# apb_decoder

Fig. 1: apb_decoder, placed cells, one color a class
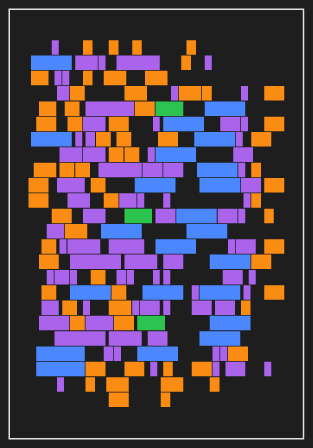

==> src/rtl/timer_pkg.sv <==
// Shared constants for the timer register block: default register addresses,
// APB FSM state encoding, one-hot read-select codes, register bit positions
// and the address decode helper.
package timer_pkg;

    localparam logic [7:0] ADDR_TDR_DFLT = 8'h00;
    localparam logic [7:0] ADDR_TCR_DFLT = 8'h01;
    localparam logic [7:0] ADDR_TSR_DFLT = 8'h02;

    typedef enum logic [1:0] {
        ST_IDLE  = 2'd0,
        ST_SETUP = 2'd1,
        ST_WAIT  = 2'd2,
        ST_READY = 2'd3
    } apb_state_e;

    localparam logic [2:0] SEL_NONE = 3'b000;
    localparam logic [2:0] SEL_TDR  = 3'b001;
    localparam logic [2:0] SEL_TCR  = 3'b010;
    localparam logic [2:0] SEL_TSR  = 3'b100;

    localparam int TSR_OVF_BIT  = 0;
    localparam int TSR_UDF_BIT  = 1;
    localparam int TCR_LOAD_BIT = 7;

    // Map an address onto the one-hot register select; unmapped gives SEL_NONE.
    function automatic logic [2:0] f_decode(
        input logic [7:0] addr,
        input logic [7:0] a_tdr,
        input logic [7:0] a_tcr,
        input logic [7:0] a_tsr
    );
        logic [2:0] sel;
        if (addr == a_tdr) begin
            sel = SEL_TDR;
        end else if (addr == a_tcr) begin
            sel = SEL_TCR;
        end else if (addr == a_tsr) begin
            sel = SEL_TSR;
        end else begin
            sel = SEL_NONE;
        end
        return sel;
    endfunction

endpackage

==> src/rtl/w1c_bit.sv <==
// Single sticky status flag: set by a hardware event, cleared by a
// write-one-to-clear; a set in the same cycle as a clear wins.
module w1c_bit
    import timer_pkg::*;
(
    input  logic i_clk,
    input  logic i_rst_n,
    input  logic i_set,
    input  logic i_clr,
    output logic o_q
);

    logic r_q;

    // Flag storage with synchronous reset and set-over-clear priority.
    always_ff @(posedge i_clk) begin
        if (!i_rst_n) begin
            r_q <= 1'b0;
        end else if (i_set) begin
            r_q <= 1'b1;
        end else if (i_clr) begin
            r_q <= 1'b0;
        end else begin
            r_q <= r_q;
        end
    end

    assign o_q = r_q;

endmodule

==> src/rtl/apb_decoder.sv <==
// APB slave front end for the timer registers TDR/TCR/TSR. Every transfer
// carries exactly one wait state; writes commit at the edge that ends READY.
module apb_decoder
    import timer_pkg::*;
#(
    parameter logic [7:0] ADDR_TDR = ADDR_TDR_DFLT,
    parameter logic [7:0] ADDR_TCR = ADDR_TCR_DFLT,
    parameter logic [7:0] ADDR_TSR = ADDR_TSR_DFLT
) (
    input  logic       pclk,
    input  logic       presetn,
    input  logic       psel,
    input  logic       penable,
    input  logic       pwrite,
    input  logic [7:0] paddr,
    input  logic [7:0] pwdata,
    input  logic       ovf_set,
    input  logic       udf_set,
    output logic       pready,
    output logic       pslverr,
    output logic [2:0] select_reg,
    output logic [7:0] tdr,
    output logic [7:0] tcr,
    output logic [7:0] tsr,
    output logic       tdr_load
);

    apb_state_e r_state;
    logic       r_pready;
    logic       r_pslverr;
    logic [7:0] r_tdr;
    logic [7:0] r_tcr;

    logic [2:0] w_addr_sel;
    logic [2:0] w_sel;
    logic       w_unmapped;
    logic       w_commit;
    logic       w_wr_tdr;
    logic       w_wr_tcr;
    logic       w_wr_tsr;
    logic       w_ovf;
    logic       w_udf;
    logic [7:0] w_tsr;

    // Address decode, gated by psel for the read-select output.
    always_comb begin
        w_addr_sel = f_decode(paddr, ADDR_TDR, ADDR_TCR, ADDR_TSR);
        w_unmapped = (w_addr_sel == SEL_NONE);
        if (psel) begin
            w_sel = w_addr_sel;
        end else begin
            w_sel = SEL_NONE;
        end
    end

    // Write strobes: only a live, mapped write in READY commits.
    always_comb begin
        w_commit = (r_state == ST_READY) && psel && penable && pwrite && !w_unmapped;
        w_wr_tdr = w_commit && (w_addr_sel == SEL_TDR);
        w_wr_tcr = w_commit && (w_addr_sel == SEL_TCR);
        w_wr_tsr = w_commit && (w_addr_sel == SEL_TSR);
    end

    // APB handshake FSM with registered pready/pslverr.
    always_ff @(posedge pclk) begin
        if (!presetn) begin
            r_state   <= ST_IDLE;
            r_pready  <= 1'b0;
            r_pslverr <= 1'b0;
        end else begin
            case (r_state)
                ST_IDLE: begin
                    r_pready  <= 1'b0;
                    r_pslverr <= 1'b0;
                    if (psel && !penable) begin
                        r_state <= ST_SETUP;
                    end else begin
                        r_state <= ST_IDLE;
                    end
                end
                ST_SETUP: begin
                    r_pready  <= 1'b0;
                    r_pslverr <= 1'b0;
                    if (!psel) begin
                        r_state <= ST_IDLE;
                    end else if (penable) begin
                        r_state <= ST_WAIT;
                    end else begin
                        r_state <= ST_SETUP;
                    end
                end
                ST_WAIT: begin
                    // The single wait state; an abandoned transfer goes idle.
                    if (psel) begin
                        r_state   <= ST_READY;
                        r_pready  <= 1'b1;
                        r_pslverr <= w_unmapped;
                    end else begin
                        r_state   <= ST_IDLE;
                        r_pready  <= 1'b0;
                        r_pslverr <= 1'b0;
                    end
                end
                ST_READY: begin
                    r_pready  <= 1'b0;
                    r_pslverr <= 1'b0;
                    if (psel && !penable) begin
                        r_state <= ST_SETUP;
                    end else begin
                        r_state <= ST_IDLE;
                    end
                end
                default: begin
                    r_state   <= ST_IDLE;
                    r_pready  <= 1'b0;
                    r_pslverr <= 1'b0;
                end
            endcase
        end
    end

    // TDR and TCR storage; the TCR load bit is a one-cycle strobe.
    always_ff @(posedge pclk) begin
        if (!presetn) begin
            r_tdr <= 8'h00;
            r_tcr <= 8'h00;
        end else begin
            if (w_wr_tdr) begin
                r_tdr <= pwdata;
            end else begin
                r_tdr <= r_tdr;
            end
            if (w_wr_tcr) begin
                r_tcr <= pwdata;
            end else begin
                r_tcr               <= r_tcr;
                r_tcr[TCR_LOAD_BIT] <= 1'b0;
            end
        end
    end

    w1c_bit u_ovf (
        .i_clk   (pclk),
        .i_rst_n (presetn),
        .i_set   (ovf_set),
        .i_clr   (w_wr_tsr && pwdata[TSR_OVF_BIT]),
        .o_q     (w_ovf)
    );

    w1c_bit u_udf (
        .i_clk   (pclk),
        .i_rst_n (presetn),
        .i_set   (udf_set),
        .i_clr   (w_wr_tsr && pwdata[TSR_UDF_BIT]),
        .o_q     (w_udf)
    );

    // Assemble TSR; the upper bits are reserved and read as zero.
    always_comb begin
        w_tsr              = 8'h00;
        w_tsr[TSR_OVF_BIT] = w_ovf;
        w_tsr[TSR_UDF_BIT] = w_udf;
    end

    assign pready     = r_pready;
    assign pslverr    = r_pslverr;
    assign select_reg = w_sel;
    assign tdr        = r_tdr;
    assign tcr        = r_tcr;
    assign tsr        = w_tsr;
    assign tdr_load   = r_tcr[TCR_LOAD_BIT];

endmodule

==> config.mk <==
export PLATFORM = sky130hd
export DESIGN_NAME = apb_decoder
export DESIGN_NICKNAME = d
export VERILOG_FILES = /design/src/rtl/timer_pkg.sv /design/src/rtl/w1c_bit.sv /design/src/rtl/apb_decoder.sv
export SDC_FILE = /design/constraint.sdc
export NUM_CORES = 1
export LEC_CHECK = 0
export ABC_CLOCK_PERIOD_IN_PS = 1100
export CAP_MARGIN = 20
export CORE_AREA = 3 3 49 73
export DETAILED_ROUTE_END_ITERATION = 10
export DIE_AREA = 0 0 52 76
export HOLD_SLACK_MARGIN = 0.05
export PLACE_DENSITY_LB_ADDON = 0.05
export SYNTH_ARGS = -nofsm -noshare
export SYNTH_HDL_FRONTEND = slang
export SYNTH_SLANG_ARGS = --single-unit
==> constraint.sdc <==
create_clock -name pclk -period 1.1 [get_ports pclk]
set_input_delay 0.165 -clock pclk [delete_from_list [all_inputs] [get_ports pclk]]
set_output_delay 0.165 -clock pclk [all_outputs]
set_load 0.02 [all_outputs]
# data_mem_arbiter

## config.mk

```make
export PLATFORM = sky130hd
export DESIGN_NAME = data_mem_arbiter
export DESIGN_NICKNAME = d
export VERILOG_FILES = /design/src/rtl/data_mem_arbiter.sv
export SDC_FILE = /design/constraint.sdc
export NUM_CORES = 1
export LEC_CHECK = 0
export CORE_AREA = 2 2 119 121
export CTS_CLUSTER_SIZE = 24
export DETAILED_ROUTE_END_ITERATION = 12
export DIE_AREA = 0 0 121 123
export PLACE_DENSITY_LB_ADDON = 0.25
export SETUP_SLACK_MARGIN = 0.05
export SLEW_MARGIN = 20
export SYNTH_ARGS = -nofsm -noshare
export SYNTH_HDL_FRONTEND = slang
export SYNTH_SLANG_ARGS = --single-unit
export TNS_END_PERCENT = 5
```

## constraint.sdc

```tcl
create_clock -name clk -period 2.3 [get_ports clk]
set_clock_uncertainty 0.05 [all_clocks]
set_input_delay 0.575 -clock clk [delete_from_list [all_inputs] [get_ports clk]]
set_output_delay 0.575 -clock clk [all_outputs]
set_load 0.02 [all_outputs]
```

## src/rtl/data_mem_arbiter.sv

```systemverilog
// rtl/data_mem_arbiter.sv - two-port req/ack arbiter in front of a single-port data memory
//
// Purpose: serializes core (port A) and debug loader (port B) accesses onto one
// memory port. Each access holds the memory command for MEM_LATENCY cycles,
// then pulses the granted port's ack for one cycle.
//
// Ports:
//   clk, reset                  clock and synchronous active-high reset
//   core_req_i/we_i/addr_i/wdata_i  core request (held until core_ack_o)
//   core_ack_o, core_rdata_o    one-cycle completion pulse, registered load data
//   core_stall_o                freezes the core PC while its access is pending
//   dbg_*                       same handshake for the debug/program loader
//   mem_read_o/mem_write_o      memory enables, high only during BUSY
//   mem_addr_o/mem_wdata_o      latched address / write data
//   mem_rdata_i                 combinational read data for mem_addr_o
//
// Optional build macro: ARB_FIXED_PRIO_EN
//   defined   -> core always wins a simultaneous request
//   undefined -> round-robin on simultaneous requests
module data_mem_arbiter #(
  parameter int DATA_WIDTH  = 32,
  parameter int ADDR_WIDTH  = 32,
  parameter int MEM_LATENCY = 1
) (
  input  logic                  clk,
  input  logic                  reset,
  input  logic                  core_req_i,
  input  logic                  core_we_i,
  input  logic [ADDR_WIDTH-1:0] core_addr_i,
  input  logic [DATA_WIDTH-1:0] core_wdata_i,
  output logic                  core_ack_o,
  output logic [DATA_WIDTH-1:0] core_rdata_o,
  output logic                  core_stall_o,
  input  logic                  dbg_req_i,
  input  logic                  dbg_we_i,
  input  logic [ADDR_WIDTH-1:0] dbg_addr_i,
  input  logic [DATA_WIDTH-1:0] dbg_wdata_i,
  output logic                  dbg_ack_o,
  output logic [DATA_WIDTH-1:0] dbg_rdata_o,
  output logic                  mem_read_o,
  output logic                  mem_write_o,
  output logic [ADDR_WIDTH-1:0] mem_addr_o,
  output logic [DATA_WIDTH-1:0] mem_wdata_o,
  input  logic [DATA_WIDTH-1:0] mem_rdata_i
);

  generate
    if (MEM_LATENCY < 1) begin : g_bad_latency
      $error("data_mem_arbiter: MEM_LATENCY must be >= 1");
    end
  endgenerate

  localparam int CW = $clog2(MEM_LATENCY + 1);
  localparam logic [CW-1:0] CNT_INIT = CW'(MEM_LATENCY - 1);

  typedef enum logic [1:0] {IDLE, BUSY, ACK} state_t;

  state_t                state;
  state_t                state_next;
  logic                  gnt_sel;    // 0 = core, 1 = dbg
  logic                  last_gnt;
  logic                  lat_we;
  logic [ADDR_WIDTH-1:0] lat_addr;
  logic [DATA_WIDTH-1:0] lat_wdata;
  logic [CW-1:0]         cnt;
  logic                  any_req;
  logic                  winner;

  // Winner is only meaningful in IDLE with at least one request pending.
`ifdef ARB_FIXED_PRIO_EN
  assign winner = ~core_req_i;
`else
  assign winner = (core_req_i & dbg_req_i) ? ~last_gnt : ~core_req_i;
`endif
  assign any_req = core_req_i | dbg_req_i;

  always_ff @(posedge clk) begin
    if (reset) begin
      state        <= IDLE;
      gnt_sel      <= 1'b0;
      last_gnt     <= 1'b1;
      lat_we       <= 1'b0;
      lat_addr     <= '0;
      lat_wdata    <= '0;
      cnt          <= '0;
      core_rdata_o <= '0;
      dbg_rdata_o  <= '0;
    end else begin
      state <= state_next;
      case (state)
        IDLE: begin
          if (any_req) begin
            gnt_sel   <= winner;
            last_gnt  <= winner;
            lat_we    <= winner ? dbg_we_i    : core_we_i;
            lat_addr  <= winner ? dbg_addr_i  : core_addr_i;
            lat_wdata <= winner ? dbg_wdata_i : core_wdata_i;
            cnt       <= CNT_INIT;
          end
        end
        BUSY: begin
          if (cnt != '0) begin
            cnt <= cnt - 1'b1;
          end else if (!lat_we) begin
            if (gnt_sel) dbg_rdata_o  <= mem_rdata_i;
            else         core_rdata_o <= mem_rdata_i;
          end
        end
        default: ;
      endcase
    end
  end

  always_comb begin
    state_next   = state;
    core_ack_o   = 1'b0;
    dbg_ack_o    = 1'b0;
    mem_read_o   = 1'b0;
    mem_write_o  = 1'b0;
    // Address/data keep their last latched values outside BUSY.
    mem_addr_o   = lat_addr;
    mem_wdata_o  = lat_wdata;
    case (state)
      IDLE: begin
        if (any_req) state_next = BUSY;
      end
      BUSY: begin
        mem_read_o  = ~lat_we;
        mem_write_o = lat_we;
        if (cnt == '0) state_next = ACK;
      end
      ACK: begin
        core_ack_o = ~gnt_sel;
        dbg_ack_o  = gnt_sel;
        state_next = IDLE;
      end
      default: state_next = IDLE;
    endcase
    core_stall_o = core_req_i & ~core_ack_o;
  end

endmodule

```

# cmd_dispatcher

### src/rtl/cmd_dispatcher.sv
// Command dispatcher: decodes UART opcodes and sequences the write,
// read-back and acquisition controllers with an idle watchdog.
module cmd_dispatcher #(
  parameter logic [7:0]  CMD_WR   = 8'h57,
  parameter logic [7:0]  CMD_RD   = 8'h52,
  parameter logic [7:0]  CMD_RUN  = 8'h53,
  parameter logic [7:0]  CMD_STOP = 8'h50,
  parameter logic [15:0] TIMEOUT  = 16'd50000
) (
  input  logic       clk,
  input  logic       rst,
  input  logic [7:0] rx_data,
  input  logic       rxrdy,
  input  logic       done_wr,
  input  logic       done_rd,
  output logic       start_wr,
  output logic       start_rd,
  output logic       run_en,
  output logic       sub_rst,
  output logic       cmd_ack,
  output logic       err,
  output logic [2:0] state_leds
);

  localparam logic [2:0] S_IDLE = 3'd0;
  localparam logic [2:0] S_WR   = 3'd1;
  localparam logic [2:0] S_RD   = 3'd2;
  localparam logic [2:0] S_RUN  = 3'd3;
  localparam logic [2:0] S_ERR  = 3'd4;

  logic [2:0]  state_q, state_d;
  logic [15:0] cnt_q, cnt_d;
  logic        err_q, err_d;
  logic        ack_q, ack_d;
  logic        strd_q, strd_d;
  logic        sub_q, sub_d;
  logic        tmo;
  logic [15:0] cnt_inc;

  assign tmo     = (cnt_q >= (TIMEOUT - 16'd1));
  assign cnt_inc = (cnt_q == 16'hFFFF) ? cnt_q : cnt_q + 16'd1;

  always_comb begin
    state_d = state_q;
    cnt_d   = cnt_q;
    err_d   = err_q;
    ack_d   = 1'b0;
    strd_d  = 1'b0;
    sub_d   = 1'b0;
    case (state_q)
      S_IDLE: begin
        cnt_d = 16'd0;
        if (rxrdy) begin
          if (rx_data == CMD_WR) begin
            state_d = S_WR;
            ack_d   = 1'b1;
            err_d   = 1'b0;
          end else if (rx_data == CMD_RD) begin
            state_d = S_RD;
            ack_d   = 1'b1;
            strd_d  = 1'b1;
            err_d   = 1'b0;
          end else if (rx_data == CMD_RUN) begin
            state_d = S_RUN;
            ack_d   = 1'b1;
            err_d   = 1'b0;
          end else begin
            state_d = S_ERR;
            err_d   = 1'b1;
          end
        end
      end
      S_WR: begin
        // done wins over a coincident watchdog expiry
        if (done_wr) begin
          state_d = S_IDLE;
        end else if (tmo) begin
          state_d = S_IDLE;
          sub_d   = 1'b1;
          err_d   = 1'b1;
        end else if (rxrdy) begin
          cnt_d = 16'd0;
        end else begin
          cnt_d = cnt_inc;
        end
      end
      S_RD: begin
        if (done_rd) begin
          state_d = S_IDLE;
        end else if (tmo) begin
          state_d = S_IDLE;
          sub_d   = 1'b1;
          err_d   = 1'b1;
        end else begin
          cnt_d = cnt_inc;
        end
      end
      S_RUN: begin
        if (rxrdy && (rx_data == CMD_STOP)) state_d = S_IDLE;
      end
      S_ERR: begin
        err_d   = 1'b1;
        state_d = S_IDLE;
      end
      default: state_d = S_IDLE;
    endcase
  end

  always_ff @(posedge clk) begin
    if (rst) begin
      state_q <= S_IDLE;
      cnt_q   <= 16'd0;
      err_q   <= 1'b0;
      ack_q   <= 1'b0;
      strd_q  <= 1'b0;
      sub_q   <= 1'b0;
    end else begin
      state_q <= state_d;
      cnt_q   <= cnt_d;
      err_q   <= err_d;
      ack_q   <= ack_d;
      strd_q  <= strd_d;
      sub_q   <= sub_d;
    end
  end

  assign start_wr   = (state_q == S_WR);
  assign run_en     = (state_q == S_RUN);
  assign start_rd   = strd_q;
  assign sub_rst    = sub_q;
  assign cmd_ack    = ack_q;
  assign err        = err_q;
  assign state_leds = state_q;

endmodule

### config.mk
export PLATFORM = sky130hd
export DESIGN_NAME = cmd_dispatcher
export DESIGN_NICKNAME = d
export VERILOG_FILES = /design/src/rtl/cmd_dispatcher.sv
export SDC_FILE = /design/constraint.sdc
export NUM_CORES = 1
export LEC_CHECK = 0
export ABC_AREA = 1
export CAP_MARGIN = 30
export CORE_AREA = 2 2 63 53
export CTS_BUF_LIST = sky130_fd_sc_hd__clkbuf_8
export CTS_CLUSTER_SIZE = 16
export DETAILED_ROUTE_END_ITERATION = 7
export DIE_AREA = 0 0 65 55
export PLACE_DENSITY = 0.89
export SKIP_CTS_REPAIR_TIMING = 1
export SYNTH_ARGS = -nofsm -noshare
export SYNTH_HDL_FRONTEND = slang
export SYNTH_SLANG_ARGS = --single-unit
### constraint.sdc
create_clock -name clk -period 1.8 [get_ports clk]
set_input_delay 0.45 -clock clk [delete_from_list [all_inputs] [get_ports clk]]
set_output_delay 0.45 -clock clk [all_outputs]
set_load 0.01 [all_outputs]
# led_status_ctrl

**src/rtl/led_pkg.sv**
```systemverilog
// Shared encodings for the front-panel LED driver: channel modes, lamp-test states
// and the per-channel mode decode.
package led_pkg;

   localparam logic [1:0] MODE_RED   = 2'b00;
   localparam logic [1:0] MODE_GREEN = 2'b01;
   localparam logic [1:0] MODE_BLINK = 2'b10;
   localparam logic [1:0] MODE_ALT   = 2'b11;

   typedef enum logic [1:0] {
      ST_IDLE      = 2'd0,
      ST_ALL_RED   = 2'd1,
      ST_ALL_GREEN = 2'd2,
      ST_ALL_ON    = 2'd3
   } lt_state_e;

   // Returns {red, green} for one channel.
   function automatic logic [1:0] decode_mode(input logic [1:0] mode, input logic phase);
      case (mode)
         MODE_RED:   return 2'b10;
         MODE_GREEN: return 2'b01;
         MODE_BLINK: return {1'b0, phase};
         default:    return {~phase, phase};
      endcase
   endfunction

endpackage

```
**src/rtl/sync_bus.sv**
```systemverilog
// Multi-flop resynchroniser for a bus of level signals, async active-low clear.
// Latency STAGES clk edges; no flow control.
module sync_bus #(
   parameter int unsigned WIDTH  = 1,
   parameter int unsigned STAGES = 2
) (
   input  logic             clk,
   input  logic             rst_n,
   input  logic [WIDTH-1:0] d_i,
   output logic [WIDTH-1:0] q_o
);

   logic [WIDTH-1:0] sync_q [STAGES];

   always_ff @(posedge clk or negedge rst_n) begin
      if (!rst_n) begin
         for (int i = 0; i < STAGES; i++) sync_q[i] <= '0;
      end else begin
         sync_q[0] <= d_i;
         for (int i = 1; i < STAGES; i++) sync_q[i] <= sync_q[i-1];
      end
   end

   assign q_o = sync_q[STAGES-1];

endmodule

```
**src/rtl/led_status_ctrl.sv**
```systemverilog
// Bi-colour LED driver: solid/blink/alternate patterns per channel plus a self-timed lamp test.
// Mode to pin SYNC_STAGES+1 edges, lamp_test rise to test_busy SYNC_STAGES+3 edges; no backpressure.
module led_status_ctrl
   import led_pkg::*;
#(
   parameter int unsigned N_LED       = 8,
   parameter int unsigned SYNC_STAGES = 2,
   parameter int unsigned BLINK_HALF  = 25000000,
   parameter int unsigned LAMP_CYCLES = 50000000
) (
   input  logic               clk,
   input  logic               rst,
   input  logic [2*N_LED-1:0] mode_in,
   input  logic               lamp_test,
   output logic [N_LED-1:0]   led_r,
   output logic [N_LED-1:0]   led_g,
   output logic               test_busy
);

   localparam int unsigned PW = $clog2(BLINK_HALF);
   localparam int unsigned SW = $clog2(LAMP_CYCLES);
   localparam int unsigned FW = $clog2(SYNC_STAGES + 1);

   logic [2*N_LED-1:0] mode_s;
   logic               lt_s;
   logic [FW-1:0]      flush_q;
   logic               lt_ready;
   logic               lt_dly_q;
   logic               start_q;
   logic [PW-1:0]      presc_q, presc_d;
   logic               phase_q, phase_d;
   lt_state_e          state_q;
   logic [SW-1:0]      step_q;
   logic               step_last;
   logic [N_LED-1:0]   dec_r, dec_g;
   logic [N_LED-1:0]   led_r_q, led_g_q;
   logic               busy_q;

   sync_bus #(.WIDTH(2*N_LED), .STAGES(SYNC_STAGES)) u_sync_mode (
      .clk   (clk),
      .rst_n (rst),
      .d_i   (mode_in),
      .q_o   (mode_s)
   );

   sync_bus #(.WIDTH(1), .STAGES(SYNC_STAGES)) u_sync_lt (
      .clk   (clk),
      .rst_n (rst),
      .d_i   (lamp_test),
      .q_o   (lt_s)
   );

   // The cleared sync chain looks like a low level; edges are only armed once it has flushed,
   // so a lamp_test held high across reset never fakes a rising edge.
   assign lt_ready = (flush_q == FW'(SYNC_STAGES));

   always_ff @(posedge clk or negedge rst) begin
      if (!rst) begin
         flush_q  <= '0;
         lt_dly_q <= 1'b1;
         start_q  <= 1'b0;
      end else begin
         if (!lt_ready) flush_q <= flush_q + 1'b1;
         lt_dly_q <= lt_ready ? lt_s : 1'b1;
         start_q  <= lt_ready & lt_s & ~lt_dly_q;
      end
   end

   always_comb begin
      presc_d = presc_q + 1'b1;
      phase_d = phase_q;
      if (presc_q == PW'(BLINK_HALF - 1)) begin
         presc_d = '0;
         phase_d = ~phase_q;
      end
   end

   always_ff @(posedge clk or negedge rst) begin
      if (!rst) begin
         presc_q <= '0;
         phase_q <= 1'b0;
      end else begin
         presc_q <= presc_d;
         phase_q <= phase_d;
      end
   end

   for (genvar i = 0; i < N_LED; i++) begin : g_ch
      assign {dec_r[i], dec_g[i]} = decode_mode(mode_s[2*i +: 2], phase_q);
   end

   assign step_last = (step_q == SW'(LAMP_CYCLES - 1));

   always_ff @(posedge clk or negedge rst) begin
      if (!rst) begin
         state_q <= ST_IDLE;
         step_q  <= '0;
         led_r_q <= '1;
         led_g_q <= '0;
         busy_q  <= 1'b0;
      end else begin
         if (state_q == ST_IDLE) begin
            if (start_q) begin
               state_q <= ST_ALL_RED;
               step_q  <= '0;
            end
         end else if (step_last) begin
            step_q  <= '0;
            state_q <= (state_q == ST_ALL_RED)   ? ST_ALL_GREEN :
                       (state_q == ST_ALL_GREEN) ? ST_ALL_ON    : ST_IDLE;
         end else begin
            step_q <= step_q + 1'b1;
         end

         case (state_q)
            ST_ALL_RED: begin
               led_r_q <= '1;
               led_g_q <= '0;
               busy_q  <= 1'b1;
            end
            ST_ALL_GREEN: begin
               led_r_q <= '0;
               led_g_q <= '1;
               busy_q  <= 1'b1;
            end
            ST_ALL_ON: begin
               led_r_q <= '1;
               led_g_q <= '1;
               busy_q  <= 1'b1;
            end
            default: begin
               led_r_q <= dec_r;
               led_g_q <= dec_g;
               busy_q  <= 1'b0;
            end
         endcase
      end
   end

   assign led_r     = led_r_q;
   assign led_g     = led_g_q;
   assign test_busy = busy_q;

endmodule

```
**config.mk**
```make
export PLATFORM = sky130hd
export DESIGN_NAME = led_status_ctrl
export DESIGN_NICKNAME = d
export VERILOG_FILES = /design/src/rtl/led_pkg.sv /design/src/rtl/sync_bus.sv /design/src/rtl/led_status_ctrl.sv
export SDC_FILE = /design/constraint.sdc
export NUM_CORES = 1
export LEC_CHECK = 0
export CAP_MARGIN = 20
export CORE_MARGIN = 4
export CORE_UTILIZATION = 50
export CTS_CLUSTER_SIZE = 10
export DETAILED_ROUTE_END_ITERATION = 8
export DONT_BUFFER_PORTS = 1
export GPL_TIMING_DRIVEN = 0
export PLACE_DENSITY = 0.71
export SLEW_MARGIN = 10
export SYNTH_ARGS = -nofsm -noshare
export SYNTH_HDL_FRONTEND = slang
export SYNTH_SLANG_ARGS = --single-unit
```
**constraint.sdc**
```tcl
create_clock -name clk -period 3.97 [get_ports clk]
set_clock_uncertainty 0.15 [all_clocks]
set_input_delay 1.191 -clock clk [delete_from_list [all_inputs] [get_ports clk]]
set_output_delay 1.191 -clock clk [all_outputs]
set_load 0.005 [all_outputs]
```
Fig. 2: data_mem_arbiter, placed cells, one color a class
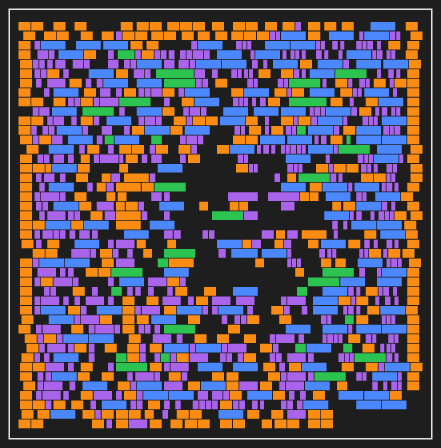
[purple] combinational and other logic | cells: 476
[orange] other buffers and delay cells | cells: 326
[blue] flops | cells: 133
[green] clock drivers and dummy loads | cells: 32
final design area excluding fillers: 9520 sq um
final core occ: 70.0%
area of the core region: 13600 sq um

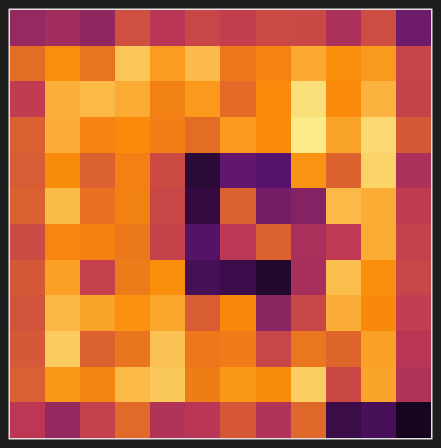
Fig. 3. Local utilization (data_mem_arbiter).
The die is cut into 12 by 12 equal tiles; black is low, pale yellow is high, 0 to 100% covered.
tiles over 75% full: 29%
emptiest ninth of the die: middle
fullest tile: 95%
mean over tiles: 63%
Core Density at Floorplan: 42.4%

==> ci_impl_report.md, data_mem_arbiter <==
### Metrics collected by this job

| Metric | Value |
|---|---|
| List of most frequent post-synthesis cells | `sky130_fd_sc_hd__dfxtp_1, sky130_fd_sc_hd__a21oi_1, sky130_fd_sc_hd__nand2_1` |
| Worst Hold Margin | `0.401 ns` |
| Synth Area in Simple Gates | `16.3%` |
| Min cycle time layout | `2.11 ns` |
| Multiplexer share | `0%` |
| Area fraction of clock buffers and clock inverters | `6.23%` |
| First-pass GRT wire length | `30500 um` |
| Clock tree from TritonCTS | `yes` |
| Die Span Y | `123 um` |
| Sequential fraction of total cell area | `28.0%` |
| Internal power | `4960 uW` |
| Std cell rows | `43` |
| Layout fillers | `1086` |
| Sequential fraction of design power | `37.3%` |
| Cell depth of the worst setup path | `4` |
| Post-synth EDFFs | `0` |
| Count of instantiated cells in the yosys netlist | `689` |
| Max stage delay cell, worst path | `sky130_fd_sc_hd__dfxtp_2` |
| Post-synthesis share of cell area spent on full adders, half adders and majority gates | `0%` |
| Well-tap cell count | `180` |
| CTS sink count | `133` |
| Cells along the critical path | `nor3b_1 -> buf_4 -> nor2_1 -> dlygate4sd2_1` |
| Sort of element at the end of the critical path | `primary output` |
| Combinational cell power | `1680 uW` |
| Critical path peak fanout | `8` |
| Data arrival time of the worst path | `1.49 ns` |
| Global-route met3 utilization | `8.72%` |
| Total of plain and repair buffers excluding clock buffers | `326` |
| # setup viols final | `0` |
| Number of antenna violations at the first check in global routing | `0` |
| Post-detailed-placement half-perimeter wirelength | `13500 um` |
| Flop count | `133` |
| Critical path origin | `state[0]` |
| CP bufs+invs | `2` |
| DRT antenna net count | `0` |
| Combinational share of cell area | `29.2%` |
| Post-CTS Resized | `6` |
| Leakage power total | `0.00329 uW` |
| Proportion of layout cells with a drive suffix above 1 | `11.3%` |
| Outcome | `finished, final reports clean` |
| Count of nets after finishing | `1120` |
| Total die area | `14900 sq um` |
| Count of unique library cells instantiated by Yosys | `29` |
| Post-Synthesis Cell Area | `5770 sq um` |
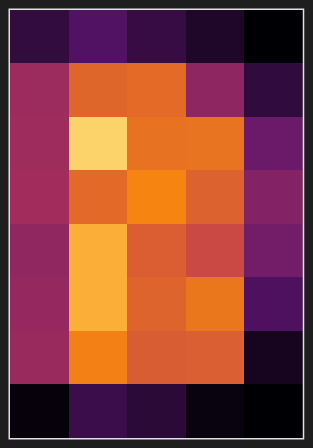
Fig. 4. Local utilization (apb_decoder).
The die is cut into 5 by 8 equal tiles; black is low, pale yellow is high, 0 to 100% covered.
nearly empty tiles: 7.5%
densest ninth of the die: middle
tiles over 75% full: 7.5%
mean over tiles: 42%
Core Density at Floorplan: 34.8%
final core occ: 57.4%
area of the core region: 2970 sq um

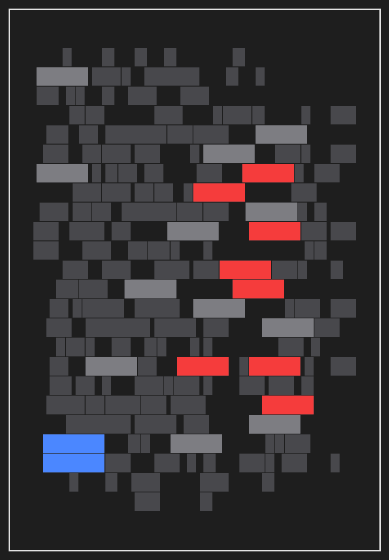
Fig. 5. Where the registers sit (apb_decoder).
[blue] r_state | placed flops: 2
[red] tdr | placed flops: 8
sequential fraction of total cell area: 26.2%
sequential logic power: 808 uW
sequential standard cell area: 448 sq um

## Picture notes: Fig. 1
[blue] flops | cells: 22
[orange] other buffers and delay cells | cells: 64
[green] clock drivers | cells: 3
[purple] combinational and other logic | cells: 78
final design area excluding fillers: 1710 sq um
std cell rows: 24

==> ci_impl_report.md, apb_decoder <==
### Metrics collected by this job

| Metric | Value |
|---|---|
| Global-route met2 utilization | `27.1%` |
| Leakage power total | `0.000827 uW` |
| Portion of the clock cycle consumed by the worst path in the final layout | `113%` |
| Reg clk slew, reported paths | `0.07 ns` |
| Detailed-route vias per instance | `4.50` |
| DRT antenna net count | `0` |
| Maximum level of the CTS H-tree | `1` |
| Termination of the worst setup path | `tdr[2]` |
| Power density over the cells | `898 nW/um^2` |
| Number of OpenROAD warnings | `31` |
| Overall Power | `1530 uW` |
| Minimum setup slack in the final design | `-0.138 ns` |
| Maximum achievable frequency | `808 MHz` |
| Total die area | `3950 sq um` |
| Critical path origin | `r_state[0]` |
| Count of unique library cells instantiated by Yosys | `27` |
| Max stage delay cell, worst path | `sky130_fd_sc_hd__dfxtp_4` |
| Fraction of synthesized cell area in xor and xnor cells | `0%` |
| Outcome | `finished, violations left` |
| Detail Route met3 WL | `112 um` |
| Share of synthesized registers carrying an async set or reset | `0%` |
| Depth of the worst register-to-register path | `4` |
| 1st-pass router iterations | `2` |
| Power in the clock group | `488 uW` |
| Mean instance size in the synthesized netlist | `9.67 sq um` |
| Proportion of layout cells with a drive suffix above 1 | `39.5%` |
| Most Used Layer, Global Route | `met2` |
| Number of clock buffer instances in the layout | `3` |
| # setup viols final | `22` |
| Clock tree from TritonCTS | `yes` |
| RSZ-0062 raised after global routing | `yes` |
| Top cell area share | `42.6%` |
| Tally of buffers added on design ports | `46` |
| Combinational share of cell area | `36.4%` |
| CTS sink count | `22` |
| Growth of design area from synthesis to finish | `64.9%` |
| Setup clock skew after layout | `0.000699 ns` |
| Violations in the final reports | `setup timing` |
| Largest delay contributor family on the critical path | `simple AND/OR/NAND/NOR gates` |
| CP required | `1.24 ns` |
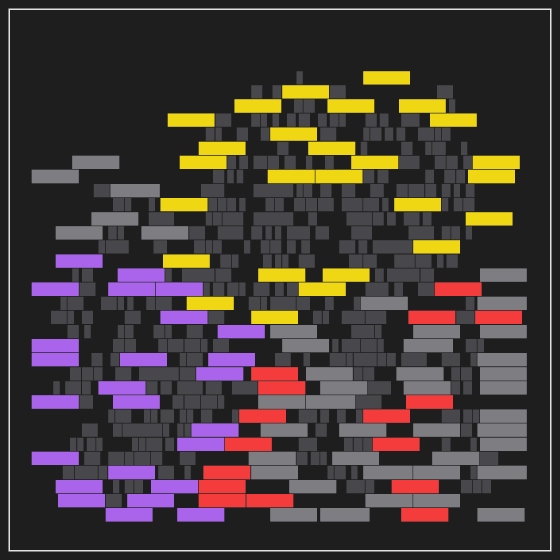
Fig. 6. Where the registers sit (led_status_ctrl).
[yellow] step_q | placed flops: 26
[purple] presc_q | placed flops: 25
[red] u_sync_mode.sync_q | placed flops: 16
not colored: 42
sequential standard cell area: 2740 sq um
final core occ: 55.9%
sequential logic power: 1370 uW
sequential fraction of total cell area: 55.4%

==> ci_impl_report.md, led_status_ctrl <==
### Metrics collected by this job

| Metric | Value |
|---|---|
| Register bank with the most flops | `step_q` |
| Number of buffers inserted for hold repair after clock tree synthesis | `0` |
| DRT antenna net count | `0` |
| Hold EP | `u_sync_mode.q_o[6]` |
| Routed vias | `3113` |
| Count of instantiated cells in the yosys netlist | `405` |
| Signal buffers share of area | `1.85%` |
| Top cell area share | `54.1%` |
| Post-CTS Resized | `0` |
| Yosys Warn Count | `0` |
| Main logic family after synthesis | `simple AND/OR/NAND/NOR gates` |
| Worst Hold Margin | `0.203 ns` |
| Detail Route met3 WL | `318 um` |
| Count of routing violations after the opening detailed-route iteration | `144` |
| Total routing resource utilization after global routing | `16.5%` |
| Overall Power | `2370 uW` |
| Portion of the clock cycle consumed by the worst path in the final layout | `62.7%` |
| Share of synthesized registers carrying an async set or reset | `100%` |
| Sum of met2 wire segment lengths after detailed routing | `4260 um` |
| Reg clk slew, reported paths | `0.10 ns` |
| Sw power | `710 uW` |
| Most Used Layer, Global Route | `met2` |
| Largest delay contributor family on the critical path | `buffers and inverters` |
| Critical path origin | `state_q[0]` |
| Critical path peak fanout | `10` |
| Outcome | `finished, final reports clean` |
| TritonCTS buffer count | `9` |
| Flop count | `109` |
| Well-tap cell count | `108` |
| Final design area excluding fillers | `4950 sq um` |
| CP bufs+invs | `4` |
| Total of plain and repair buffers excluding clock buffers | `17` |
| Commonest Layout Cell | `sky130_fd_sc_hd__dfrtp_1` |
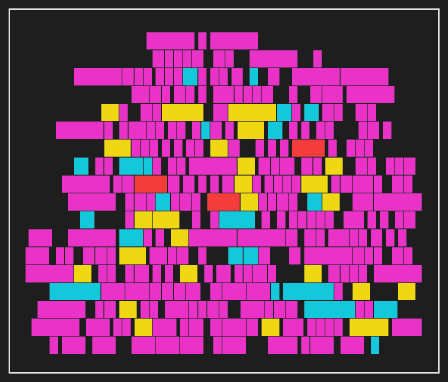
Fig. 7. Drive-strength map (cmd_dispatcher).
[red] _6 and larger | cells: 3 | share: 1.0%
[magenta] _0 and _1 cells | cells: 251 | share: 83%
[yellow] _3 and _4 cells | cells: 25 | share: 8.3%
[cyan] _2 cells | cells: 22 | share: 7.3%
total of plain and repair buffers excluding clock buffers: 38
minimum setup slack in the final design: 0.0919 ns

==> ci_impl_report.md, cmd_dispatcher <==
### Metrics collected by this job

| Metric | Value |
|---|---|
| Clk Tree Root Cell | `sky130_fd_sc_hd__clkbuf_8` |
| # setup viols final | `0` |
| Outcome | `finished, final reports clean` |
| RSZ-0062 raised after global routing | `no` |
| Post-synthesis share of cell area spent on full adders, half adders and majority gates | `0.770%` |
| Worst setup slack before clock tree synthesis | `-0.114 ns` |
| Setup clock skew after layout | `0.00606 ns` |
| Total die area | `3580 sq um` |
| Via count of the first global-routing pass | `1558` |
| DRT antenna net count | `0` |
| Global-route congestion overflow total | `0` |
| Tally of buffers added on design ports | `21` |
| Min cycle time layout | `1.71 ns` |
| Clock network power share | `33.5%` |
| Fraction of synthesized cell area in xor and xnor cells | `3.23%` |
| Post-detailed-placement half-perimeter wirelength | `3110 um` |
| Part of the total power dissipated in combinational logic | `12.0%` |
| Gpl congestion | `0.942` |
| Antenna cells | `0` |
| Summed standard-cell area reported by yosys | `1630 sq um` |
| Post-Synthesis Cell Area | `1630 sq um` |
| Total routing resource utilization after global routing | `25.8%` |
| Detail Route met3 WL | `286 um` |
| Cell depth of the worst setup path | `1` |

# ffram_port_ctrl

Fig. 8: ffram_port_ctrl, wires at chosen ports, followed through buffers
Bar = 10 um.
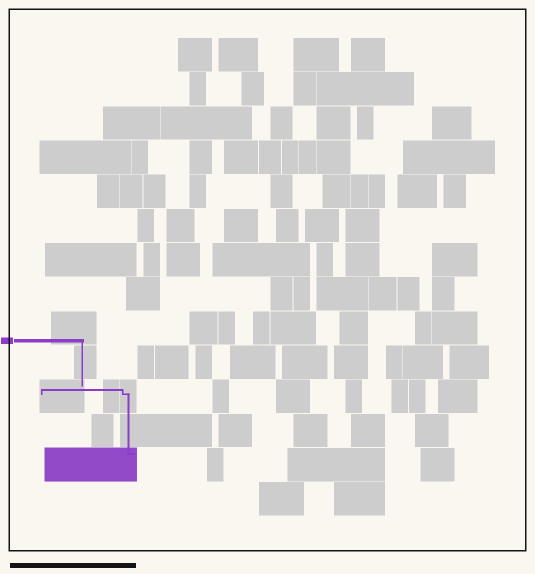

## src/rtl/ffram_pkg.sv

```systemverilog
// ffram_pkg: shared definitions for the ffram port controller.
//   - default geometry (ADDR_W, DATA_W) and sweep fill value (INIT_VAL)
//   - FSM state encoding used by ffram_port_ctrl
package ffram_pkg;

  localparam int unsigned DEF_ADDR_W   = 1;
  localparam int unsigned DEF_DATA_W   = 1;
  localparam int unsigned DEF_INIT_VAL = 0;

  localparam int unsigned STATE_W = 3;

  localparam logic [STATE_W-1:0] ST_INIT    = 3'd0;
  localparam logic [STATE_W-1:0] ST_IDLE    = 3'd1;
  localparam logic [STATE_W-1:0] ST_RD_WAIT = 3'd2;
  localparam logic [STATE_W-1:0] ST_WV_WAIT = 3'd3;
  localparam logic [STATE_W-1:0] ST_WV_CHK  = 3'd4;

endpackage

```

## src/rtl/ffram_rsp_buf.sv

```systemverilog
// ffram_rsp_buf: single-entry valid/ready response register.
// Ports:
//   clk, reset     clock, synchronous active-high reset
//   cap, cap_data  load a new response (wins over a same-edge drain)
//   rsp_ready      consumer takes the held response
//   rsp_valid      response held
//   rsp_rdata      held response data (stable until taken)
module ffram_rsp_buf
  import ffram_pkg::*;
#(
  parameter int unsigned DATA_W = DEF_DATA_W
) (
  input  logic              clk,
  input  logic              reset,
  input  logic              cap,
  input  logic [DATA_W-1:0] cap_data,
  input  logic              rsp_ready,
  output logic              rsp_valid,
  output logic [DATA_W-1:0] rsp_rdata
);

  logic              rsp_valid_q, rsp_valid_d;
  logic [DATA_W-1:0] rsp_rdata_q, rsp_rdata_d;

  // Drain on handshake; a capture on the same edge keeps the entry full.
  always_comb begin
    rsp_valid_d = rsp_valid_q;
    rsp_rdata_d = rsp_rdata_q;
    if (rsp_valid_q && rsp_ready) begin
      rsp_valid_d = 1'b0;
    end
    if (cap) begin
      rsp_valid_d = 1'b1;
      rsp_rdata_d = cap_data;
    end
  end

  always_ff @(posedge clk) begin
    if (reset) begin
      rsp_valid_q <= 1'b0;
      rsp_rdata_q <= '0;
    end else begin
      rsp_valid_q <= rsp_valid_d;
      rsp_rdata_q <= rsp_rdata_d;
    end
  end

  assign rsp_valid = rsp_valid_q;
  assign rsp_rdata = rsp_rdata_q;

endmodule

```

## src/rtl/ffram_port_ctrl.sv

```systemverilog
// ffram_port_ctrl: request/response front-end for the single-port ffram.
// After reset it writes INIT_VAL to every location, then serialises
// valid/ready read/write requests onto the RAM port and returns read data
// through a single-entry back-pressurable response buffer.
// Ports:
//   clk, reset                      clock, synchronous active-high reset
//   req_valid/req_ready             request handshake
//   req_wen, req_addr, req_wdata    request payload (1 = write)
//   rsp_valid/rsp_ready, rsp_rdata  read response handshake and data
//   init_done                       init sweep complete (sticky)
//   ram_addr, ram_wen, ram_din      RAM port drive
//   ram_dout                        RAM registered read data
//   verify_err                      sticky write read-back mismatch
//                                   (only with FFRAM_PORT_CTRL_WRITE_VERIFY_EN)
// Optional feature macro: FFRAM_PORT_CTRL_WRITE_VERIFY_EN adds an automatic
// read-back check after every accepted write.
module ffram_port_ctrl
  import ffram_pkg::*;
#(
  parameter int unsigned        ADDR_W   = DEF_ADDR_W,
  parameter int unsigned        DATA_W   = DEF_DATA_W,
  parameter logic [DATA_W-1:0]  INIT_VAL = DATA_W'(DEF_INIT_VAL)
) (
  input  logic              clk,
  input  logic              reset,
  input  logic              req_valid,
  output logic              req_ready,
  input  logic              req_wen,
  input  logic [ADDR_W-1:0] req_addr,
  input  logic [DATA_W-1:0] req_wdata,
  output logic              rsp_valid,
  input  logic              rsp_ready,
  output logic [DATA_W-1:0] rsp_rdata,
  output logic              init_done,
  output logic [ADDR_W-1:0] ram_addr,
  output logic              ram_wen,
  output logic [DATA_W-1:0] ram_din,
  input  logic [DATA_W-1:0] ram_dout
`ifdef FFRAM_PORT_CTRL_WRITE_VERIFY_EN
  ,
  output logic              verify_err
`endif
);

  localparam int unsigned       DEPTH    = 1 << ADDR_W;
  localparam int unsigned       CNT_W    = ADDR_W + 1;
  localparam logic [CNT_W-1:0]  LAST_CNT = CNT_W'(DEPTH - 1);

  logic [STATE_W-1:0] state_q, state_d;
  logic [CNT_W-1:0]   cnt_q, cnt_d;
  logic               init_done_q, init_done_d;
  // Last driven RAM address/data, held while the port is idle.
  logic [ADDR_W-1:0]  addr_hold_q, addr_hold_d;
  logic [DATA_W-1:0]  din_hold_q, din_hold_d;
  logic               fire;
  logic               cap;

`ifdef FFRAM_PORT_CTRL_WRITE_VERIFY_EN
  logic [DATA_W-1:0]  wv_data_q, wv_data_d;
  logic               verify_err_q, verify_err_d;
`endif

  // FSM next state, sweep counter and RAM port drive.
  always_comb begin
    state_d     = state_q;
    cnt_d       = cnt_q;
    init_done_d = init_done_q;
    addr_hold_d = addr_hold_q;
    din_hold_d  = din_hold_q;
    ram_wen     = 1'b0;
    ram_addr    = addr_hold_q;
    ram_din     = din_hold_q;
    req_ready   = 1'b0;
    fire        = 1'b0;
    cap         = 1'b0;
`ifdef FFRAM_PORT_CTRL_WRITE_VERIFY_EN
    wv_data_d    = wv_data_q;
    verify_err_d = verify_err_q;
`endif

    case (state_q)
      ST_INIT: begin
        ram_wen     = 1'b1;
        ram_addr    = cnt_q[ADDR_W-1:0];
        ram_din     = INIT_VAL;
        addr_hold_d = cnt_q[ADDR_W-1:0];
        din_hold_d  = INIT_VAL;
        cnt_d       = cnt_q + CNT_W'(1);
        if (cnt_q == LAST_CNT) begin
          state_d     = ST_IDLE;
          init_done_d = 1'b1;
        end
      end

      ST_IDLE: begin
        // Refuse new work only while a held response is not being taken.
        req_ready = !(rsp_valid && !rsp_ready);
        fire      = req_valid && req_ready;
        if (fire) begin
          ram_addr    = req_addr;
          ram_wen     = req_wen;
          ram_din     = req_wdata;
          addr_hold_d = req_addr;
          din_hold_d  = req_wdata;
          if (req_wen) begin
`ifdef FFRAM_PORT_CTRL_WRITE_VERIFY_EN
            state_d   = ST_WV_WAIT;
            wv_data_d = req_wdata;
`else
            state_d   = ST_IDLE;
`endif
          end else begin
            state_d = ST_RD_WAIT;
          end
        end
      end

      ST_RD_WAIT: begin
        // ram_dout now carries the read issued last cycle.
        cap     = 1'b1;
        state_d = ST_IDLE;
      end

`ifdef FFRAM_PORT_CTRL_WRITE_VERIFY_EN
      ST_WV_WAIT: begin
        // Address held with wen low: the RAM reads back the written word.
        state_d = ST_WV_CHK;
      end

      ST_WV_CHK: begin
        if (ram_dout != wv_data_q) begin
          verify_err_d = 1'b1;
        end
        state_d = ST_IDLE;
      end
`endif

      default: begin
        state_d = ST_INIT;
      end
    endcase

    // Port is quiet while reset is asserted.
    if (reset) begin
      ram_wen   = 1'b0;
      ram_addr  = '0;
      ram_din   = '0;
      req_ready = 1'b0;
      fire      = 1'b0;
      cap       = 1'b0;
    end
  end

  always_ff @(posedge clk) begin
    if (reset) begin
      state_q     <= ST_INIT;
      cnt_q       <= '0;
      init_done_q <= 1'b0;
      addr_hold_q <= '0;
      din_hold_q  <= '0;
    end else begin
      state_q     <= state_d;
      cnt_q       <= cnt_d;
      init_done_q <= init_done_d;
      addr_hold_q <= addr_hold_d;
      din_hold_q  <= din_hold_d;
    end
  end

`ifdef FFRAM_PORT_CTRL_WRITE_VERIFY_EN
  always_ff @(posedge clk) begin
    if (reset) begin
      wv_data_q    <= '0;
      verify_err_q <= 1'b0;
    end else begin
      wv_data_q    <= wv_data_d;
      verify_err_q <= verify_err_d;
    end
  end

  assign verify_err = verify_err_q;
`endif

  assign init_done = init_done_q;

  ffram_rsp_buf #(
    .DATA_W (DATA_W)
  ) u_rsp_buf (
    .clk       (clk),
    .reset     (reset),
    .cap       (cap),
    .cap_data  (ram_dout),
    .rsp_ready (rsp_ready),
    .rsp_valid (rsp_valid),
    .rsp_rdata (rsp_rdata)
  );

endmodule

```

## config.mk

```make
export PLATFORM = sky130hd
export DESIGN_NAME = ffram_port_ctrl
export DESIGN_NICKNAME = d
export VERILOG_FILES = /design/src/rtl/ffram_pkg.sv /design/src/rtl/ffram_rsp_buf.sv /design/src/rtl/ffram_port_ctrl.sv
export SDC_FILE = /design/constraint.sdc
export NUM_CORES = 1
export LEC_CHECK = 0
export ABC_AREA = 1
export ABC_CLOCK_PERIOD_IN_PS = 1200
export CORE_AREA = 2 2 39 41
export DETAILED_ROUTE_END_ITERATION = 12
export DIE_AREA = 0 0 41 43
export PLACE_DENSITY_LB_ADDON = 0.25
export SLEW_MARGIN = 40
export SYNTH_ARGS = -nofsm -noshare
export SYNTH_HDL_FRONTEND = slang
export SYNTH_SLANG_ARGS = --single-unit
export TNS_END_PERCENT = 5
```

## constraint.sdc

```tcl
create_clock -name clk -period 1.2 [get_ports clk]
set_input_delay 0.3 -clock clk [delete_from_list [all_inputs] [get_ports clk]]
set_output_delay 0.3 -clock clk [all_outputs]
set_load 0.01 [all_outputs]
```

# des12

<file path="config.mk">
export PLATFORM = sky130hd
export DESIGN_NAME = des12
export DESIGN_NICKNAME = d
export VERILOG_FILES = /design/src/rtl/des12_pkg.sv /design/src/rtl/cnt_mod12.sv /design/src/rtl/des12.sv
export SDC_FILE = /design/constraint.sdc
export NUM_CORES = 1
export LEC_CHECK = 0
export CORE_ASPECT_RATIO = 1.4
export CORE_MARGIN = 2
export CORE_UTILIZATION = 30
export CTS_CLUSTER_SIZE = 24
export DETAILED_ROUTE_END_ITERATION = 10
export PLACE_DENSITY = 0.55
export SLEW_MARGIN = 20
export SYNTH_ARGS = -nofsm -noshare
export SYNTH_HDL_FRONTEND = slang
export SYNTH_SLANG_ARGS = --single-unit
</file>
<file path="constraint.sdc">
create_clock -name CK -period 3.9 [get_ports CK]
set_input_delay 0.585 -clock CK [delete_from_list [all_inputs] [get_ports CK]]
set_output_delay 0.585 -clock CK [all_outputs]
set_load 0.01 [all_outputs]
</file>
<file path="src/rtl/des12_pkg.sv">
// Shared constants and helpers for the des12 12-bit serial-to-parallel deserializer.
package des12_pkg;

  localparam int FRAME_W  = 12;
  localparam int CNT_W    = 4;
  localparam int LAST_IDX = 11;

  localparam bit ORDER_LSB_FIRST = 1'b0;
  localparam bit ORDER_MSB_FIRST = 1'b1;

  // Final frame position of the bit received when the counter reads cnt.
  function automatic logic [CNT_W-1:0] bit_pos(input logic [CNT_W-1:0] cnt, input bit msb_first);
    logic [CNT_W-1:0] pos;
    if (msb_first == ORDER_MSB_FIRST) begin
      pos = CNT_W'(LAST_IDX) - cnt;
    end else begin
      pos = cnt;
    end
    return pos;
  endfunction

endpackage

</file>
<file path="src/rtl/cnt_mod12.sv">
// Modulo-12 bit counter with enable, synchronous clear and asynchronous clear.
module cnt_mod12
  import des12_pkg::*;
(
  input  logic             CK,
  input  logic             CD,
  input  logic             en_i,
  input  logic             clr_i,
  output logic [CNT_W-1:0] cnt_o,
  output logic             tc_o
);

  logic [CNT_W-1:0] cnt_q;
  logic [CNT_W-1:0] cnt_d;

  assign tc_o  = (cnt_q == CNT_W'(LAST_IDX));
  assign cnt_o = cnt_q;

  // Clear wins over enable; the only wrap back to zero is from the terminal count.
  always_comb begin
    cnt_d = cnt_q;
    if (clr_i) begin
      cnt_d = '0;
    end else if (en_i) begin
      if (tc_o) begin
        cnt_d = '0;
      end else begin
        cnt_d = cnt_q + CNT_W'(1);
      end
    end else begin
      cnt_d = cnt_q;
    end
  end

  always_ff @(posedge CK or posedge CD) begin
    if (CD) begin
      cnt_q <= '0;
    end else begin
      cnt_q <= cnt_d;
    end
  end

endmodule

</file>
<file path="src/rtl/des12.sv">
// 12-bit serial-to-parallel deserializer: shift register, holding register and
// valid/ready handshake on twelve registered single-bit outputs.
module des12
  import des12_pkg::*;
#(
  parameter bit MSB_FIRST = ORDER_LSB_FIRST
) (
  input  logic CK,
  input  logic CD,
  input  logic SI,
  input  logic SV,
  input  logic SCLR,
  input  logic RD,
  output logic Z0,
  output logic Z1,
  output logic Z2,
  output logic Z3,
  output logic Z4,
  output logic Z5,
  output logic Z6,
  output logic Z7,
  output logic Z8,
  output logic Z9,
  output logic Z10,
  output logic Z11,
  output logic ZV,
  output logic SR
);

  logic [FRAME_W-1:0] sh_q, sh_d;
  logic [FRAME_W-1:0] z_q, z_d;
  logic [FRAME_W-1:0] frame_s;
  logic               zv_q, zv_d;
  logic [CNT_W-1:0]   cnt_s;
  logic               tc_s;
  logic               accept_s, take_s, complete_s, consume_s;

  // Only the last bit of a frame can be refused: it needs a free holding register.
  assign SR         = !(tc_s && zv_q && !RD);
  assign accept_s   = SV && SR;
  assign take_s     = accept_s && !SCLR;
  assign complete_s = take_s && tc_s;
  assign consume_s  = zv_q && RD;

  cnt_mod12 u_cnt (
    .CK    (CK),
    .CD    (CD),
    .en_i  (take_s),
    .clr_i (SCLR),
    .cnt_o (cnt_s),
    .tc_o  (tc_s)
  );

  always_comb begin
    frame_s = sh_q;
    frame_s[bit_pos(cnt_s, MSB_FIRST)] = SI;

    if (SCLR || complete_s) begin
      sh_d = '0;
    end else if (take_s) begin
      sh_d = frame_s;
    end else begin
      sh_d = sh_q;
    end

    z_d = complete_s ? frame_s : z_q;

    // A completing frame keeps ZV high even when the old one is consumed.
    if (complete_s) begin
      zv_d = 1'b1;
    end else if (consume_s) begin
      zv_d = 1'b0;
    end else begin
      zv_d = zv_q;
    end
  end

  always_ff @(posedge CK or posedge CD) begin
    if (CD) begin
      sh_q <= '0;
      z_q  <= '0;
      zv_q <= 1'b0;
    end else begin
      sh_q <= sh_d;
      z_q  <= z_d;
      zv_q <= zv_d;
    end
  end

  assign {Z11, Z10, Z9, Z8, Z7, Z6, Z5, Z4, Z3, Z2, Z1, Z0} = z_q;
  assign ZV = zv_q;

endmodule

</file>
# dma_prog_sequencer

`config.mk`:
```
export PLATFORM = sky130hd
export DESIGN_NAME = dma_prog_sequencer
export DESIGN_NICKNAME = d
export VERILOG_FILES = /design/src/rtl/dma_prog_sequencer.sv
export SDC_FILE = /design/constraint.sdc
export NUM_CORES = 1
export LEC_CHECK = 0
export CORE_ASPECT_RATIO = 0.5
export CORE_MARGIN = 2
export CORE_UTILIZATION = 47
export DETAILED_ROUTE_END_ITERATION = 7
export GPL_ROUTABILITY_DRIVEN = 0
export PLACE_DENSITY = 0.86
export SLEW_MARGIN = 30
export SYNTH_ARGS = -nofsm -noshare
export SYNTH_HDL_FRONTEND = slang
export SYNTH_SLANG_ARGS = --single-unit
```
`constraint.sdc`:
```
create_clock -name clk -period 2.2 [get_ports clk]
set_clock_uncertainty 0.05 [all_clocks]
set_input_delay 0.44 -clock clk [delete_from_list [all_inputs] [get_ports clk]]
set_output_delay 0.44 -clock clk [all_outputs]
set_load 0.05 [all_outputs]
```
`src/rtl/dma_prog_sequencer.sv`:
```
// rtl/dma_prog_sequencer.sv - expands tagged MIPS DMA opcodes into 8237-style register write sequences
module dma_prog_sequencer #(
  parameter int DATA_W   = 16,
  parameter int ADDR_W   = 16,
  parameter int NUM_CH   = 4,
  parameter int IO_LIMIT = 32764,
  parameter int CH_W     = (NUM_CH > 1) ? $clog2(NUM_CH) : 1
) (
  input  logic              clk,
  input  logic              rst,
  input  logic              op_valid,
  output logic              op_ready,
  input  logic [5:0]        op_code,
  input  logic [CH_W-1:0]   op_ch,
  input  logic [DATA_W-1:0] move_data,
  output logic              bus_valid,
  input  logic              bus_ready,
  output logic [ADDR_W-1:0] Address_bus,
  output logic [DATA_W-1:0] data_bus,
  output logic              busy,
  output logic              err
);

  typedef enum logic {S_IDLE, S_EMIT} state_e;
  typedef enum logic [2:0] {P_WC, P_SRC_IO, P_SRC_MEM, P_M2M, P_M2IO, P_IO2M} path_e;

  localparam logic [ADDR_W-1:0] A_CMD  = ADDR_W'(2 * NUM_CH);
  localparam logic [ADDR_W-1:0] A_REQ  = ADDR_W'(2 * NUM_CH + 1);
  localparam logic [ADDR_W-1:0] A_MASK = ADDR_W'(2 * NUM_CH + 2);
  localparam logic [ADDR_W-1:0] A_MODE = ADDR_W'(2 * NUM_CH + 3);
  localparam logic [ADDR_W-1:0] A_DEST = ADDR_W'(2 * NUM_CH + 4);

  state_e              state_q, state_d;
  path_e               path_q, path_d;
  logic [1:0]          step_q, step_d;
  logic [2:0]          len_q, len_d;
  logic [CH_W-1:0]     ch_q, ch_d;
  logic [DATA_W-1:0]   md_q, md_d;
  logic [NUM_CH-1:0]   pend_q, pend_d;
  logic [ADDR_W-1:0]   addr_q, addr_d;
  logic [DATA_W-1:0]   wdata_q, wdata_d;
  logic                err_q, err_d;
  logic                start;
  logic                io;
  logic                bad_ch;
  logic                legal_code;

  function automatic logic [ADDR_W-1:0] base_a(input logic [CH_W-1:0] ch);
    return ADDR_W'(ch) << 1;
  endfunction

  function automatic logic [DATA_W-1:0] req_d(input logic [CH_W-1:0] ch);
    return DATA_W'(8'h04) | DATA_W'(ch);
  endfunction

  // Write number idx of a sequence, packed as {address, data}.
  function automatic logic [ADDR_W+DATA_W-1:0] entry(input path_e p, input logic [CH_W-1:0] ch,
                                                     input logic [DATA_W-1:0] md, input logic [1:0] idx);
    logic [ADDR_W+DATA_W-1:0] e;
    e = '0;
    case (p)
      P_WC:      e = {base_a(ch) | ADDR_W'(1), md};
      P_SRC_IO:
        case (idx)
          2'd0:    e = {A_CMD, DATA_W'(8'h80)};
          2'd1:    e = {A_MASK, DATA_W'(ch)};
          2'd2:    e = {A_MODE, DATA_W'(8'h08) | DATA_W'(ch)};
          default: e = {A_REQ, req_d(ch)};
        endcase
      P_SRC_MEM: e = (idx == 2'd0) ? {base_a(ch), md} : {A_MASK, DATA_W'(ch)};
      P_M2M:
        case (idx)
          2'd0:    e = {A_DEST, md};
          2'd1:    e = {A_CMD, DATA_W'(8'h01)};
          default: e = {A_REQ, req_d(ch)};
        endcase
      P_M2IO:
        case (idx)
          2'd0:    e = {A_MODE, req_d(ch)};
          2'd1:    e = {A_CMD, DATA_W'(0)};
          default: e = {A_REQ, req_d(ch)};
        endcase
      default:   e = {base_a(ch), md};
    endcase
    return e;
  endfunction

  function automatic logic [2:0] path_len(input path_e p);
    case (p)
      P_SRC_IO:        return 3'd4;
      P_SRC_MEM:       return 3'd2;
      P_M2M, P_M2IO:   return 3'd3;
      default:         return 3'd1;
    endcase
  endfunction

  assign io         = 64'(move_data) > 64'(IO_LIMIT);
  assign bad_ch     = 32'(op_ch) >= 32'(NUM_CH);
  assign legal_code = (op_code == 6'd56) || (op_code == 6'd57) || (op_code == 6'd58);

  always_comb begin
    state_d = state_q;
    path_d  = path_q;
    step_d  = step_q;
    len_d   = len_q;
    ch_d    = ch_q;
    md_d    = md_q;
    pend_d  = pend_q;
    addr_d  = addr_q;
    wdata_d = wdata_q;
    err_d   = 1'b0;
    start   = 1'b0;
    case (state_q)
      S_IDLE: begin
        if (op_valid && legal_code) begin
          if (bad_ch) begin
            err_d = 1'b1;
          end else begin
            start = 1'b1;
            case (op_code)
              6'd56: path_d = P_WC;
              6'd57: begin
                path_d        = io ? P_SRC_IO : P_SRC_MEM;
                pend_d[op_ch] = !io;
              end
              default: begin
                if (pend_q[op_ch]) path_d = io ? P_M2IO : P_M2M;
                else if (!io)      path_d = P_IO2M;
                else begin
                  start = 1'b0;
                  err_d = 1'b1;
                end
                if (start) pend_d[op_ch] = 1'b0;
              end
            endcase
          end
        end
        if (start) begin
          state_d           = S_EMIT;
          step_d            = 2'd0;
          ch_d              = op_ch;
          md_d              = move_data;
          len_d             = path_len(path_d);
          {addr_d, wdata_d} = entry(path_d, op_ch, move_data, 2'd0);
        end else begin
          path_d = path_q;
        end
      end
      default: begin
        if (bus_ready) begin
          if (3'(step_q) + 3'd1 == len_q) begin
            state_d = S_IDLE;
            step_d  = 2'd0;
          end else begin
            step_d            = step_q + 2'd1;
            {addr_d, wdata_d} = entry(path_q, ch_q, md_q, step_q + 2'd1);
          end
        end
      end
    endcase
  end

  always_ff @(posedge clk or posedge rst) begin
    if (rst) begin
      state_q <= S_IDLE;
      path_q  <= P_WC;
      step_q  <= 2'd0;
      len_q   <= 3'd0;
      ch_q    <= '0;
      md_q    <= '0;
      pend_q  <= '0;
      addr_q  <= '0;
      wdata_q <= '0;
      err_q   <= 1'b0;
    end else begin
      state_q <= state_d;
      path_q  <= path_d;
      step_q  <= step_d;
      len_q   <= len_d;
      ch_q    <= ch_d;
      md_q    <= md_d;
      pend_q  <= pend_d;
      addr_q  <= addr_d;
      wdata_q <= wdata_d;
      err_q   <= err_d;
    end
  end

  assign op_ready    = (state_q == S_IDLE);
  assign bus_valid   = (state_q == S_EMIT);
  assign busy        = (state_q == S_EMIT);
  assign Address_bus = addr_q;
  assign data_bus    = wdata_q;
  assign err         = err_q;

endmodule

```
Fig. 9: dma_prog_sequencer, where the registers sit
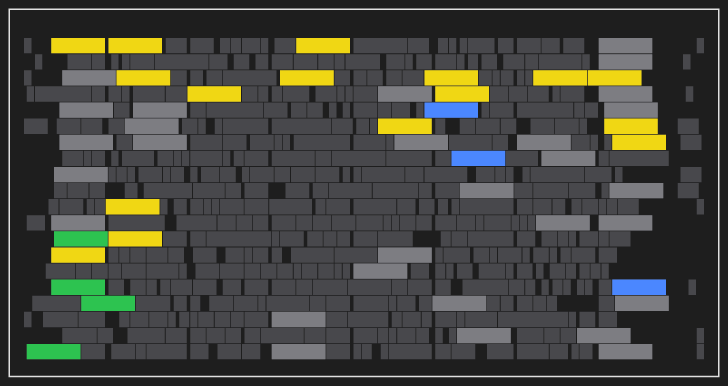
[green] pend_q | placed flops: 4 | where: bottom left
[yellow] data_bus | placed flops: 16
[blue] path_q | placed flops: 3
not colored: 29
sequential standard cell area: 1300 sq um
sequential fraction of total cell area: 24.6%

==> ci_impl_report.md, dma_prog_sequencer <==
### Metrics collected by this job

| Metric | Value |
|---|---|
| Post-Synthesis Cell Area | `3140 sq um` |
| Top cells by area in the synthesized netlist | `sky130_fd_sc_hd__dfrtp_1, sky130_fd_sc_hd__nand2_1, sky130_fd_sc_hd__nor2_1` |
| Count of unique library cells instantiated by Yosys | `65` |
| Mean instance size in the synthesized netlist | `8.72 sq um` |
| Post-detailed-placement half-perimeter wirelength | `6420 um` |
| # setup viols final | `50` |
| Highest routed metal layer | `met4` |
| Worst slew margin relative to its limit | `58.1%` |
| Total of plain and repair buffers excluding clock buffers | `144` |
| Post-Route Setup TNS | `-16.40 ns` |
| Flop count | `52` |
| Global-route congestion overflow total | `0` |
| Total routing resource utilization after global routing | `39.2%` |
| Overall Power | `6570 uW` |
| Comb gates | `274` |
| Termination of the worst setup path | `data_bus[3]` |
| Commonest Layout Cell | `sky130_fd_sc_hd__buf_4` |
| Clock tree from TritonCTS | `yes` |
| Number of post-CTS setup repair buffers | `7` |
| Outcome | `finished, violations left` |
| Reg clk slew, reported paths | `0.08 ns` |
| Violations in the final reports | `setup timing` |
| Critical path class | `reg -> reg` |
| Most Used Layer, Global Route | `met2` |
| Cell kind with the greatest summed area | `combinational gates` |
| Met1 Track Usage GR | `46.2%` |
| Combinational share of cell area | `42.2%` |
| Maximum buffer depth of the clock tree | `2` |
| Minimum setup slack in the final design | `-0.605 ns` |
| Placement-stage cell area | `4160 sq um` |
| Sequential fraction of design power | `25.0%` |
| Well-tap cell count | `88` |
| Count of nets after finishing | `521` |
| Sort of element at the end of the critical path | `register` |
| Number of antenna violations at the first check in global routing | `2` |
| Cells along the critical path | `mux4_2 -> or2_1 -> mux2i_2 -> buf_4 -> nor2_4 -> a221oi_4 -> clkbuf_16 -> nand2_4 -> a31oi_2` |
| RSZ-0062 raised after global routing | `yes` |
| Via count of the first global-routing pass | `3688` |
| Synth top cell by count | `sky130_fd_sc_hd__nand2_1` |
| Count of mapped cells out of synthesis | `360` |
| TritonCTS buffer count | `5` |
| Final design area excluding fillers | `5300 sq um` |
| Hold Fails Final Rpt | `0` |
| Critical path peak fanout | `7` |
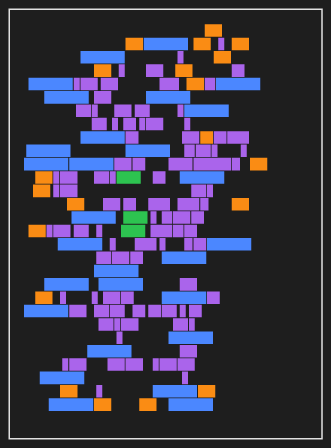
Fig. 10. Placed cells, one color a class (des12).
[orange] other buffers and delay cells | cells: 20
[blue] flops | cells: 28
[purple] combinational and other logic | cells: 98
[green] clock drivers | cells: 3
sequential fraction of total cell area: 39.9%
std cell rows: 30
final design area excluding fillers: 1760 sq um

==> ci_impl_report.md, des12 <==
### Metrics collected by this job

| Metric | Value |
|---|---|
| Outcome | `finished, final reports clean` |
| Dominant logic cell types in the final layout | `sky130_fd_sc_hd__dfrtp_1, sky130_fd_sc_hd__inv_1, sky130_fd_sc_hd__mux2i_1` |
| Combinational cell power | `43.8 uW` |
| Metal-1 WL | `1280 um` |
| # setup viols final | `0` |
| Portion of the clock cycle consumed by the worst path in the final layout | `64.2%` |
| Count of nets after finishing | `161` |
| Sw power | `114 uW` |
| Clk Tree Root Cell | `sky130_fd_sc_hd__clkbuf_8` |
| Number of I/O pins | `20` |
| Sum of met2 wire segment lengths after detailed routing | `1430 um` |
| Top cell area share | `47.3%` |
| Area of the core region | `4800 sq um` |
| Critical path class | `in -> out` |
| Total routing resource utilization after global routing | `11.6%` |
| Comb gates | `72` |
| Area of the multi-input gates | `638 sq um` |
| Count of instantiated cells in the yosys netlist | `134` |
| Register bank with the most flops | `z_q` |
| Yosys Warn Count | `0` |
| Multiplexer share | `17.0%` |
| AO/OA Area Share | `8.78%` |
| Fin cells | `213` |
| DRT antenna net count | `0` |
| Total die area | `5520 sq um` |
| Max stage delay cell, worst path | `sky130_fd_sc_hd__clkdlybuf4s50_1` |
| Global-route congestion overflow total | `0` |
| Sort of element at the end of the critical path | `primary output` |
| Number of logic inverters in the finished layout | `26` |
| Sequential logic power | `298 uW` |
| Cells along the critical path | `clkdlybuf4s50_1 -> and2b_1 -> nand3_1 -> clkdlybuf4s50_1` |
| Worst slew margin relative to its limit | `49.8%` |
| Max-capacitance violation count | `0` |
| Number of buffers inserted for hold repair after clock tree synthesis | `0` |
| Growth of design area from synthesis to finish | `18.5%` |
| Maximum achievable frequency | `400 MHz` |
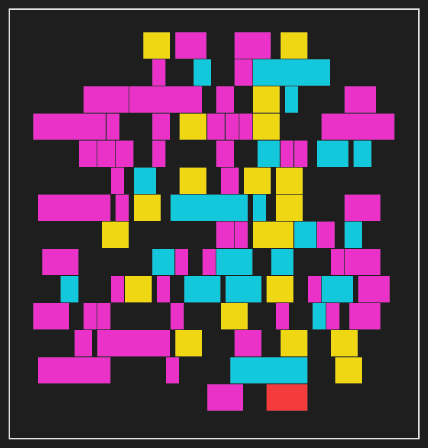
Fig. 11. Drive-strength map (ffram_port_ctrl).
[red] _6 and larger | cells: 1 | share: 1.1%
[magenta] _0 and _1 cells | cells: 52 | share: 57%
[yellow] _3 and _4 cells | cells: 19 | share: 21%
[cyan] _2 cells | cells: 20 | share: 22%
final design area excluding fillers: 729 sq um
total of plain and repair buffers excluding clock buffers: 30
growth of design area from synthesis to finish: 72.0%
minimum setup slack in the final design: -0.379 ns

Notes on Fig. 8 above:
[purple] rsp_rdata | bits: 1 | direction: output | end cells: 1 | buffers: 1 | wire: 21.7 um
tally of buffers added on design ports: 14
number of I/O pins: 15

==> ci_impl_report.md, ffram_port_ctrl <==
### Metrics collected by this job

| Metric | Value |
|---|---|
| Outcome | `finished, violations left` |
| Violations in the final reports | `setup timing` |
| Count of mapped cells out of synthesis | `59` |
| Metal-1 WL | `458 um` |
| 1st-pass router iterations | `2` |
| Most area-hungry cell type in the Yosys netlist | `sky130_fd_sc_hd__dfxtp_1` |
| Yosys Warn Count | `0` |
| Count of instantiated cells in the yosys netlist | `59` |
| # setup viols final | `4` |
| Minimum setup slack in the final design | `-0.379 ns` |
| Number of nets at floorplan | `68` |
| Maximum buffer depth of the clock tree | `2` |
| AO/OA Area Share | `14.5%` |
| Count of nets after finishing | `102` |
| CP dominant cell by count | `sky130_fd_sc_hd__nand3_2` |
| Highest routed metal layer | `met4` |
| Combinational cell power | `440 uW` |
| Global-route met2 utilization | `23.1%` |

# axis_pkt_rr_arbiter

**src/rtl/axis_pkt_rr_arbiter.sv**
```systemverilog
// Packet-granular round-robin arbiter feeding one AXI-stream queue ingress; optional watchdog via AXIS_ARB_WDOG_EN.
// Latency: one idle arbitration cycle per packet, then zero-latency combinational steering of the granted source.
// Backpressure: m_axis_tready passes straight to the granted source's tready; the grant never moves while stalled.
module axis_pkt_rr_arbiter #(
    parameter int NUM_SRC     = 4,
    parameter int DATA_WIDTH  = 8,
    parameter int MTY_WIDTH   = 8,
    parameter int WDOG_CYCLES = 64,
    localparam int GW = (NUM_SRC > 1) ? $clog2(NUM_SRC) : 1
) (
    input  logic                            aclk,
    input  logic                            aresetn,
    input  logic [NUM_SRC-1:0]              s_axis_tvalid,
    input  logic [NUM_SRC*DATA_WIDTH-1:0]   s_axis_tdata,
    input  logic [NUM_SRC-1:0]              s_axis_tlast,
    input  logic [NUM_SRC*MTY_WIDTH-1:0]    s_axis_tuser_mty,
    output logic [NUM_SRC-1:0]              s_axis_tready,
    output logic                            m_axis_tvalid,
    output logic [DATA_WIDTH-1:0]           m_axis_tdata,
    output logic                            m_axis_tlast,
    output logic [MTY_WIDTH-1:0]            m_axis_tuser_mty,
    input  logic                            m_axis_tready,
    output logic                            drop_incmpt_pkt,
    output logic [GW-1:0]                   grant_id,
    output logic                            busy
);

    typedef enum logic {IDLE, PASS} state_t;

    state_t        state, state_nxt;
    logic [GW-1:0] last_grant, last_nxt, grant_nxt, pick;
    logic          pick_vld;
    logic          beat, eop, expire;

    // Rotating priority: search starts one past the previous winner.
    always_comb begin
        pick     = '0;
        pick_vld = 1'b0;
        for (int k = 1; k <= NUM_SRC; k++) begin
            if (!pick_vld && s_axis_tvalid[(int'(last_grant) + k) % NUM_SRC]) begin
                pick     = GW'((int'(last_grant) + k) % NUM_SRC);
                pick_vld = 1'b1;
            end
        end
    end

    always_comb begin
        m_axis_tvalid    = 1'b0;
        m_axis_tdata     = '0;
        m_axis_tlast     = 1'b0;
        m_axis_tuser_mty = '0;
        s_axis_tready    = '0;
        if (state == PASS) begin
            m_axis_tvalid           = s_axis_tvalid[grant_id];
            s_axis_tready[grant_id] = m_axis_tready;
            if (s_axis_tvalid[grant_id]) begin
                m_axis_tdata     = s_axis_tdata[grant_id*DATA_WIDTH +: DATA_WIDTH];
                m_axis_tlast     = s_axis_tlast[grant_id];
                m_axis_tuser_mty = s_axis_tuser_mty[grant_id*MTY_WIDTH +: MTY_WIDTH];
            end
        end
    end

    assign beat = m_axis_tvalid & m_axis_tready;
    assign eop  = beat & m_axis_tlast;
    assign busy = (state == PASS);

`ifdef AXIS_ARB_WDOG_EN
    localparam int CW = $clog2(WDOG_CYCLES + 1);

    logic [CW-1:0] wdog_cnt, wdog_nxt;
    logic          starve, drop_q;

    // Only cycles where the granted source itself has nothing to offer count as starvation.
    assign starve = (state == PASS) && !s_axis_tvalid[grant_id];
    assign expire = starve && (wdog_cnt == CW'(WDOG_CYCLES - 1));

    always_comb begin
        wdog_nxt = '0;
        if (state == PASS && !beat && !expire)
            wdog_nxt = starve ? wdog_cnt + 1'b1 : wdog_cnt;
    end

    always_ff @(posedge aclk or negedge aresetn) begin
        if (!aresetn) begin
            wdog_cnt <= '0;
            drop_q   <= 1'b0;
        end else begin
            wdog_cnt <= wdog_nxt;
            drop_q   <= expire;
        end
    end

    assign drop_incmpt_pkt = drop_q;
`else
    assign expire          = 1'b0;
    assign drop_incmpt_pkt = 1'b0;
`endif

    always_comb begin
        state_nxt = state;
        grant_nxt = grant_id;
        last_nxt  = last_grant;
        case (state)
            IDLE: begin
                if (pick_vld) begin
                    grant_nxt = pick;
                    state_nxt = PASS;
                end
            end
            PASS: begin
                if (eop || expire) begin
                    state_nxt = IDLE;
                    last_nxt  = grant_id;
                end
            end
            default: state_nxt = IDLE;
        endcase
    end

    always_ff @(posedge aclk or negedge aresetn) begin
        if (!aresetn) begin
            state      <= IDLE;
            grant_id   <= '0;
            last_grant <= GW'(NUM_SRC - 1);
        end else begin
            state      <= state_nxt;
            grant_id   <= grant_nxt;
            last_grant <= last_nxt;
        end
    end

endmodule

```
**config.mk**
```make
export PLATFORM = sky130hd
export DESIGN_NAME = axis_pkt_rr_arbiter
export DESIGN_NICKNAME = d
export VERILOG_FILES = /design/src/rtl/axis_pkt_rr_arbiter.sv
export SDC_FILE = /design/constraint.sdc
export NUM_CORES = 1
export LEC_CHECK = 0
export CORE_MARGIN = 10
export CORE_UTILIZATION = 30
export DETAILED_ROUTE_END_ITERATION = 10
export PLACE_DENSITY = 0.93
export SLEW_MARGIN = 0
export SYNTH_ARGS = -nofsm -noshare
export SYNTH_HDL_FRONTEND = slang
export SYNTH_SLANG_ARGS = --single-unit
```
**constraint.sdc**
```tcl
create_clock -name aclk -period 3 [get_ports aclk]
set_input_delay 0.3 -clock aclk [delete_from_list [all_inputs] [get_ports aclk]]
set_output_delay 0.3 -clock aclk [all_outputs]
set_load 0.01 [all_outputs]
```
# buf_axis_reader

===== config.mk =====
export PLATFORM = sky130hd
export DESIGN_NAME = buf_axis_reader
export DESIGN_NICKNAME = d
export VERILOG_FILES = /design/src/rtl/buf_axis_reader.sv
export SDC_FILE = /design/constraint.sdc
export NUM_CORES = 1
export LEC_CHECK = 0
export CORE_MARGIN = 4
export CORE_UTILIZATION = 45
export DETAILED_ROUTE_END_ITERATION = 8
export DONT_BUFFER_PORTS = 1
export PLACE_DENSITY = 0.69
export SYNTH_ARGS = -nofsm -noshare
export SYNTH_HDL_FRONTEND = slang
export SYNTH_SLANG_ARGS = --single-unit

===== constraint.sdc =====
create_clock -name clk -period 2.6 [get_ports clk]
set_clock_uncertainty 0.05 [all_clocks]
set_input_delay 0.39 -clock clk [delete_from_list [all_inputs] [get_ports clk]]
set_output_delay 0.39 -clock clk [all_outputs]
set_load 0.02 [all_outputs]

===== src/rtl/buf_axis_reader.sv =====
// FIFO drain to AXI4-Stream master: one registered read-strobe pulse per word.
// Optional tlast generation under `define BUF_AXIS_READER_TLAST_EN.
module buf_axis_reader #(
    parameter int unsigned DWIDTH    = 32,
    parameter int unsigned BURST_LEN = 16,
    parameter int unsigned CNTWIDTH  = 8
) (
    input  logic              clk,
    input  logic              rst,
    input  logic              enable,
    input  logic              buf_isempty,
    input  logic [DWIDTH-1:0] buf_rdata,
    output logic              buf_re,
    output logic [DWIDTH-1:0] m_axis_tdata,
    output logic              m_axis_tvalid,
    input  logic              m_axis_tready,
    output logic              m_axis_tlast,
    output logic              busy
);

    typedef enum logic {
        IDLE = 1'b0,
        SEND = 1'b1
    } state_t;

    state_t            state_q, state_d;
    logic              buf_re_q, buf_re_d;
    logic [DWIDTH-1:0] tdata_q, tdata_d;
    logic              tvalid_q, tvalid_d;

    if (CNTWIDTH < 32 && (64'd1 << CNTWIDTH) < 64'(BURST_LEN)) begin : g_cfg_check
        $error("CNTWIDTH too small for BURST_LEN");
    end

`ifdef BUF_AXIS_READER_TLAST_EN
    localparam logic [CNTWIDTH-1:0] LAST_BEAT = CNTWIDTH'(BURST_LEN - 1);

    logic                tlast_q, tlast_d;
    logic [CNTWIDTH-1:0] beat_cnt_q, beat_cnt_d;
`endif

    always_comb begin
        state_d  = state_q;
        buf_re_d = 1'b0;
        tdata_d  = tdata_q;
        tvalid_d = tvalid_q;
`ifdef BUF_AXIS_READER_TLAST_EN
        tlast_d    = tlast_q;
        beat_cnt_d = beat_cnt_q;
`endif
        case (state_q)
            IDLE: begin
                // !buf_re_q keeps the strobe low between pulses so the FIFO
                // pointer has settled before the head word is sampled again.
                if (enable && !buf_isempty && !buf_re_q) begin
                    tdata_d  = buf_rdata;
                    tvalid_d = 1'b1;
                    buf_re_d = 1'b1;
                    state_d  = SEND;
`ifdef BUF_AXIS_READER_TLAST_EN
                    tlast_d  = (beat_cnt_q == LAST_BEAT);
`endif
                end
            end
            SEND: begin
                if (tvalid_q && m_axis_tready) begin
                    tvalid_d = 1'b0;
                    state_d  = IDLE;
`ifdef BUF_AXIS_READER_TLAST_EN
                    tlast_d    = 1'b0;
                    beat_cnt_d = (beat_cnt_q == LAST_BEAT) ? '0
                                                           : beat_cnt_q + CNTWIDTH'(1);
`endif
                end
            end
            default: begin
                state_d  = IDLE;
                tvalid_d = 1'b0;
            end
        endcase
    end

    always_ff @(posedge clk or posedge rst) begin
        if (rst) begin
            state_q  <= IDLE;
            buf_re_q <= 1'b0;
            tdata_q  <= '0;
            tvalid_q <= 1'b0;
        end else begin
            state_q  <= state_d;
            buf_re_q <= buf_re_d;
            tdata_q  <= tdata_d;
            tvalid_q <= tvalid_d;
        end
    end

`ifdef BUF_AXIS_READER_TLAST_EN
    always_ff @(posedge clk or posedge rst) begin
        if (rst) begin
            tlast_q    <= 1'b0;
            beat_cnt_q <= '0;
        end else begin
            tlast_q    <= tlast_d;
            beat_cnt_q <= beat_cnt_d;
        end
    end

    assign m_axis_tlast = tlast_q;
`else
    assign m_axis_tlast = 1'b0;
`endif

    assign buf_re        = buf_re_q;
    assign m_axis_tdata  = tdata_q;
    assign m_axis_tvalid = tvalid_q;
    assign busy          = (state_q == SEND);

endmodule

# basamak_uretme

**config.mk**
```make
export PLATFORM = sky130hd
export DESIGN_NAME = basamak_uretme
export DESIGN_NICKNAME = d
export VERILOG_FILES = /design/src/rtl/basamak_pkg.sv /design/src/rtl/basamak_tampon.sv /design/src/rtl/basamak_uretme.sv
export SDC_FILE = /design/constraint.sdc
export NUM_CORES = 1
export LEC_CHECK = 0
export CAP_MARGIN = 20
export CORE_AREA = 3 3 40 42
export CTS_CLUSTER_SIZE = 12
export DETAILED_ROUTE_END_ITERATION = 10
export DIE_AREA = 0 0 43 45
export GPL_TIMING_DRIVEN = 0
export PLACE_DENSITY = 0.72
export SKIP_CTS_REPAIR_TIMING = 1
export SLEW_MARGIN = 25
export SYNTH_ARGS = -nofsm -noshare
export SYNTH_HDL_FRONTEND = slang
export SYNTH_SLANG_ARGS = --single-unit
```
**constraint.sdc**
```tcl
create_clock -name clk -period 2.5 [get_ports clk]
set_input_delay 0.625 -clock clk [delete_from_list [all_inputs] [get_ports clk]]
set_output_delay 0.625 -clock clk [all_outputs]
set_load 0.005 [all_outputs]
```
**src/rtl/basamak_pkg.sv**
```systemverilog
// Shared constants, buffer state encoding and decode helpers for the
// bit-position decoder (basamak_uretme) and its output buffer.
package basamak_pkg;

   localparam int unsigned BASAMAK_WIDTH = 3;
   localparam int unsigned BASAMAK_IDXW  = 2;

   // Occupancy of the 2-entry output buffer
   typedef enum logic [1:0] {
      EMPTY = 2'd0,
      ONE   = 2'd1,
      FULL  = 2'd2
   } tampon_state_t;

   // The all-ones position code, reserved for "no set bit"
   function automatic int unsigned none_code(input int unsigned idxw);
      return (32'd1 << idxw) - 32'd1;
   endfunction

   // One bit of the one-hot word: set only where the index equals the code
   function automatic logic decode_bit(input int unsigned pos, input int unsigned idx);
      return (pos == idx);
   endfunction

   // Code falls outside the word, so no bit is set
   function automatic logic decode_none(input int unsigned pos, input int unsigned width);
      return (pos >= width);
   endfunction

   // One bit of the thermometer mask below the set bit; all ones for a none code
   function automatic logic mask_bit(input int unsigned pos, input int unsigned idx,
                                     input int unsigned width);
      return (pos >= width) || (idx < pos);
   endfunction

endpackage

```
**src/rtl/basamak_tampon.sv**
```systemverilog
// Generic 2-entry valid/ready FIFO buffer. in_ready depends only on the
// registered occupancy, so there is no combinational path from out_ready.
// The head entry drives dout directly and holds its value when empty.
module basamak_tampon
   import basamak_pkg::*;
#(
   parameter int unsigned DATA_W = 4
) (
   input  logic              clk,
   input  logic              rst,
   input  logic              in_valid,
   output logic              in_ready,
   input  logic [DATA_W-1:0] din,
   output logic              out_valid,
   input  logic              out_ready,
   output logic [DATA_W-1:0] dout
);

   tampon_state_t     state, state_nxt;
   logic              push, pop;
   logic [DATA_W-1:0] head_p0;
   logic [DATA_W-1:0] tail_p1;

   // Occupancy state register
   always_ff @(posedge clk) begin
      if (rst) state <= EMPTY;
      else     state <= state_nxt;
   end

   // Occupancy transitions on push/pop; never wraps past FULL or below EMPTY
   always_comb begin
      state_nxt = state;
      case (state)
         EMPTY:   if (push) state_nxt = ONE;
         ONE:     if (push && !pop) state_nxt = FULL;
                  else if (!push && pop) state_nxt = EMPTY;
         FULL:    if (pop) state_nxt = ONE;
         default: state_nxt = EMPTY;
      endcase
   end

   // Handshake outputs decoded from the registered occupancy only
   always_comb begin
      in_ready  = (state != FULL);
      out_valid = (state != EMPTY);
      push      = in_valid && in_ready;
      pop       = out_valid && out_ready;
   end

   // Entry storage: head feeds the output, tail shifts up when the head leaves
   always_ff @(posedge clk) begin
      if (rst) begin
         head_p0 <= '0;
      end else begin
         case (state)
            EMPTY: if (push) head_p0 <= din;
            ONE: begin
               if (push && pop) head_p0 <= din;
               else if (push)   tail_p1 <= din;
            end
            FULL:  if (pop) head_p0 <= tail_p1;
            default: ;
         endcase
      end
   end

   assign dout = head_p0;

endmodule

```
**src/rtl/basamak_uretme.sv**
```systemverilog
// Bit-position decoder: turns a position code into the matching one-hot
// word (all-ones code -> zero word with out_none), buffered through a
// 2-entry valid/ready FIFO. Define BASAMAK_MASKE_EN to add out_mask, the
// thermometer mask of positions below the set bit.
module basamak_uretme
   import basamak_pkg::*;
#(
   parameter int unsigned WIDTH = BASAMAK_WIDTH,
   parameter int unsigned IDXW  = BASAMAK_IDXW
) (
   input  logic             clk,
   input  logic             rst,
   input  logic             in_valid,
   output logic             in_ready,
   input  logic [IDXW-1:0]  in_pos,
   output logic             out_valid,
   input  logic             out_ready,
   output logic [WIDTH-1:0] out_word,
`ifdef BASAMAK_MASKE_EN
   output logic [WIDTH-1:0] out_mask,
`endif
   output logic             out_none
);

`ifdef BASAMAK_MASKE_EN
   localparam int unsigned DATA_W = 2 * WIDTH + 1;
`else
   localparam int unsigned DATA_W = WIDTH + 1;
`endif

   logic [WIDTH-1:0]  dec_word;
   logic              dec_none;
   logic [DATA_W-1:0] din, dout;

   // Decode the incoming code before it enters the buffer
   always_comb begin
      dec_word = '0;
      for (int unsigned i = 0; i < WIDTH; i++)
         dec_word[i] = decode_bit(32'(in_pos), i);
      dec_none = decode_none(32'(in_pos), WIDTH);
   end

`ifdef BASAMAK_MASKE_EN
   logic [WIDTH-1:0] dec_mask;

   // Thermometer mask travels with the word
   always_comb begin
      dec_mask = '0;
      for (int unsigned i = 0; i < WIDTH; i++)
         dec_mask[i] = mask_bit(32'(in_pos), i, WIDTH);
   end

   assign din = {dec_mask, dec_none, dec_word};
   assign {out_mask, out_none, out_word} = dout;
`else
   assign din = {dec_none, dec_word};
   assign {out_none, out_word} = dout;
`endif

   basamak_tampon #(
      .DATA_W (DATA_W)
   ) u_tampon (
      .clk       (clk),
      .rst       (rst),
      .in_valid  (in_valid),
      .in_ready  (in_ready),
      .din       (din),
      .out_valid (out_valid),
      .out_ready (out_ready),
      .dout      (dout)
   );

endmodule

```
# sample_sequencer

<file path="src/rtl/sample_sequencer_pkg.sv">
// Shared definitions for the sample sequencer: FSM state encoding and default widths.
package sample_sequencer_pkg;

  localparam int unsigned SampleSizeDefault   = 16;
  localparam int unsigned CntWidthDefault     = 8;
  localparam int unsigned TimeoutDefault      = 2048;
  localparam int unsigned HoldoffDefault      = 2;
  localparam int unsigned DecayShiftDefault   = 10;

  // Encodings are fixed so state values seen in waveforms match the documented numbering.
  typedef enum logic [1:0] {
    StIdle  = 2'd0,
    StIssue = 2'd1,
    StHold  = 2'd2,
    StWait  = 2'd3
  } seq_state_e;

endpackage

</file>
<file path="src/rtl/sample_sequencer_peak.sv">
// Decaying magnitude peak meter for captured engine results.
// The whole module exists only when SAMPLE_SEQ_PEAK_EN is defined, so a default build carries
// no peak logic at all.
`ifdef SAMPLE_SEQ_PEAK_EN
module peak_meter
  import sample_sequencer_pkg::*;
#(
  parameter int unsigned sample_size      = SampleSizeDefault,
  parameter int unsigned peak_decay_shift = DecayShiftDefault
) (
  input  logic                   clk,
  input  logic                   reset,
  input  logic                   capture,
  input  logic [sample_size-1:0] sample,
  output logic [sample_size-1:0] peak
);

  localparam logic [sample_size-1:0] MostNeg = {1'b1, {(sample_size-1){1'b0}}};
  localparam logic [sample_size-1:0] MostPos = {1'b0, {(sample_size-1){1'b1}}};

  logic [sample_size-1:0] mag;
  logic [sample_size-1:0] decayed;

  // Saturating magnitude of the new sample and the decayed previous peak.
  always_comb begin
    mag = sample;
    if (sample == MostNeg) begin
      mag = MostPos;
    end else if (sample[sample_size-1]) begin
      mag = -sample;
    end
    decayed = peak - (peak >> peak_decay_shift);
  end

  // Peak only moves on a successful capture; timed-out frames never reach here.
  always_ff @(posedge clk) begin
    if (reset) begin
      peak <= '0;
    end else if (capture) begin
      peak <= (mag > decayed) ? mag : decayed;
    end
  end

endmodule
`endif

</file>
<file path="src/rtl/sample_sequencer.sv">
// Frame sequencer between the I2S transceiver and the DSP engine.
// Turns each rx_valid rising edge into one engine tick, buffers one pending frame, captures the
// engine result for transmit, and tracks overrun/timeout faults.
// Optional feature: define SAMPLE_SEQ_PEAK_EN to enable the decaying |tx_sample| peak meter.
module sample_sequencer
  import sample_sequencer_pkg::*;
#(
  parameter int unsigned sample_size      = SampleSizeDefault,
  parameter int unsigned cnt_width        = CntWidthDefault,
  parameter int unsigned timeout_cycles   = TimeoutDefault,
  parameter int unsigned ready_holdoff    = HoldoffDefault,
  parameter int unsigned peak_decay_shift = DecayShiftDefault
) (
  input  logic                   sys_clk,
  input  logic                   reset,
  input  logic                   rx_valid,
  input  logic [sample_size-1:0] rx_sample,
  output logic                   engine_tick,
  output logic [sample_size-1:0] engine_in,
  input  logic                   engine_ready,
  input  logic [sample_size-1:0] engine_out,
  output logic [sample_size-1:0] tx_sample,
  output logic                   busy,
  output logic                   overrun,
  output logic                   timeout,
  output logic [cnt_width-1:0]   overrun_count,
  input  logic                   clear_stats,
  output logic [sample_size-1:0] peak
);

  localparam int unsigned CntMax = (timeout_cycles > ready_holdoff) ? timeout_cycles
                                                                     : ready_holdoff;
  localparam int unsigned CntW   = $clog2(CntMax + 1);

  if (peak_decay_shift >= sample_size) begin : gen_bad_shift
    $error("peak_decay_shift must be smaller than sample_size");
  end

  seq_state_e             state_q;
  logic                   rx_valid_q;
  logic [CntW-1:0]        wait_cnt_q;
  logic                   pending_full_q;
  logic [sample_size-1:0] pending_q;

  logic edge_det;
  logic capture;
  logic ov_evt;
  logic to_evt;

  assign busy = (state_q != StIdle);

  // Frame edge, capture and fault event decode.
  always_comb begin
    edge_det = rx_valid & ~rx_valid_q;
    capture  = (state_q == StWait) & engine_ready;
    // A drop only happens while busy; in IDLE the pending slot is drained the same cycle.
    ov_evt   = edge_det & (state_q != StIdle) & pending_full_q;
    to_evt   = (state_q == StWait) & ~engine_ready &
               (wait_cnt_q == CntW'(timeout_cycles - 1));
  end

  // Sequencer FSM with registered engine/tx outputs, pending buffer and sticky statistics.
  always_ff @(posedge sys_clk) begin
    if (reset) begin
      state_q        <= StIdle;
      rx_valid_q     <= 1'b0;
      wait_cnt_q     <= '0;
      pending_full_q <= 1'b0;
      pending_q      <= '0;
      engine_tick    <= 1'b0;
      engine_in      <= '0;
      tx_sample      <= '0;
      overrun        <= 1'b0;
      timeout        <= 1'b0;
      overrun_count  <= '0;
    end else begin
      rx_valid_q  <= rx_valid;
      engine_tick <= 1'b0;

      unique case (state_q)
        StIdle: begin
          if (pending_full_q) begin
            engine_in   <= pending_q;
            engine_tick <= 1'b1;
            state_q     <= StIssue;
            // A fresh edge refills the slot just drained, so it is not a drop.
            if (edge_det) begin
              pending_q <= rx_sample;
            end else begin
              pending_full_q <= 1'b0;
            end
          end else if (edge_det) begin
            engine_in   <= rx_sample;
            engine_tick <= 1'b1;
            state_q     <= StIssue;
          end
        end
        StIssue: begin
          wait_cnt_q <= '0;
          state_q    <= (ready_holdoff == 0) ? StWait : StHold;
        end
        StHold: begin
          if (wait_cnt_q == CntW'(ready_holdoff - 1)) begin
            wait_cnt_q <= '0;
            state_q    <= StWait;
          end else begin
            wait_cnt_q <= wait_cnt_q + 1'b1;
          end
        end
        StWait: begin
          if (engine_ready) begin
            tx_sample <= engine_out;
            state_q   <= StIdle;
          end else if (to_evt) begin
            state_q <= StIdle;
          end else begin
            wait_cnt_q <= wait_cnt_q + 1'b1;
          end
        end
        default: state_q <= StIdle;
      endcase

      if (edge_det && (state_q != StIdle)) begin
        pending_q      <= rx_sample;
        pending_full_q <= 1'b1;
      end

      // clear_stats wins over any event in the same cycle.
      if (clear_stats) begin
        overrun       <= 1'b0;
        timeout       <= 1'b0;
        overrun_count <= '0;
      end else begin
        if (ov_evt) begin
          overrun <= 1'b1;
          if (overrun_count != '1) begin
            overrun_count <= overrun_count + 1'b1;
          end
        end
        if (to_evt) begin
          timeout <= 1'b1;
        end
      end
    end
  end

`ifdef SAMPLE_SEQ_PEAK_EN
  peak_meter #(
    .sample_size      (sample_size),
    .peak_decay_shift (peak_decay_shift)
  ) u_peak_meter (
    .clk     (sys_clk),
    .reset   (reset),
    .capture (capture),
    .sample  (engine_out),
    .peak    (peak)
  );
`else
  assign peak = '0;
`endif

endmodule

</file>
<file path="config.mk">
export PLATFORM = sky130hd
export DESIGN_NAME = sample_sequencer
export DESIGN_NICKNAME = d
export VERILOG_FILES = /design/src/rtl/sample_sequencer_pkg.sv /design/src/rtl/sample_sequencer_peak.sv /design/src/rtl/sample_sequencer.sv
export SDC_FILE = /design/constraint.sdc
export NUM_CORES = 1
export LEC_CHECK = 0
export ABC_AREA = 1
export ABC_CLOCK_PERIOD_IN_PS = 2000
export CORE_MARGIN = 1
export CORE_UTILIZATION = 48
export DETAILED_ROUTE_END_ITERATION = 12
export PLACE_DENSITY = 0.8
export RECOVER_POWER = 100
export SYNTH_ARGS = -nofsm -noshare
export SYNTH_HDL_FRONTEND = slang
export SYNTH_SLANG_ARGS = --single-unit
</file>
<file path="constraint.sdc">
create_clock -name sys_clk -period 2 [get_ports sys_clk]
set_input_delay 0.2 -clock sys_clk [delete_from_list [all_inputs] [get_ports sys_clk]]
set_output_delay 0.2 -clock sys_clk [all_outputs]
set_load 0.05 [all_outputs]
</file>
Fig. 12: buf_axis_reader, wires at chosen ports, followed through buffers
Bar = 20 um.
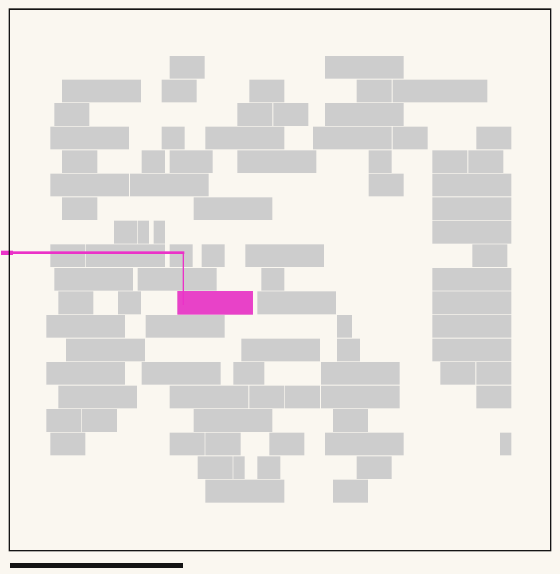
[magenta] buf_isempty | bits: 1 | direction: input | end cells: 1 | buffers: 0 | wire: 25.5 um
number of I/O pins: 73
tally of buffers added on design ports: 0

==> ci_impl_report.md, buf_axis_reader <==
### Metrics collected by this job

| Metric | Value |
|---|---|
| Total die area | `3890 sq um` |
| Max stage delay on crit path | `0.52 ns` |
| Outcome | `finished, final reports clean` |
| Minimum setup slack in the final design | `0.860 ns` |
| Final design area excluding fillers | `1450 sq um` |
| Combinational cell power | `343 uW` |
| Synth Area in Simple Gates | `2.35%` |
| Number of flip-flops under the largest register name | `32` |
| Sequential logic power | `1360 uW` |
| Mean instance size in the synthesized netlist | `17.1 sq um` |
| First-pass GRT wire length | `3830 um` |
| Count of nets after finishing | `122` |
| Flop count | `35` |
| Critical path class | `reg -> reg` |
| Data arrival time of the worst path | `1.90 ns` |
| Power in the clock group | `389 uW` |
| Most area-hungry cell type in the Yosys netlist | `sky130_fd_sc_hd__dfrtp_1` |
| Layout fillers | `233` |
| Fraction of synthesized cell area in xor and xnor cells | `0%` |
| Sequential fraction of total cell area | `60.5%` |
| Core Density at Floorplan | `47.9%` |
| Total of plain and repair buffers excluding clock buffers | `4` |
| Count of routing violations after the opening detailed-route iteration | `4` |
| Dominant logic cell types in the final layout | `sky130_fd_sc_hd__dfrtp_1, sky130_fd_sc_hd__mux2_2, sky130_fd_sc_hd__clkbuf_4` |
| 1st-pass router iterations | `3` |
| CTS sink count | `35` |
| DRT antenna net count | `0` |
| Fin. max-slew vios | `0` |
| Count of instantiated cells in the yosys netlist | `78` |
| Leading power group | `sequential cells` |
| Main flop type | `sky130_fd_sc_hd__dfrtp_1` |
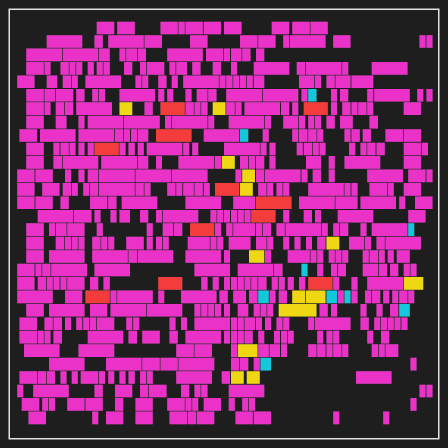
Fig. 13. Drive-strength map (sample_sequencer).
[magenta] _0 and _1 cells | cells: 536 | share: 94%
[yellow] _3 and _4 cells | cells: 14 | share: 2.5%
[red] _6 and larger | cells: 11 | share: 1.9%
[cyan] _2 cells | cells: 9 | share: 1.6%
total of plain and repair buffers excluding clock buffers: 90
growth of design area from synthesis to finish: 30.0%

==> ci_impl_report.md, sample_sequencer <==
### Metrics collected by this job

| Metric | Value |
|---|---|
| Global-route met3 utilization | `5.14%` |
| Reg clk slew, reported paths | `0.08 ns` |
| Most area-hungry cell type in the Yosys netlist | `sky130_fd_sc_hd__dfxtp_1` |
| Signal buffers share of area | `20.0%` |
| Sw Share | `41.8%` |
| Count of nets after finishing | `610` |
| Outcome | `finished, final reports clean` |
| Seq/Total Area, Yosys | `43.7%` |
| Depth of the worst register-to-register path | `8` |
| Area fraction of clock buffers and clock inverters | `3.59%` |
| Post-synth EDFFs | `0` |
| # setup viols final | `0` |
| Data arrival time of the worst path | `1.68 ns` |
| Synth top cell by count | `sky130_fd_sc_hd__nand2_1` |
| Number of post-CTS setup repair buffers | `0` |
| Post-Route Setup TNS | `0 ns` |
| Met1 Track Usage GR | `27.6%` |
| Leakage power total | `0.00191 uW` |
| Internal power | `2760 uW` |
| First-pass GRT wire length | `12900 um` |
| Clock network power share | `20.6%` |
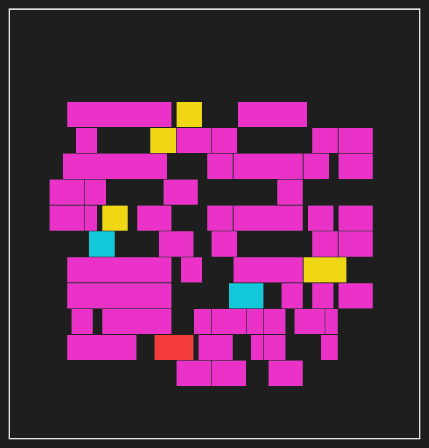
Fig. 14. Drive-strength map (basamak_uretme).
[yellow] _3 and _4 cells | cells: 4 | share: 7.0%
[magenta] _0 and _1 cells | cells: 50 | share: 88%
[red] _6 and larger | cells: 1 | share: 1.8%
[cyan] _2 cells | cells: 2 | share: 3.5%
minimum setup slack in the final design: 0.450 ns
total of plain and repair buffers excluding clock buffers: 12
growth of design area from synthesis to finish: 31.3%
final design area excluding fillers: 636 sq um

==> ci_impl_report.md, basamak_uretme <==
### Metrics collected by this job

| Metric | Value |
|---|---|
| Outcome | `finished, final reports clean` |
| Power density over the cells | `540 nW/um^2` |
| Routed vias | `352` |
| Core Density at Floorplan | `37.7%` |
| Gpl congestion | `0.650` |
| TritonCTS buffer count | `3` |
| Metal-1 WL | `386 um` |
| Min cycle time layout | `2.05 ns` |
| Minimum setup slack among reg-to-reg paths | `1.21 ns` |
| Maximum buffer depth of the clock tree | `2` |
| Via count of the first global-routing pass | `301` |
| Global-route met3 utilization | `3.59%` |
| Combinational share of cell area | `36.6%` |
| Fin. max-slew vios | `0` |
| Main flop type | `sky130_fd_sc_hd__dfxtp_1` |
| Drt wl/cell | `10.6 um` |
| Leading power group | `sequential cells` |
| Max stage delay on crit path | `0.50 ns` |
| Highest routed metal layer | `met3` |
| Number of clock buffer instances in the layout | `3` |
| Post-synth EDFFs | `4` |
| Clk Tree Root Cell | `sky130_fd_sc_hd__clkbuf_4` |
| CTS sink count | `10` |
| Clock network power share | `29.4%` |
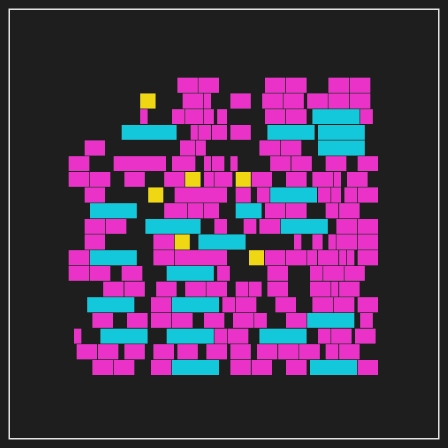
Fig. 15. Drive-strength map (axis_pkt_rr_arbiter).
[magenta] _0 and _1 cells | cells: 151 | share: 85%
[yellow] _3 and _4 cells | cells: 6 | share: 3.4%
[cyan] _2 cells | cells: 21 | share: 12%
final design area excluding fillers: 1910 sq um
growth of design area from synthesis to finish: 117%

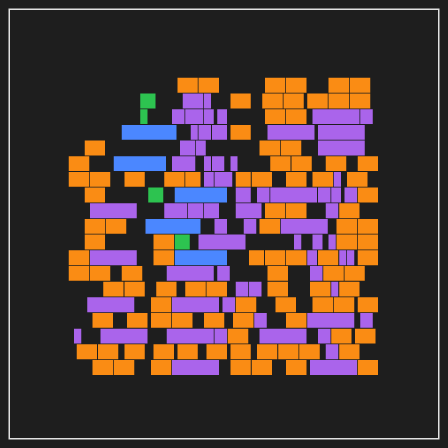
Fig. 16. Placed cells, one color a class (axis_pkt_rr_arbiter).
[orange] other buffers and delay cells | cells: 102
[blue] flops | cells: 5
[purple] combinational and other logic | cells: 67
[green] clock drivers and dummy loads | cells: 4
std cell rows: 19
area of the core region: 2780 sq um
final core occ: 68.8%
sequential fraction of total cell area: 6.67%

==> ci_impl_report.md, axis_pkt_rr_arbiter <==
### Metrics collected by this job

| Metric | Value |
|---|---|
| Overall Power | `1380 uW` |
| Placement-stage cell area | `1890 sq um` |
| Clk Tree Root Cell | `sky130_fd_sc_hd__clkbuf_4` |
| Reg clk slew, reported paths | `0.04 ns` |
| Total of plain and repair buffers excluding clock buffers | `102` |
| First-pass GRT wire length | `6710 um` |
| Clock network power share | `5.5%` |
| Mean instance size in the synthesized netlist | `10.9 sq um` |
| Outcome | `finished, final reports clean` |
| Detail Route met3 WL | `589 um` |
| Signal buffers share of area | `53.0%` |
| Summed standard-cell area reported by yosys | `883 sq um` |
| Post-Route Setup TNS | `0 ns` |
| Cells along the critical path | `mux4_2 -> and3_1 -> clkdlybuf4s50_1` |
| Max stage delay on crit path | `0.70 ns` |
| Count of nets after finishing | `254` |
| Critical path peak fanout | `19` |
| Power in the clock group | `76.2 uW` |
| Worst supply voltage drop on vdd | `0.000521 V` |

# bcd_count_ctrl_flat

Fig. 17: bcd_count_ctrl_flat, where the registers sit
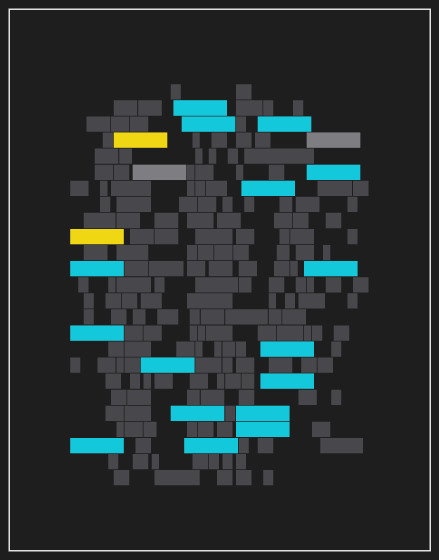

`config.mk`:
```
export PLATFORM = sky130hd
export DESIGN_NAME = bcd_count_ctrl_flat
export DESIGN_NICKNAME = d
export VERILOG_FILES = /design/src/rtl/bcd_count_ctrl_pkg.sv /design/src/rtl/bcd_count_ctrl_if.sv /design/src/rtl/bcd_count_ctrl_decade.sv /design/src/rtl/bcd_count_ctrl.sv /design/src/flat_wrapper.sv
export SDC_FILE = /design/constraint.sdc
export NUM_CORES = 1
export LEC_CHECK = 0
export ABC_CLOCK_PERIOD_IN_PS = 2000
export CORE_ASPECT_RATIO = 1.4
export CORE_MARGIN = 10
export CORE_UTILIZATION = 32
export CTS_BUF_LIST = sky130_fd_sc_hd__clkbuf_2
export DETAILED_ROUTE_END_ITERATION = 12
export PLACE_DENSITY_LB_ADDON = 0.12
export SETUP_SLACK_MARGIN = 0.5
export SKIP_LAST_GASP = 1
export SLEW_MARGIN = 20
export SYNTH_ARGS = -nofsm -noshare
export SYNTH_HDL_FRONTEND = slang
export SYNTH_SLANG_ARGS = --single-unit
```
`constraint.sdc`:
```
create_clock -name clk -period 2 [get_ports clk]
set_clock_uncertainty 0.05 [all_clocks]
set_input_delay 0.4 -clock clk [delete_from_list [all_inputs] [get_ports clk]]
set_output_delay 0.4 -clock clk [all_outputs]
set_load 0.005 [all_outputs]
```
`src/rtl/bcd_count_ctrl_pkg.sv`:
```
// rtl/bcd_count_ctrl_pkg.sv - shared FSM state encodings and BCD digit constant
package bcd_count_ctrl_pkg;

  typedef enum logic [1:0] {
    ST_IDLE = 2'd0,
    ST_RUN  = 2'd1,
    ST_HOLD = 2'd2,
    ST_DONE = 2'd3
  } state_t;

  localparam logic [3:0] BCD_MAX = 4'd9;

endpackage

```
`src/rtl/bcd_count_ctrl_if.sv`:
```
// rtl/bcd_count_ctrl_if.sv - command/strobe inputs and digit/status outputs of the BCD count controller
interface bcd_count_ctrl_if #(
  parameter int NDIGITS = 4
);
  logic                 start;
  logic                 stop;
  logic                 clear;
  logic                 tick;
  logic [4*NDIGITS-1:0] digits;
  logic                 running;
  logic                 overflow;
  logic                 done;

  modport master (
    output start, stop, clear, tick,
    input  digits, running, overflow, done
  );

  modport slave (
    input  start, stop, clear, tick,
    output digits, running, overflow, done
  );
endinterface

```
`src/rtl/bcd_count_ctrl_decade.sv`:
```
// rtl/bcd_count_ctrl_decade.sv - one BCD decade (0..9), falling-edge, sync clear over enable-gated increment
module bcd_decade
  import bcd_count_ctrl_pkg::*;
(
  input  logic       clk,
  input  logic       rst,
  input  logic       en,
  input  logic       clr,
  output logic [3:0] q,
  output logic       is_nine
);

  logic [3:0] r_q;

  always_ff @(negedge clk or negedge rst) begin
    if (!rst) begin
      r_q <= 4'd0;
    end else if (clr) begin
      r_q <= 4'd0;
    end else if (en) begin
      r_q <= (r_q == BCD_MAX) ? 4'd0 : r_q + 4'd1;
    end
  end

  assign q       = r_q;
  assign is_nine = (r_q == BCD_MAX);

endmodule

```
`src/rtl/bcd_count_ctrl.sv`:
```
// rtl/bcd_count_ctrl.sv - start/stop/clear sequencer for a cascaded BCD counter
// Optional terminal stop at all-9s: BCD_CTRL_TERMINAL_STOP_EN
module bcd_count_ctrl
  import bcd_count_ctrl_pkg::*;
#(
  parameter int NDIGITS = 4
) (
  input  logic                   clk,
  input  logic                   rst,
  bcd_count_ctrl_if.slave        bus
);

  state_t               r_state;
  state_t               w_state_nxt;
  logic                 r_running;
  logic                 r_overflow;
  logic                 w_tick_en;
  logic                 w_wrap;
  logic                 w_all_nine;
  logic [NDIGITS-1:0]   w_is_nine;
  logic [NDIGITS-1:0]   w_en;
  logic [4*NDIGITS-1:0] w_digits;

  assign w_all_nine = &w_is_nine;

  always_ff @(negedge clk or negedge rst) begin
    if (!rst) begin
      r_state <= ST_IDLE;
    end else begin
      r_state <= w_state_nxt;
    end
  end

  always_comb begin
    w_state_nxt = r_state;
    if (bus.clear) begin
      w_state_nxt = ST_IDLE;
    end else begin
      unique case (r_state)
        ST_IDLE: if (bus.start) w_state_nxt = ST_RUN;
        ST_RUN: begin
          if (bus.stop) begin
            w_state_nxt = ST_HOLD;
          end
`ifdef BCD_CTRL_TERMINAL_STOP_EN
          else if (bus.tick && w_all_nine) begin
            w_state_nxt = ST_DONE;
          end
`endif
        end
        // stop outranks start, so both together keep HOLD
        ST_HOLD: if (!bus.stop && bus.start) w_state_nxt = ST_RUN;
        ST_DONE: w_state_nxt = r_state;
        default: w_state_nxt = ST_IDLE;
      endcase
    end
  end

  always_comb begin
    w_tick_en = (r_state == ST_RUN) && bus.tick && !bus.clear && !bus.stop;
    w_wrap    = 1'b0;
`ifdef BCD_CTRL_TERMINAL_STOP_EN
    w_tick_en = w_tick_en && !w_all_nine;
`else
    w_wrap    = w_tick_en && w_all_nine;
`endif
  end

  always_ff @(negedge clk or negedge rst) begin
    if (!rst) begin
      r_running  <= 1'b0;
      r_overflow <= 1'b0;
    end else begin
      r_running  <= (w_state_nxt == ST_RUN);
      r_overflow <= w_wrap;
    end
  end

`ifdef BCD_CTRL_TERMINAL_STOP_EN
  logic r_done;

  always_ff @(negedge clk or negedge rst) begin
    if (!rst) begin
      r_done <= 1'b0;
    end else begin
      r_done <= (w_state_nxt == ST_DONE);
    end
  end

  assign bus.done = r_done;
`else
  assign bus.done = 1'b0;
`endif

  // Decade k steps only when every lower decade is about to roll over
  for (genvar k = 0; k < NDIGITS; k++) begin : g_decade
    if (k == 0) begin : g_lsd
      assign w_en[k] = w_tick_en;
    end else begin : g_upper
      assign w_en[k] = w_tick_en & (&w_is_nine[k-1:0]);
    end

    bcd_decade u_decade (
      .clk     (clk),
      .rst     (rst),
      .en      (w_en[k]),
      .clr     (bus.clear),
      .q       (w_digits[4*k +: 4]),
      .is_nine (w_is_nine[k])
    );
  end

  assign bus.digits   = w_digits;
  assign bus.running  = r_running;
  assign bus.overflow = r_overflow;

endmodule

```
`src/flat_wrapper.sv`:
```
// flat-port wrapper written by rule: the top's interface ports become plain ports
module bcd_count_ctrl_flat import bcd_count_ctrl_pkg::*;
#(
  parameter int NDIGITS = 4
)
  (clk, rst, bus_start, bus_stop, bus_clear, bus_tick, bus_digits, bus_running, bus_overflow, bus_done);
  bcd_count_ctrl_if #(.NDIGITS(NDIGITS)) bus_i ();
  input  logic clk;
  input  logic rst;
  input wire logic [$bits(bus_i.start)-1:0] bus_start;
  input wire logic [$bits(bus_i.stop)-1:0] bus_stop;
  input wire logic [$bits(bus_i.clear)-1:0] bus_clear;
  input wire logic [$bits(bus_i.tick)-1:0] bus_tick;
  output wire logic [$bits(bus_i.digits)-1:0] bus_digits;
  output wire logic [$bits(bus_i.running)-1:0] bus_running;
  output wire logic [$bits(bus_i.overflow)-1:0] bus_overflow;
  output wire logic [$bits(bus_i.done)-1:0] bus_done;
  assign bus_i.start = bus_start;
  assign bus_i.stop = bus_stop;
  assign bus_i.clear = bus_clear;
  assign bus_i.tick = bus_tick;
  assign bus_digits = bus_i.digits;
  assign bus_running = bus_i.running;
  assign bus_overflow = bus_i.overflow;
  assign bus_done = bus_i.done;
  bcd_count_ctrl #(.NDIGITS(NDIGITS)) u_core (.clk(clk), .rst(rst), .bus(bus_i));
endmodule
```
# uart_tx

File: config.mk
export PLATFORM = sky130hd
export DESIGN_NAME = uart_tx
export DESIGN_NICKNAME = d
export VERILOG_FILES = /design/src/rtl/uart_pkg.sv /design/src/rtl/sync_fifo.sv /design/src/rtl/uart_tx.sv
export SDC_FILE = /design/constraint.sdc
export NUM_CORES = 1
export LEC_CHECK = 0
export CAP_MARGIN = 20
export CORE_MARGIN = 4
export CORE_UTILIZATION = 53
export DETAILED_ROUTE_END_ITERATION = 8
export GPL_TIMING_DRIVEN = 0
export MAX_ROUTING_LAYER = met4
export PLACE_DENSITY = 0.76
export SYNTH_ARGS = -nofsm -noshare
export SYNTH_HDL_FRONTEND = slang
export SYNTH_SLANG_ARGS = --single-unit
export TNS_END_PERCENT = 30
File: constraint.sdc
create_clock -name clk_i -period 2.6 [get_ports clk_i]
set_clock_uncertainty 0.15 [all_clocks]
set_input_delay 0.78 -clock clk_i [delete_from_list [all_inputs] [get_ports clk_i]]
set_output_delay 0.78 -clock clk_i [all_outputs]
set_load 0.01 [all_outputs]
File: src/rtl/uart_pkg.sv
// Shared definitions for the buffered UART transmitter: parity encodings,
// default bit timing and the transmit FSM state type.
package uart_pkg;

  localparam int PARITY_NONE = 0;
  localparam int PARITY_EVEN = 1;
  localparam int PARITY_ODD  = 2;

  // 10 MHz / 9600 baud, truncated
  localparam int DEFAULT_CLKS_PER_BIT = 1041;

  typedef enum logic [2:0] {
    ST_IDLE,
    ST_START,
    ST_DATA,
    ST_PARITY,
    ST_STOP
  } state_t;

endpackage

File: src/rtl/sync_fifo.sv
// Single-clock FIFO with first-word-fall-through read data and an occupancy
// count. Pushes while full and pops while empty are ignored.
module sync_fifo #(
  parameter int WIDTH = 8,
  parameter int DEPTH = 4
) (
  input  logic                     clk,
  input  logic                     rst_n,
  input  logic                     push,
  input  logic [WIDTH-1:0]         wr_data,
  input  logic                     pop,
  output logic [WIDTH-1:0]         rd_data,
  output logic                     full,
  output logic                     empty,
  output logic [$clog2(DEPTH):0]   level
);

  localparam int AW = $clog2(DEPTH);

  logic [WIDTH-1:0] mem [DEPTH];
  logic [AW-1:0]    wr_ptr;
  logic [AW-1:0]    rd_ptr;
  logic             do_push;
  logic             do_pop;

  assign full    = (level == (AW+1)'(DEPTH));
  assign empty   = (level == '0);
  assign do_push = push && !full;
  assign do_pop  = pop && !empty;
  assign rd_data = mem[rd_ptr];

  always_ff @(posedge clk) begin
    if (do_push) begin
      mem[wr_ptr] <= wr_data;
    end
  end

  // Pointers wrap naturally because DEPTH is a power of two
  always_ff @(posedge clk) begin
    if (!rst_n) begin
      wr_ptr <= '0;
      rd_ptr <= '0;
      level  <= '0;
    end else begin
      if (do_push) wr_ptr <= wr_ptr + AW'(1);
      if (do_pop)  rd_ptr <= rd_ptr + AW'(1);
      case ({do_push, do_pop})
        2'b10:   level <= level + (AW+1)'(1);
        2'b01:   level <= level - (AW+1)'(1);
        default: level <= level;
      endcase
    end
  end

endmodule

File: src/rtl/uart_tx.sv
// Buffered 8-bit UART transmitter: bytes enter a FIFO over valid/ready and
// leave LSB-first as start, data, optional parity and stop bits.
module uart_tx
  import uart_pkg::*;
#(
  parameter int CLKS_PER_BIT = DEFAULT_CLKS_PER_BIT,
  parameter int PARITY       = PARITY_NONE,
  parameter int STOP_BITS    = 1,
  parameter int FIFO_DEPTH   = 4
) (
  input  logic                          clk_i,
  input  logic                          rst_n_i,
  input  logic [7:0]                    data_i,
  input  logic                          valid_i,
  output logic                          ready_o,
  output logic                          uart_tx_o,
  output logic                          busy_o,
  output logic [$clog2(FIFO_DEPTH):0]   level_o
);

  localparam int                CNT_W    = $clog2(CLKS_PER_BIT);
  localparam logic [CNT_W-1:0]  CNT_LAST = CNT_W'(CLKS_PER_BIT - 1);
  localparam logic              ODD_PAR  = (PARITY == PARITY_ODD);

  state_t           state;
  logic [CNT_W-1:0] bit_cnt;
  logic [2:0]       bit_idx;
  logic             stop_idx;
  logic [7:0]       shift_reg;
  logic             parity_bit;
  logic             tx_reg;

  logic             fifo_full;
  logic             fifo_empty;
  logic [7:0]       fifo_data;
  logic             bit_done;
  logic             last_stop;
  logic             pop;

  sync_fifo #(
    .WIDTH (8),
    .DEPTH (FIFO_DEPTH)
  ) u_fifo (
    .clk     (clk_i),
    .rst_n   (rst_n_i),
    .push    (valid_i),
    .wr_data (data_i),
    .pop     (pop),
    .rd_data (fifo_data),
    .full    (fifo_full),
    .empty   (fifo_empty),
    .level   (level_o)
  );

  assign bit_done  = (bit_cnt == CNT_LAST);
  assign last_stop = (state == ST_STOP) && bit_done && (STOP_BITS == 1 || stop_idx);
  // Popping on the final stop cycle is what makes back-to-back frames gapless
  assign pop       = !fifo_empty && (state == ST_IDLE || last_stop);

  assign ready_o   = !fifo_full;
  assign busy_o    = (state != ST_IDLE) || !fifo_empty;
  assign uart_tx_o = tx_reg;

  always_ff @(posedge clk_i) begin
    if (!rst_n_i) begin
      state      <= ST_IDLE;
      tx_reg     <= 1'b1;
      bit_cnt    <= '0;
      bit_idx    <= '0;
      stop_idx   <= 1'b0;
      shift_reg  <= '0;
      parity_bit <= 1'b0;
    end else begin
      bit_cnt <= (state == ST_IDLE || bit_done) ? '0 : bit_cnt + CNT_W'(1);
      if (pop) begin
        state      <= ST_START;
        tx_reg     <= 1'b0;
        shift_reg  <= fifo_data;
        parity_bit <= (^fifo_data) ^ ODD_PAR;
      end else if (bit_done) begin
        case (state)
          ST_START: begin
            state   <= ST_DATA;
            tx_reg  <= shift_reg[0];
            bit_idx <= '0;
          end
          ST_DATA: begin
            bit_idx <= bit_idx + 3'd1;
            if (bit_idx == 3'd7) begin
              if (PARITY != PARITY_NONE) begin
                state  <= ST_PARITY;
                tx_reg <= parity_bit;
              end else begin
                state    <= ST_STOP;
                tx_reg   <= 1'b1;
                stop_idx <= 1'b0;
              end
            end else begin
              tx_reg    <= shift_reg[1];
              shift_reg <= {1'b0, shift_reg[7:1]};
            end
          end
          ST_PARITY: begin
            state    <= ST_STOP;
            tx_reg   <= 1'b1;
            stop_idx <= 1'b0;
          end
          ST_STOP: begin
            if (STOP_BITS == 1 || stop_idx) begin
              state  <= ST_IDLE;
              tx_reg <= 1'b1;
            end else begin
              stop_idx <= 1'b1;
            end
          end
          default: ;
        endcase
      end
    end
  end

endmodule

Fig. 18: uart_tx, where the registers sit
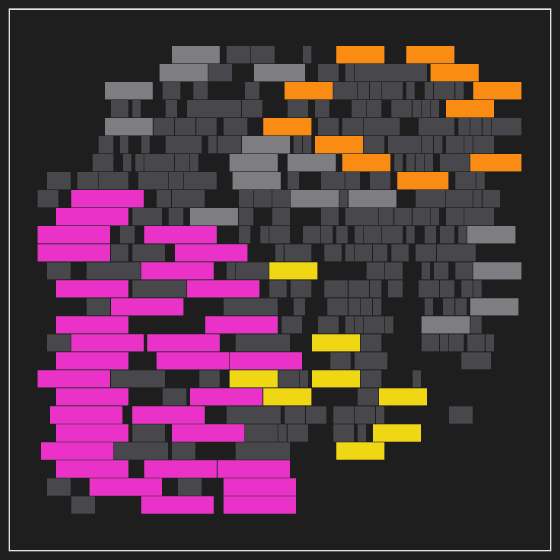
[magenta] u_fifo.mem | placed flops: 32
[yellow] shift_reg | placed flops: 8
[orange] bit_cnt | placed flops: 11
sequential fraction of total cell area: 48.7%
sequential standard cell area: 1670 sq um

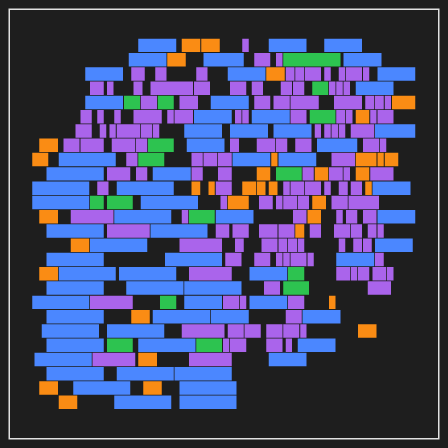
Fig. 19. Placed cells, one color a class (uart_tx).
[orange] other buffers and delay cells | cells: 35
[blue] flops | cells: 67
[purple] combinational and other logic | cells: 153
[green] clock drivers and dummy loads | cells: 16
area of the core region: 5170 sq um
final core occ: 66.1%
std cell rows: 26
final design area excluding fillers: 3420 sq um

==> ci_impl_report.md, uart_tx <==
### Metrics collected by this job

| Metric | Value |
|---|---|
| Class of the tightest hold or removal check | `reg -> reg` |
| First-pass GRT wire length | `8260 um` |
| Combinational cell power | `1080 uW` |
| Worst setup slack before clock tree synthesis | `-0.443 ns` |
| Count of routing violations after the opening detailed-route iteration | `105` |
| Post-synth EDFFs | `32` |
| Number of post-CTS setup repair buffers | `4` |
| Slew at the pin with the worst max-slew slack | `0.467 ns` |
| Critical path peak fanout | `4` |
| Sequential logic power | `1390 uW` |
| Setup crit start kind | `register` |
| Outcome | `finished, final reports clean` |
| Minimum setup slack among reg-to-reg paths | `0.08 ns` |
| Internal power | `2300 uW` |
| Worst slew margin relative to its limit | `68.9%` |
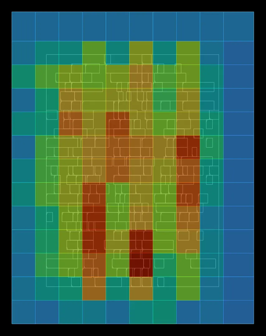
Fig. 20. Routing congestion (bcd_count_ctrl_flat).
total routing resource utilization after global routing: 10.0%
global-route met3 utilization: 2.07%
final core occ: 57.6%
global-route met2 utilization: 19.2%

Notes on Fig. 17 above:
[cyan] u_core.g_decade.u_decade.q | placed flops: 16
[yellow] u_core.r_state | placed flops: 2
sequential standard cell area: 500 sq um
sequential fraction of total cell area: 25.3%
sequential logic power: 417 uW

==> ci_impl_report.md, bcd_count_ctrl_flat <==
### Metrics collected by this job

| Metric | Value |
|---|---|
| Outcome | `finished, violations left` |
| Violations in the final reports | `setup timing` |
| Sw power | `193 uW` |
| Seq/Total Area, Yosys | `43.0%` |
| Final wirelength | `3620 um` |
| Post-Route Setup TNS | `-9.69 ns` |
| Leakage power total | `0.000975 uW` |
| First-pass GRT wire length | `5460 um` |
| Post-synthesis share of cell area spent on full adders, half adders and majority gates | `8.59%` |
| Hold EP | `u_core.g_decade[0].u_decade.q[3]` |
| Drt wl/cell | `15.4 um` |
| Overall Power | `707 uW` |
| Width of the die | `71.0 um` |
| Area fraction of clock buffers and clock inverters | `0.948%` |
| CP required | `1.30 ns` |
| Post-CTS Resized | `103` |
| Maximum level of the CTS H-tree | `1` |
| Via count of the first global-routing pass | `1203` |
| Final design area excluding fillers | `1980 sq um` |
| Count of unique library cells instantiated by Yosys | `35` |
| Maximum number of pins on one net before global-route repair | `22` |
| Metal-1 WL | `1370 um` |
| Post-synth EDFFs | `0` |
| Total die area | `6490 sq um` |
| Minimum setup slack in the final design | `-0.375 ns` |
| Worst supply voltage drop on vdd | `0.000278 V` |
| Synth Area in Simple Gates | `29.1%` |
| Worst hold path startpoint | `u_core.g_decade[0].u_decade.q[3]` |
| Reg-to-reg critical path startpoint | `u_core.g_decade[2].u_decade.q[1]` |
| Count of routing violations after the opening detailed-route iteration | `35` |
| Most Used Layer, Global Route | `met2` |
| Max stage delay on crit path | `0.56 ns` |
| # setup viols final | `36` |


==> screenshots <==
Local utilization.
image #1
The die is cut into 7 by 9 equal tiles; black is low, pale yellow is high, 0 to 100% covered.
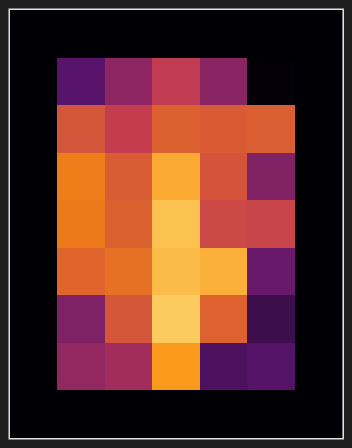
image #2
The die is cut into 9 by 9 equal tiles; black is low, pale yellow is high, 0 to 100% covered.
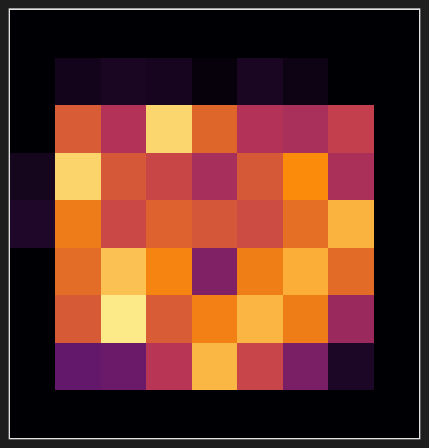
image #3
The die is cut into 7 by 7 equal tiles; black is low, pale yellow is high, 0 to 100% covered.
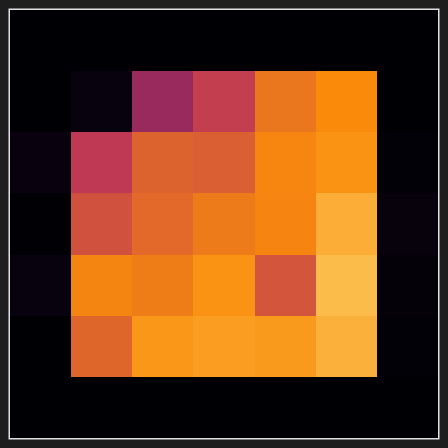
image #4
The die is cut into 12 by 6 equal tiles; black is low, pale yellow is high, 0 to 100% covered.
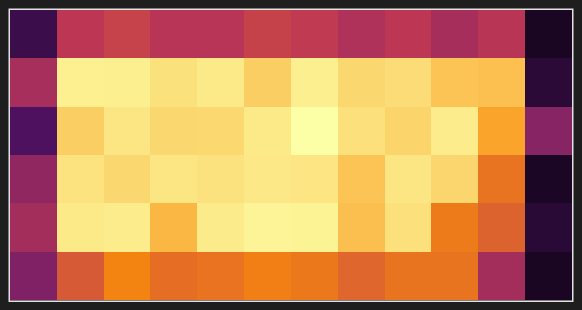
image #5
The die is cut into 8 by 8 equal tiles; black is low, pale yellow is high, 0 to 100% covered.
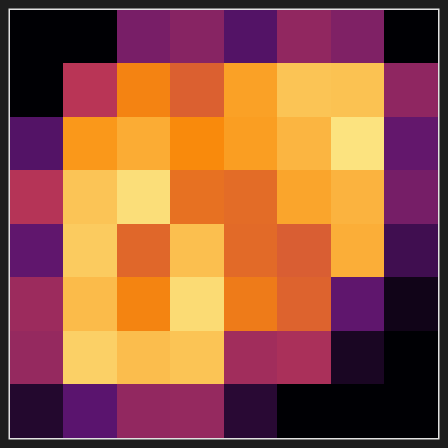
image #6
The die is cut into 8 by 9 equal tiles; black is low, pale yellow is high, 0 to 100% covered.
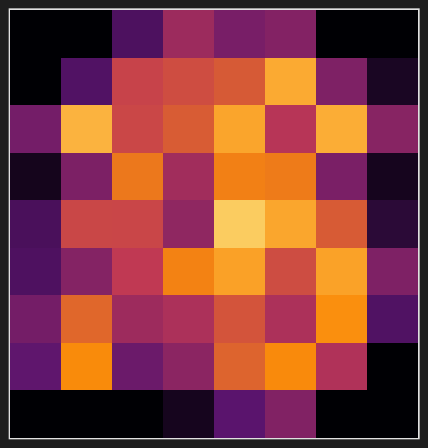
ffram_port_ctrl -> image #6
bcd_count_ctrl_flat -> image #1
axis_pkt_rr_arbiter -> image #3
dma_prog_sequencer -> image #4
basamak_uretme -> image #2
uart_tx -> image #5
The one with the highest utilization is image #4.

Key to image #4:
fullest tile: 100%
densest ninth of the die: middle
mean over tiles: 70%
tiles over 75% full: 51%


==> notes/layouts.md <==
Pictures saved along the way, in no particular order.

Placed cells, one color a class.
shot_01.png
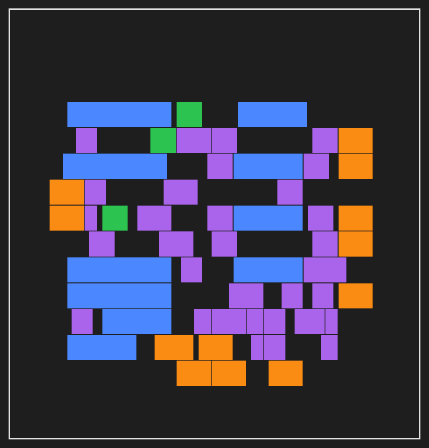
shot_02.png
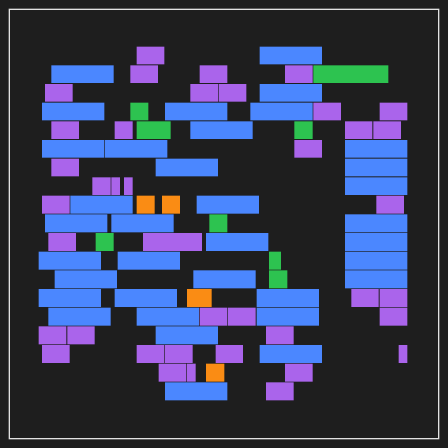
shot_03.png
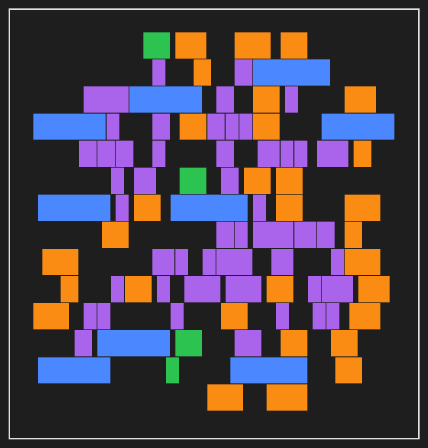
shot_04.png
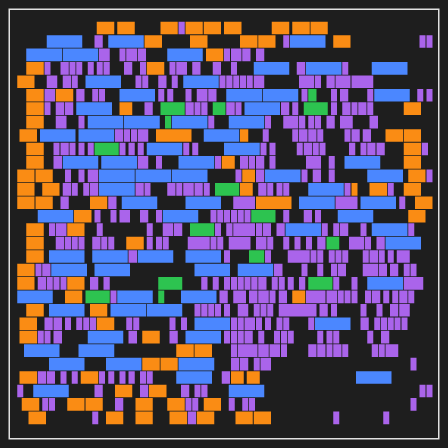
shot_05.png
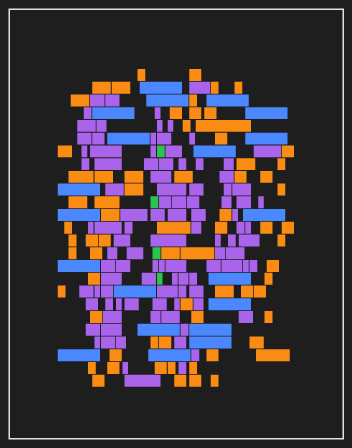
shot_06.png
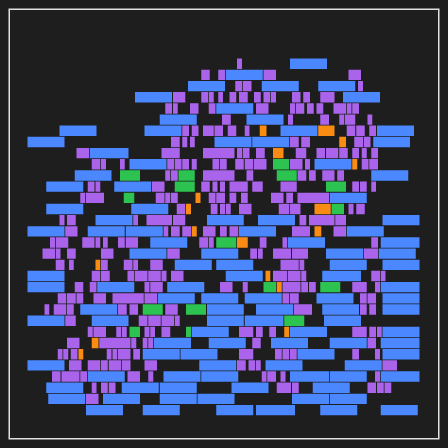
Of these, fewest cells: shot_01.png
Of these, most sequential cells: shot_06.png
shot_03.png: ffram_port_ctrl
shot_02.png: buf_axis_reader
shot_06.png: led_status_ctrl
shot_04.png: sample_sequencer
shot_05.png: bcd_count_ctrl_flat
shot_01.png: basamak_uretme

Key to shot_06.png:
[orange] other buffers and delay cells | cells: 17
[green] clock drivers and dummy loads | cells: 16
[purple] combinational and other logic | cells: 279
[blue] flops | cells: 109

Power and IR drop assume default switching activity.
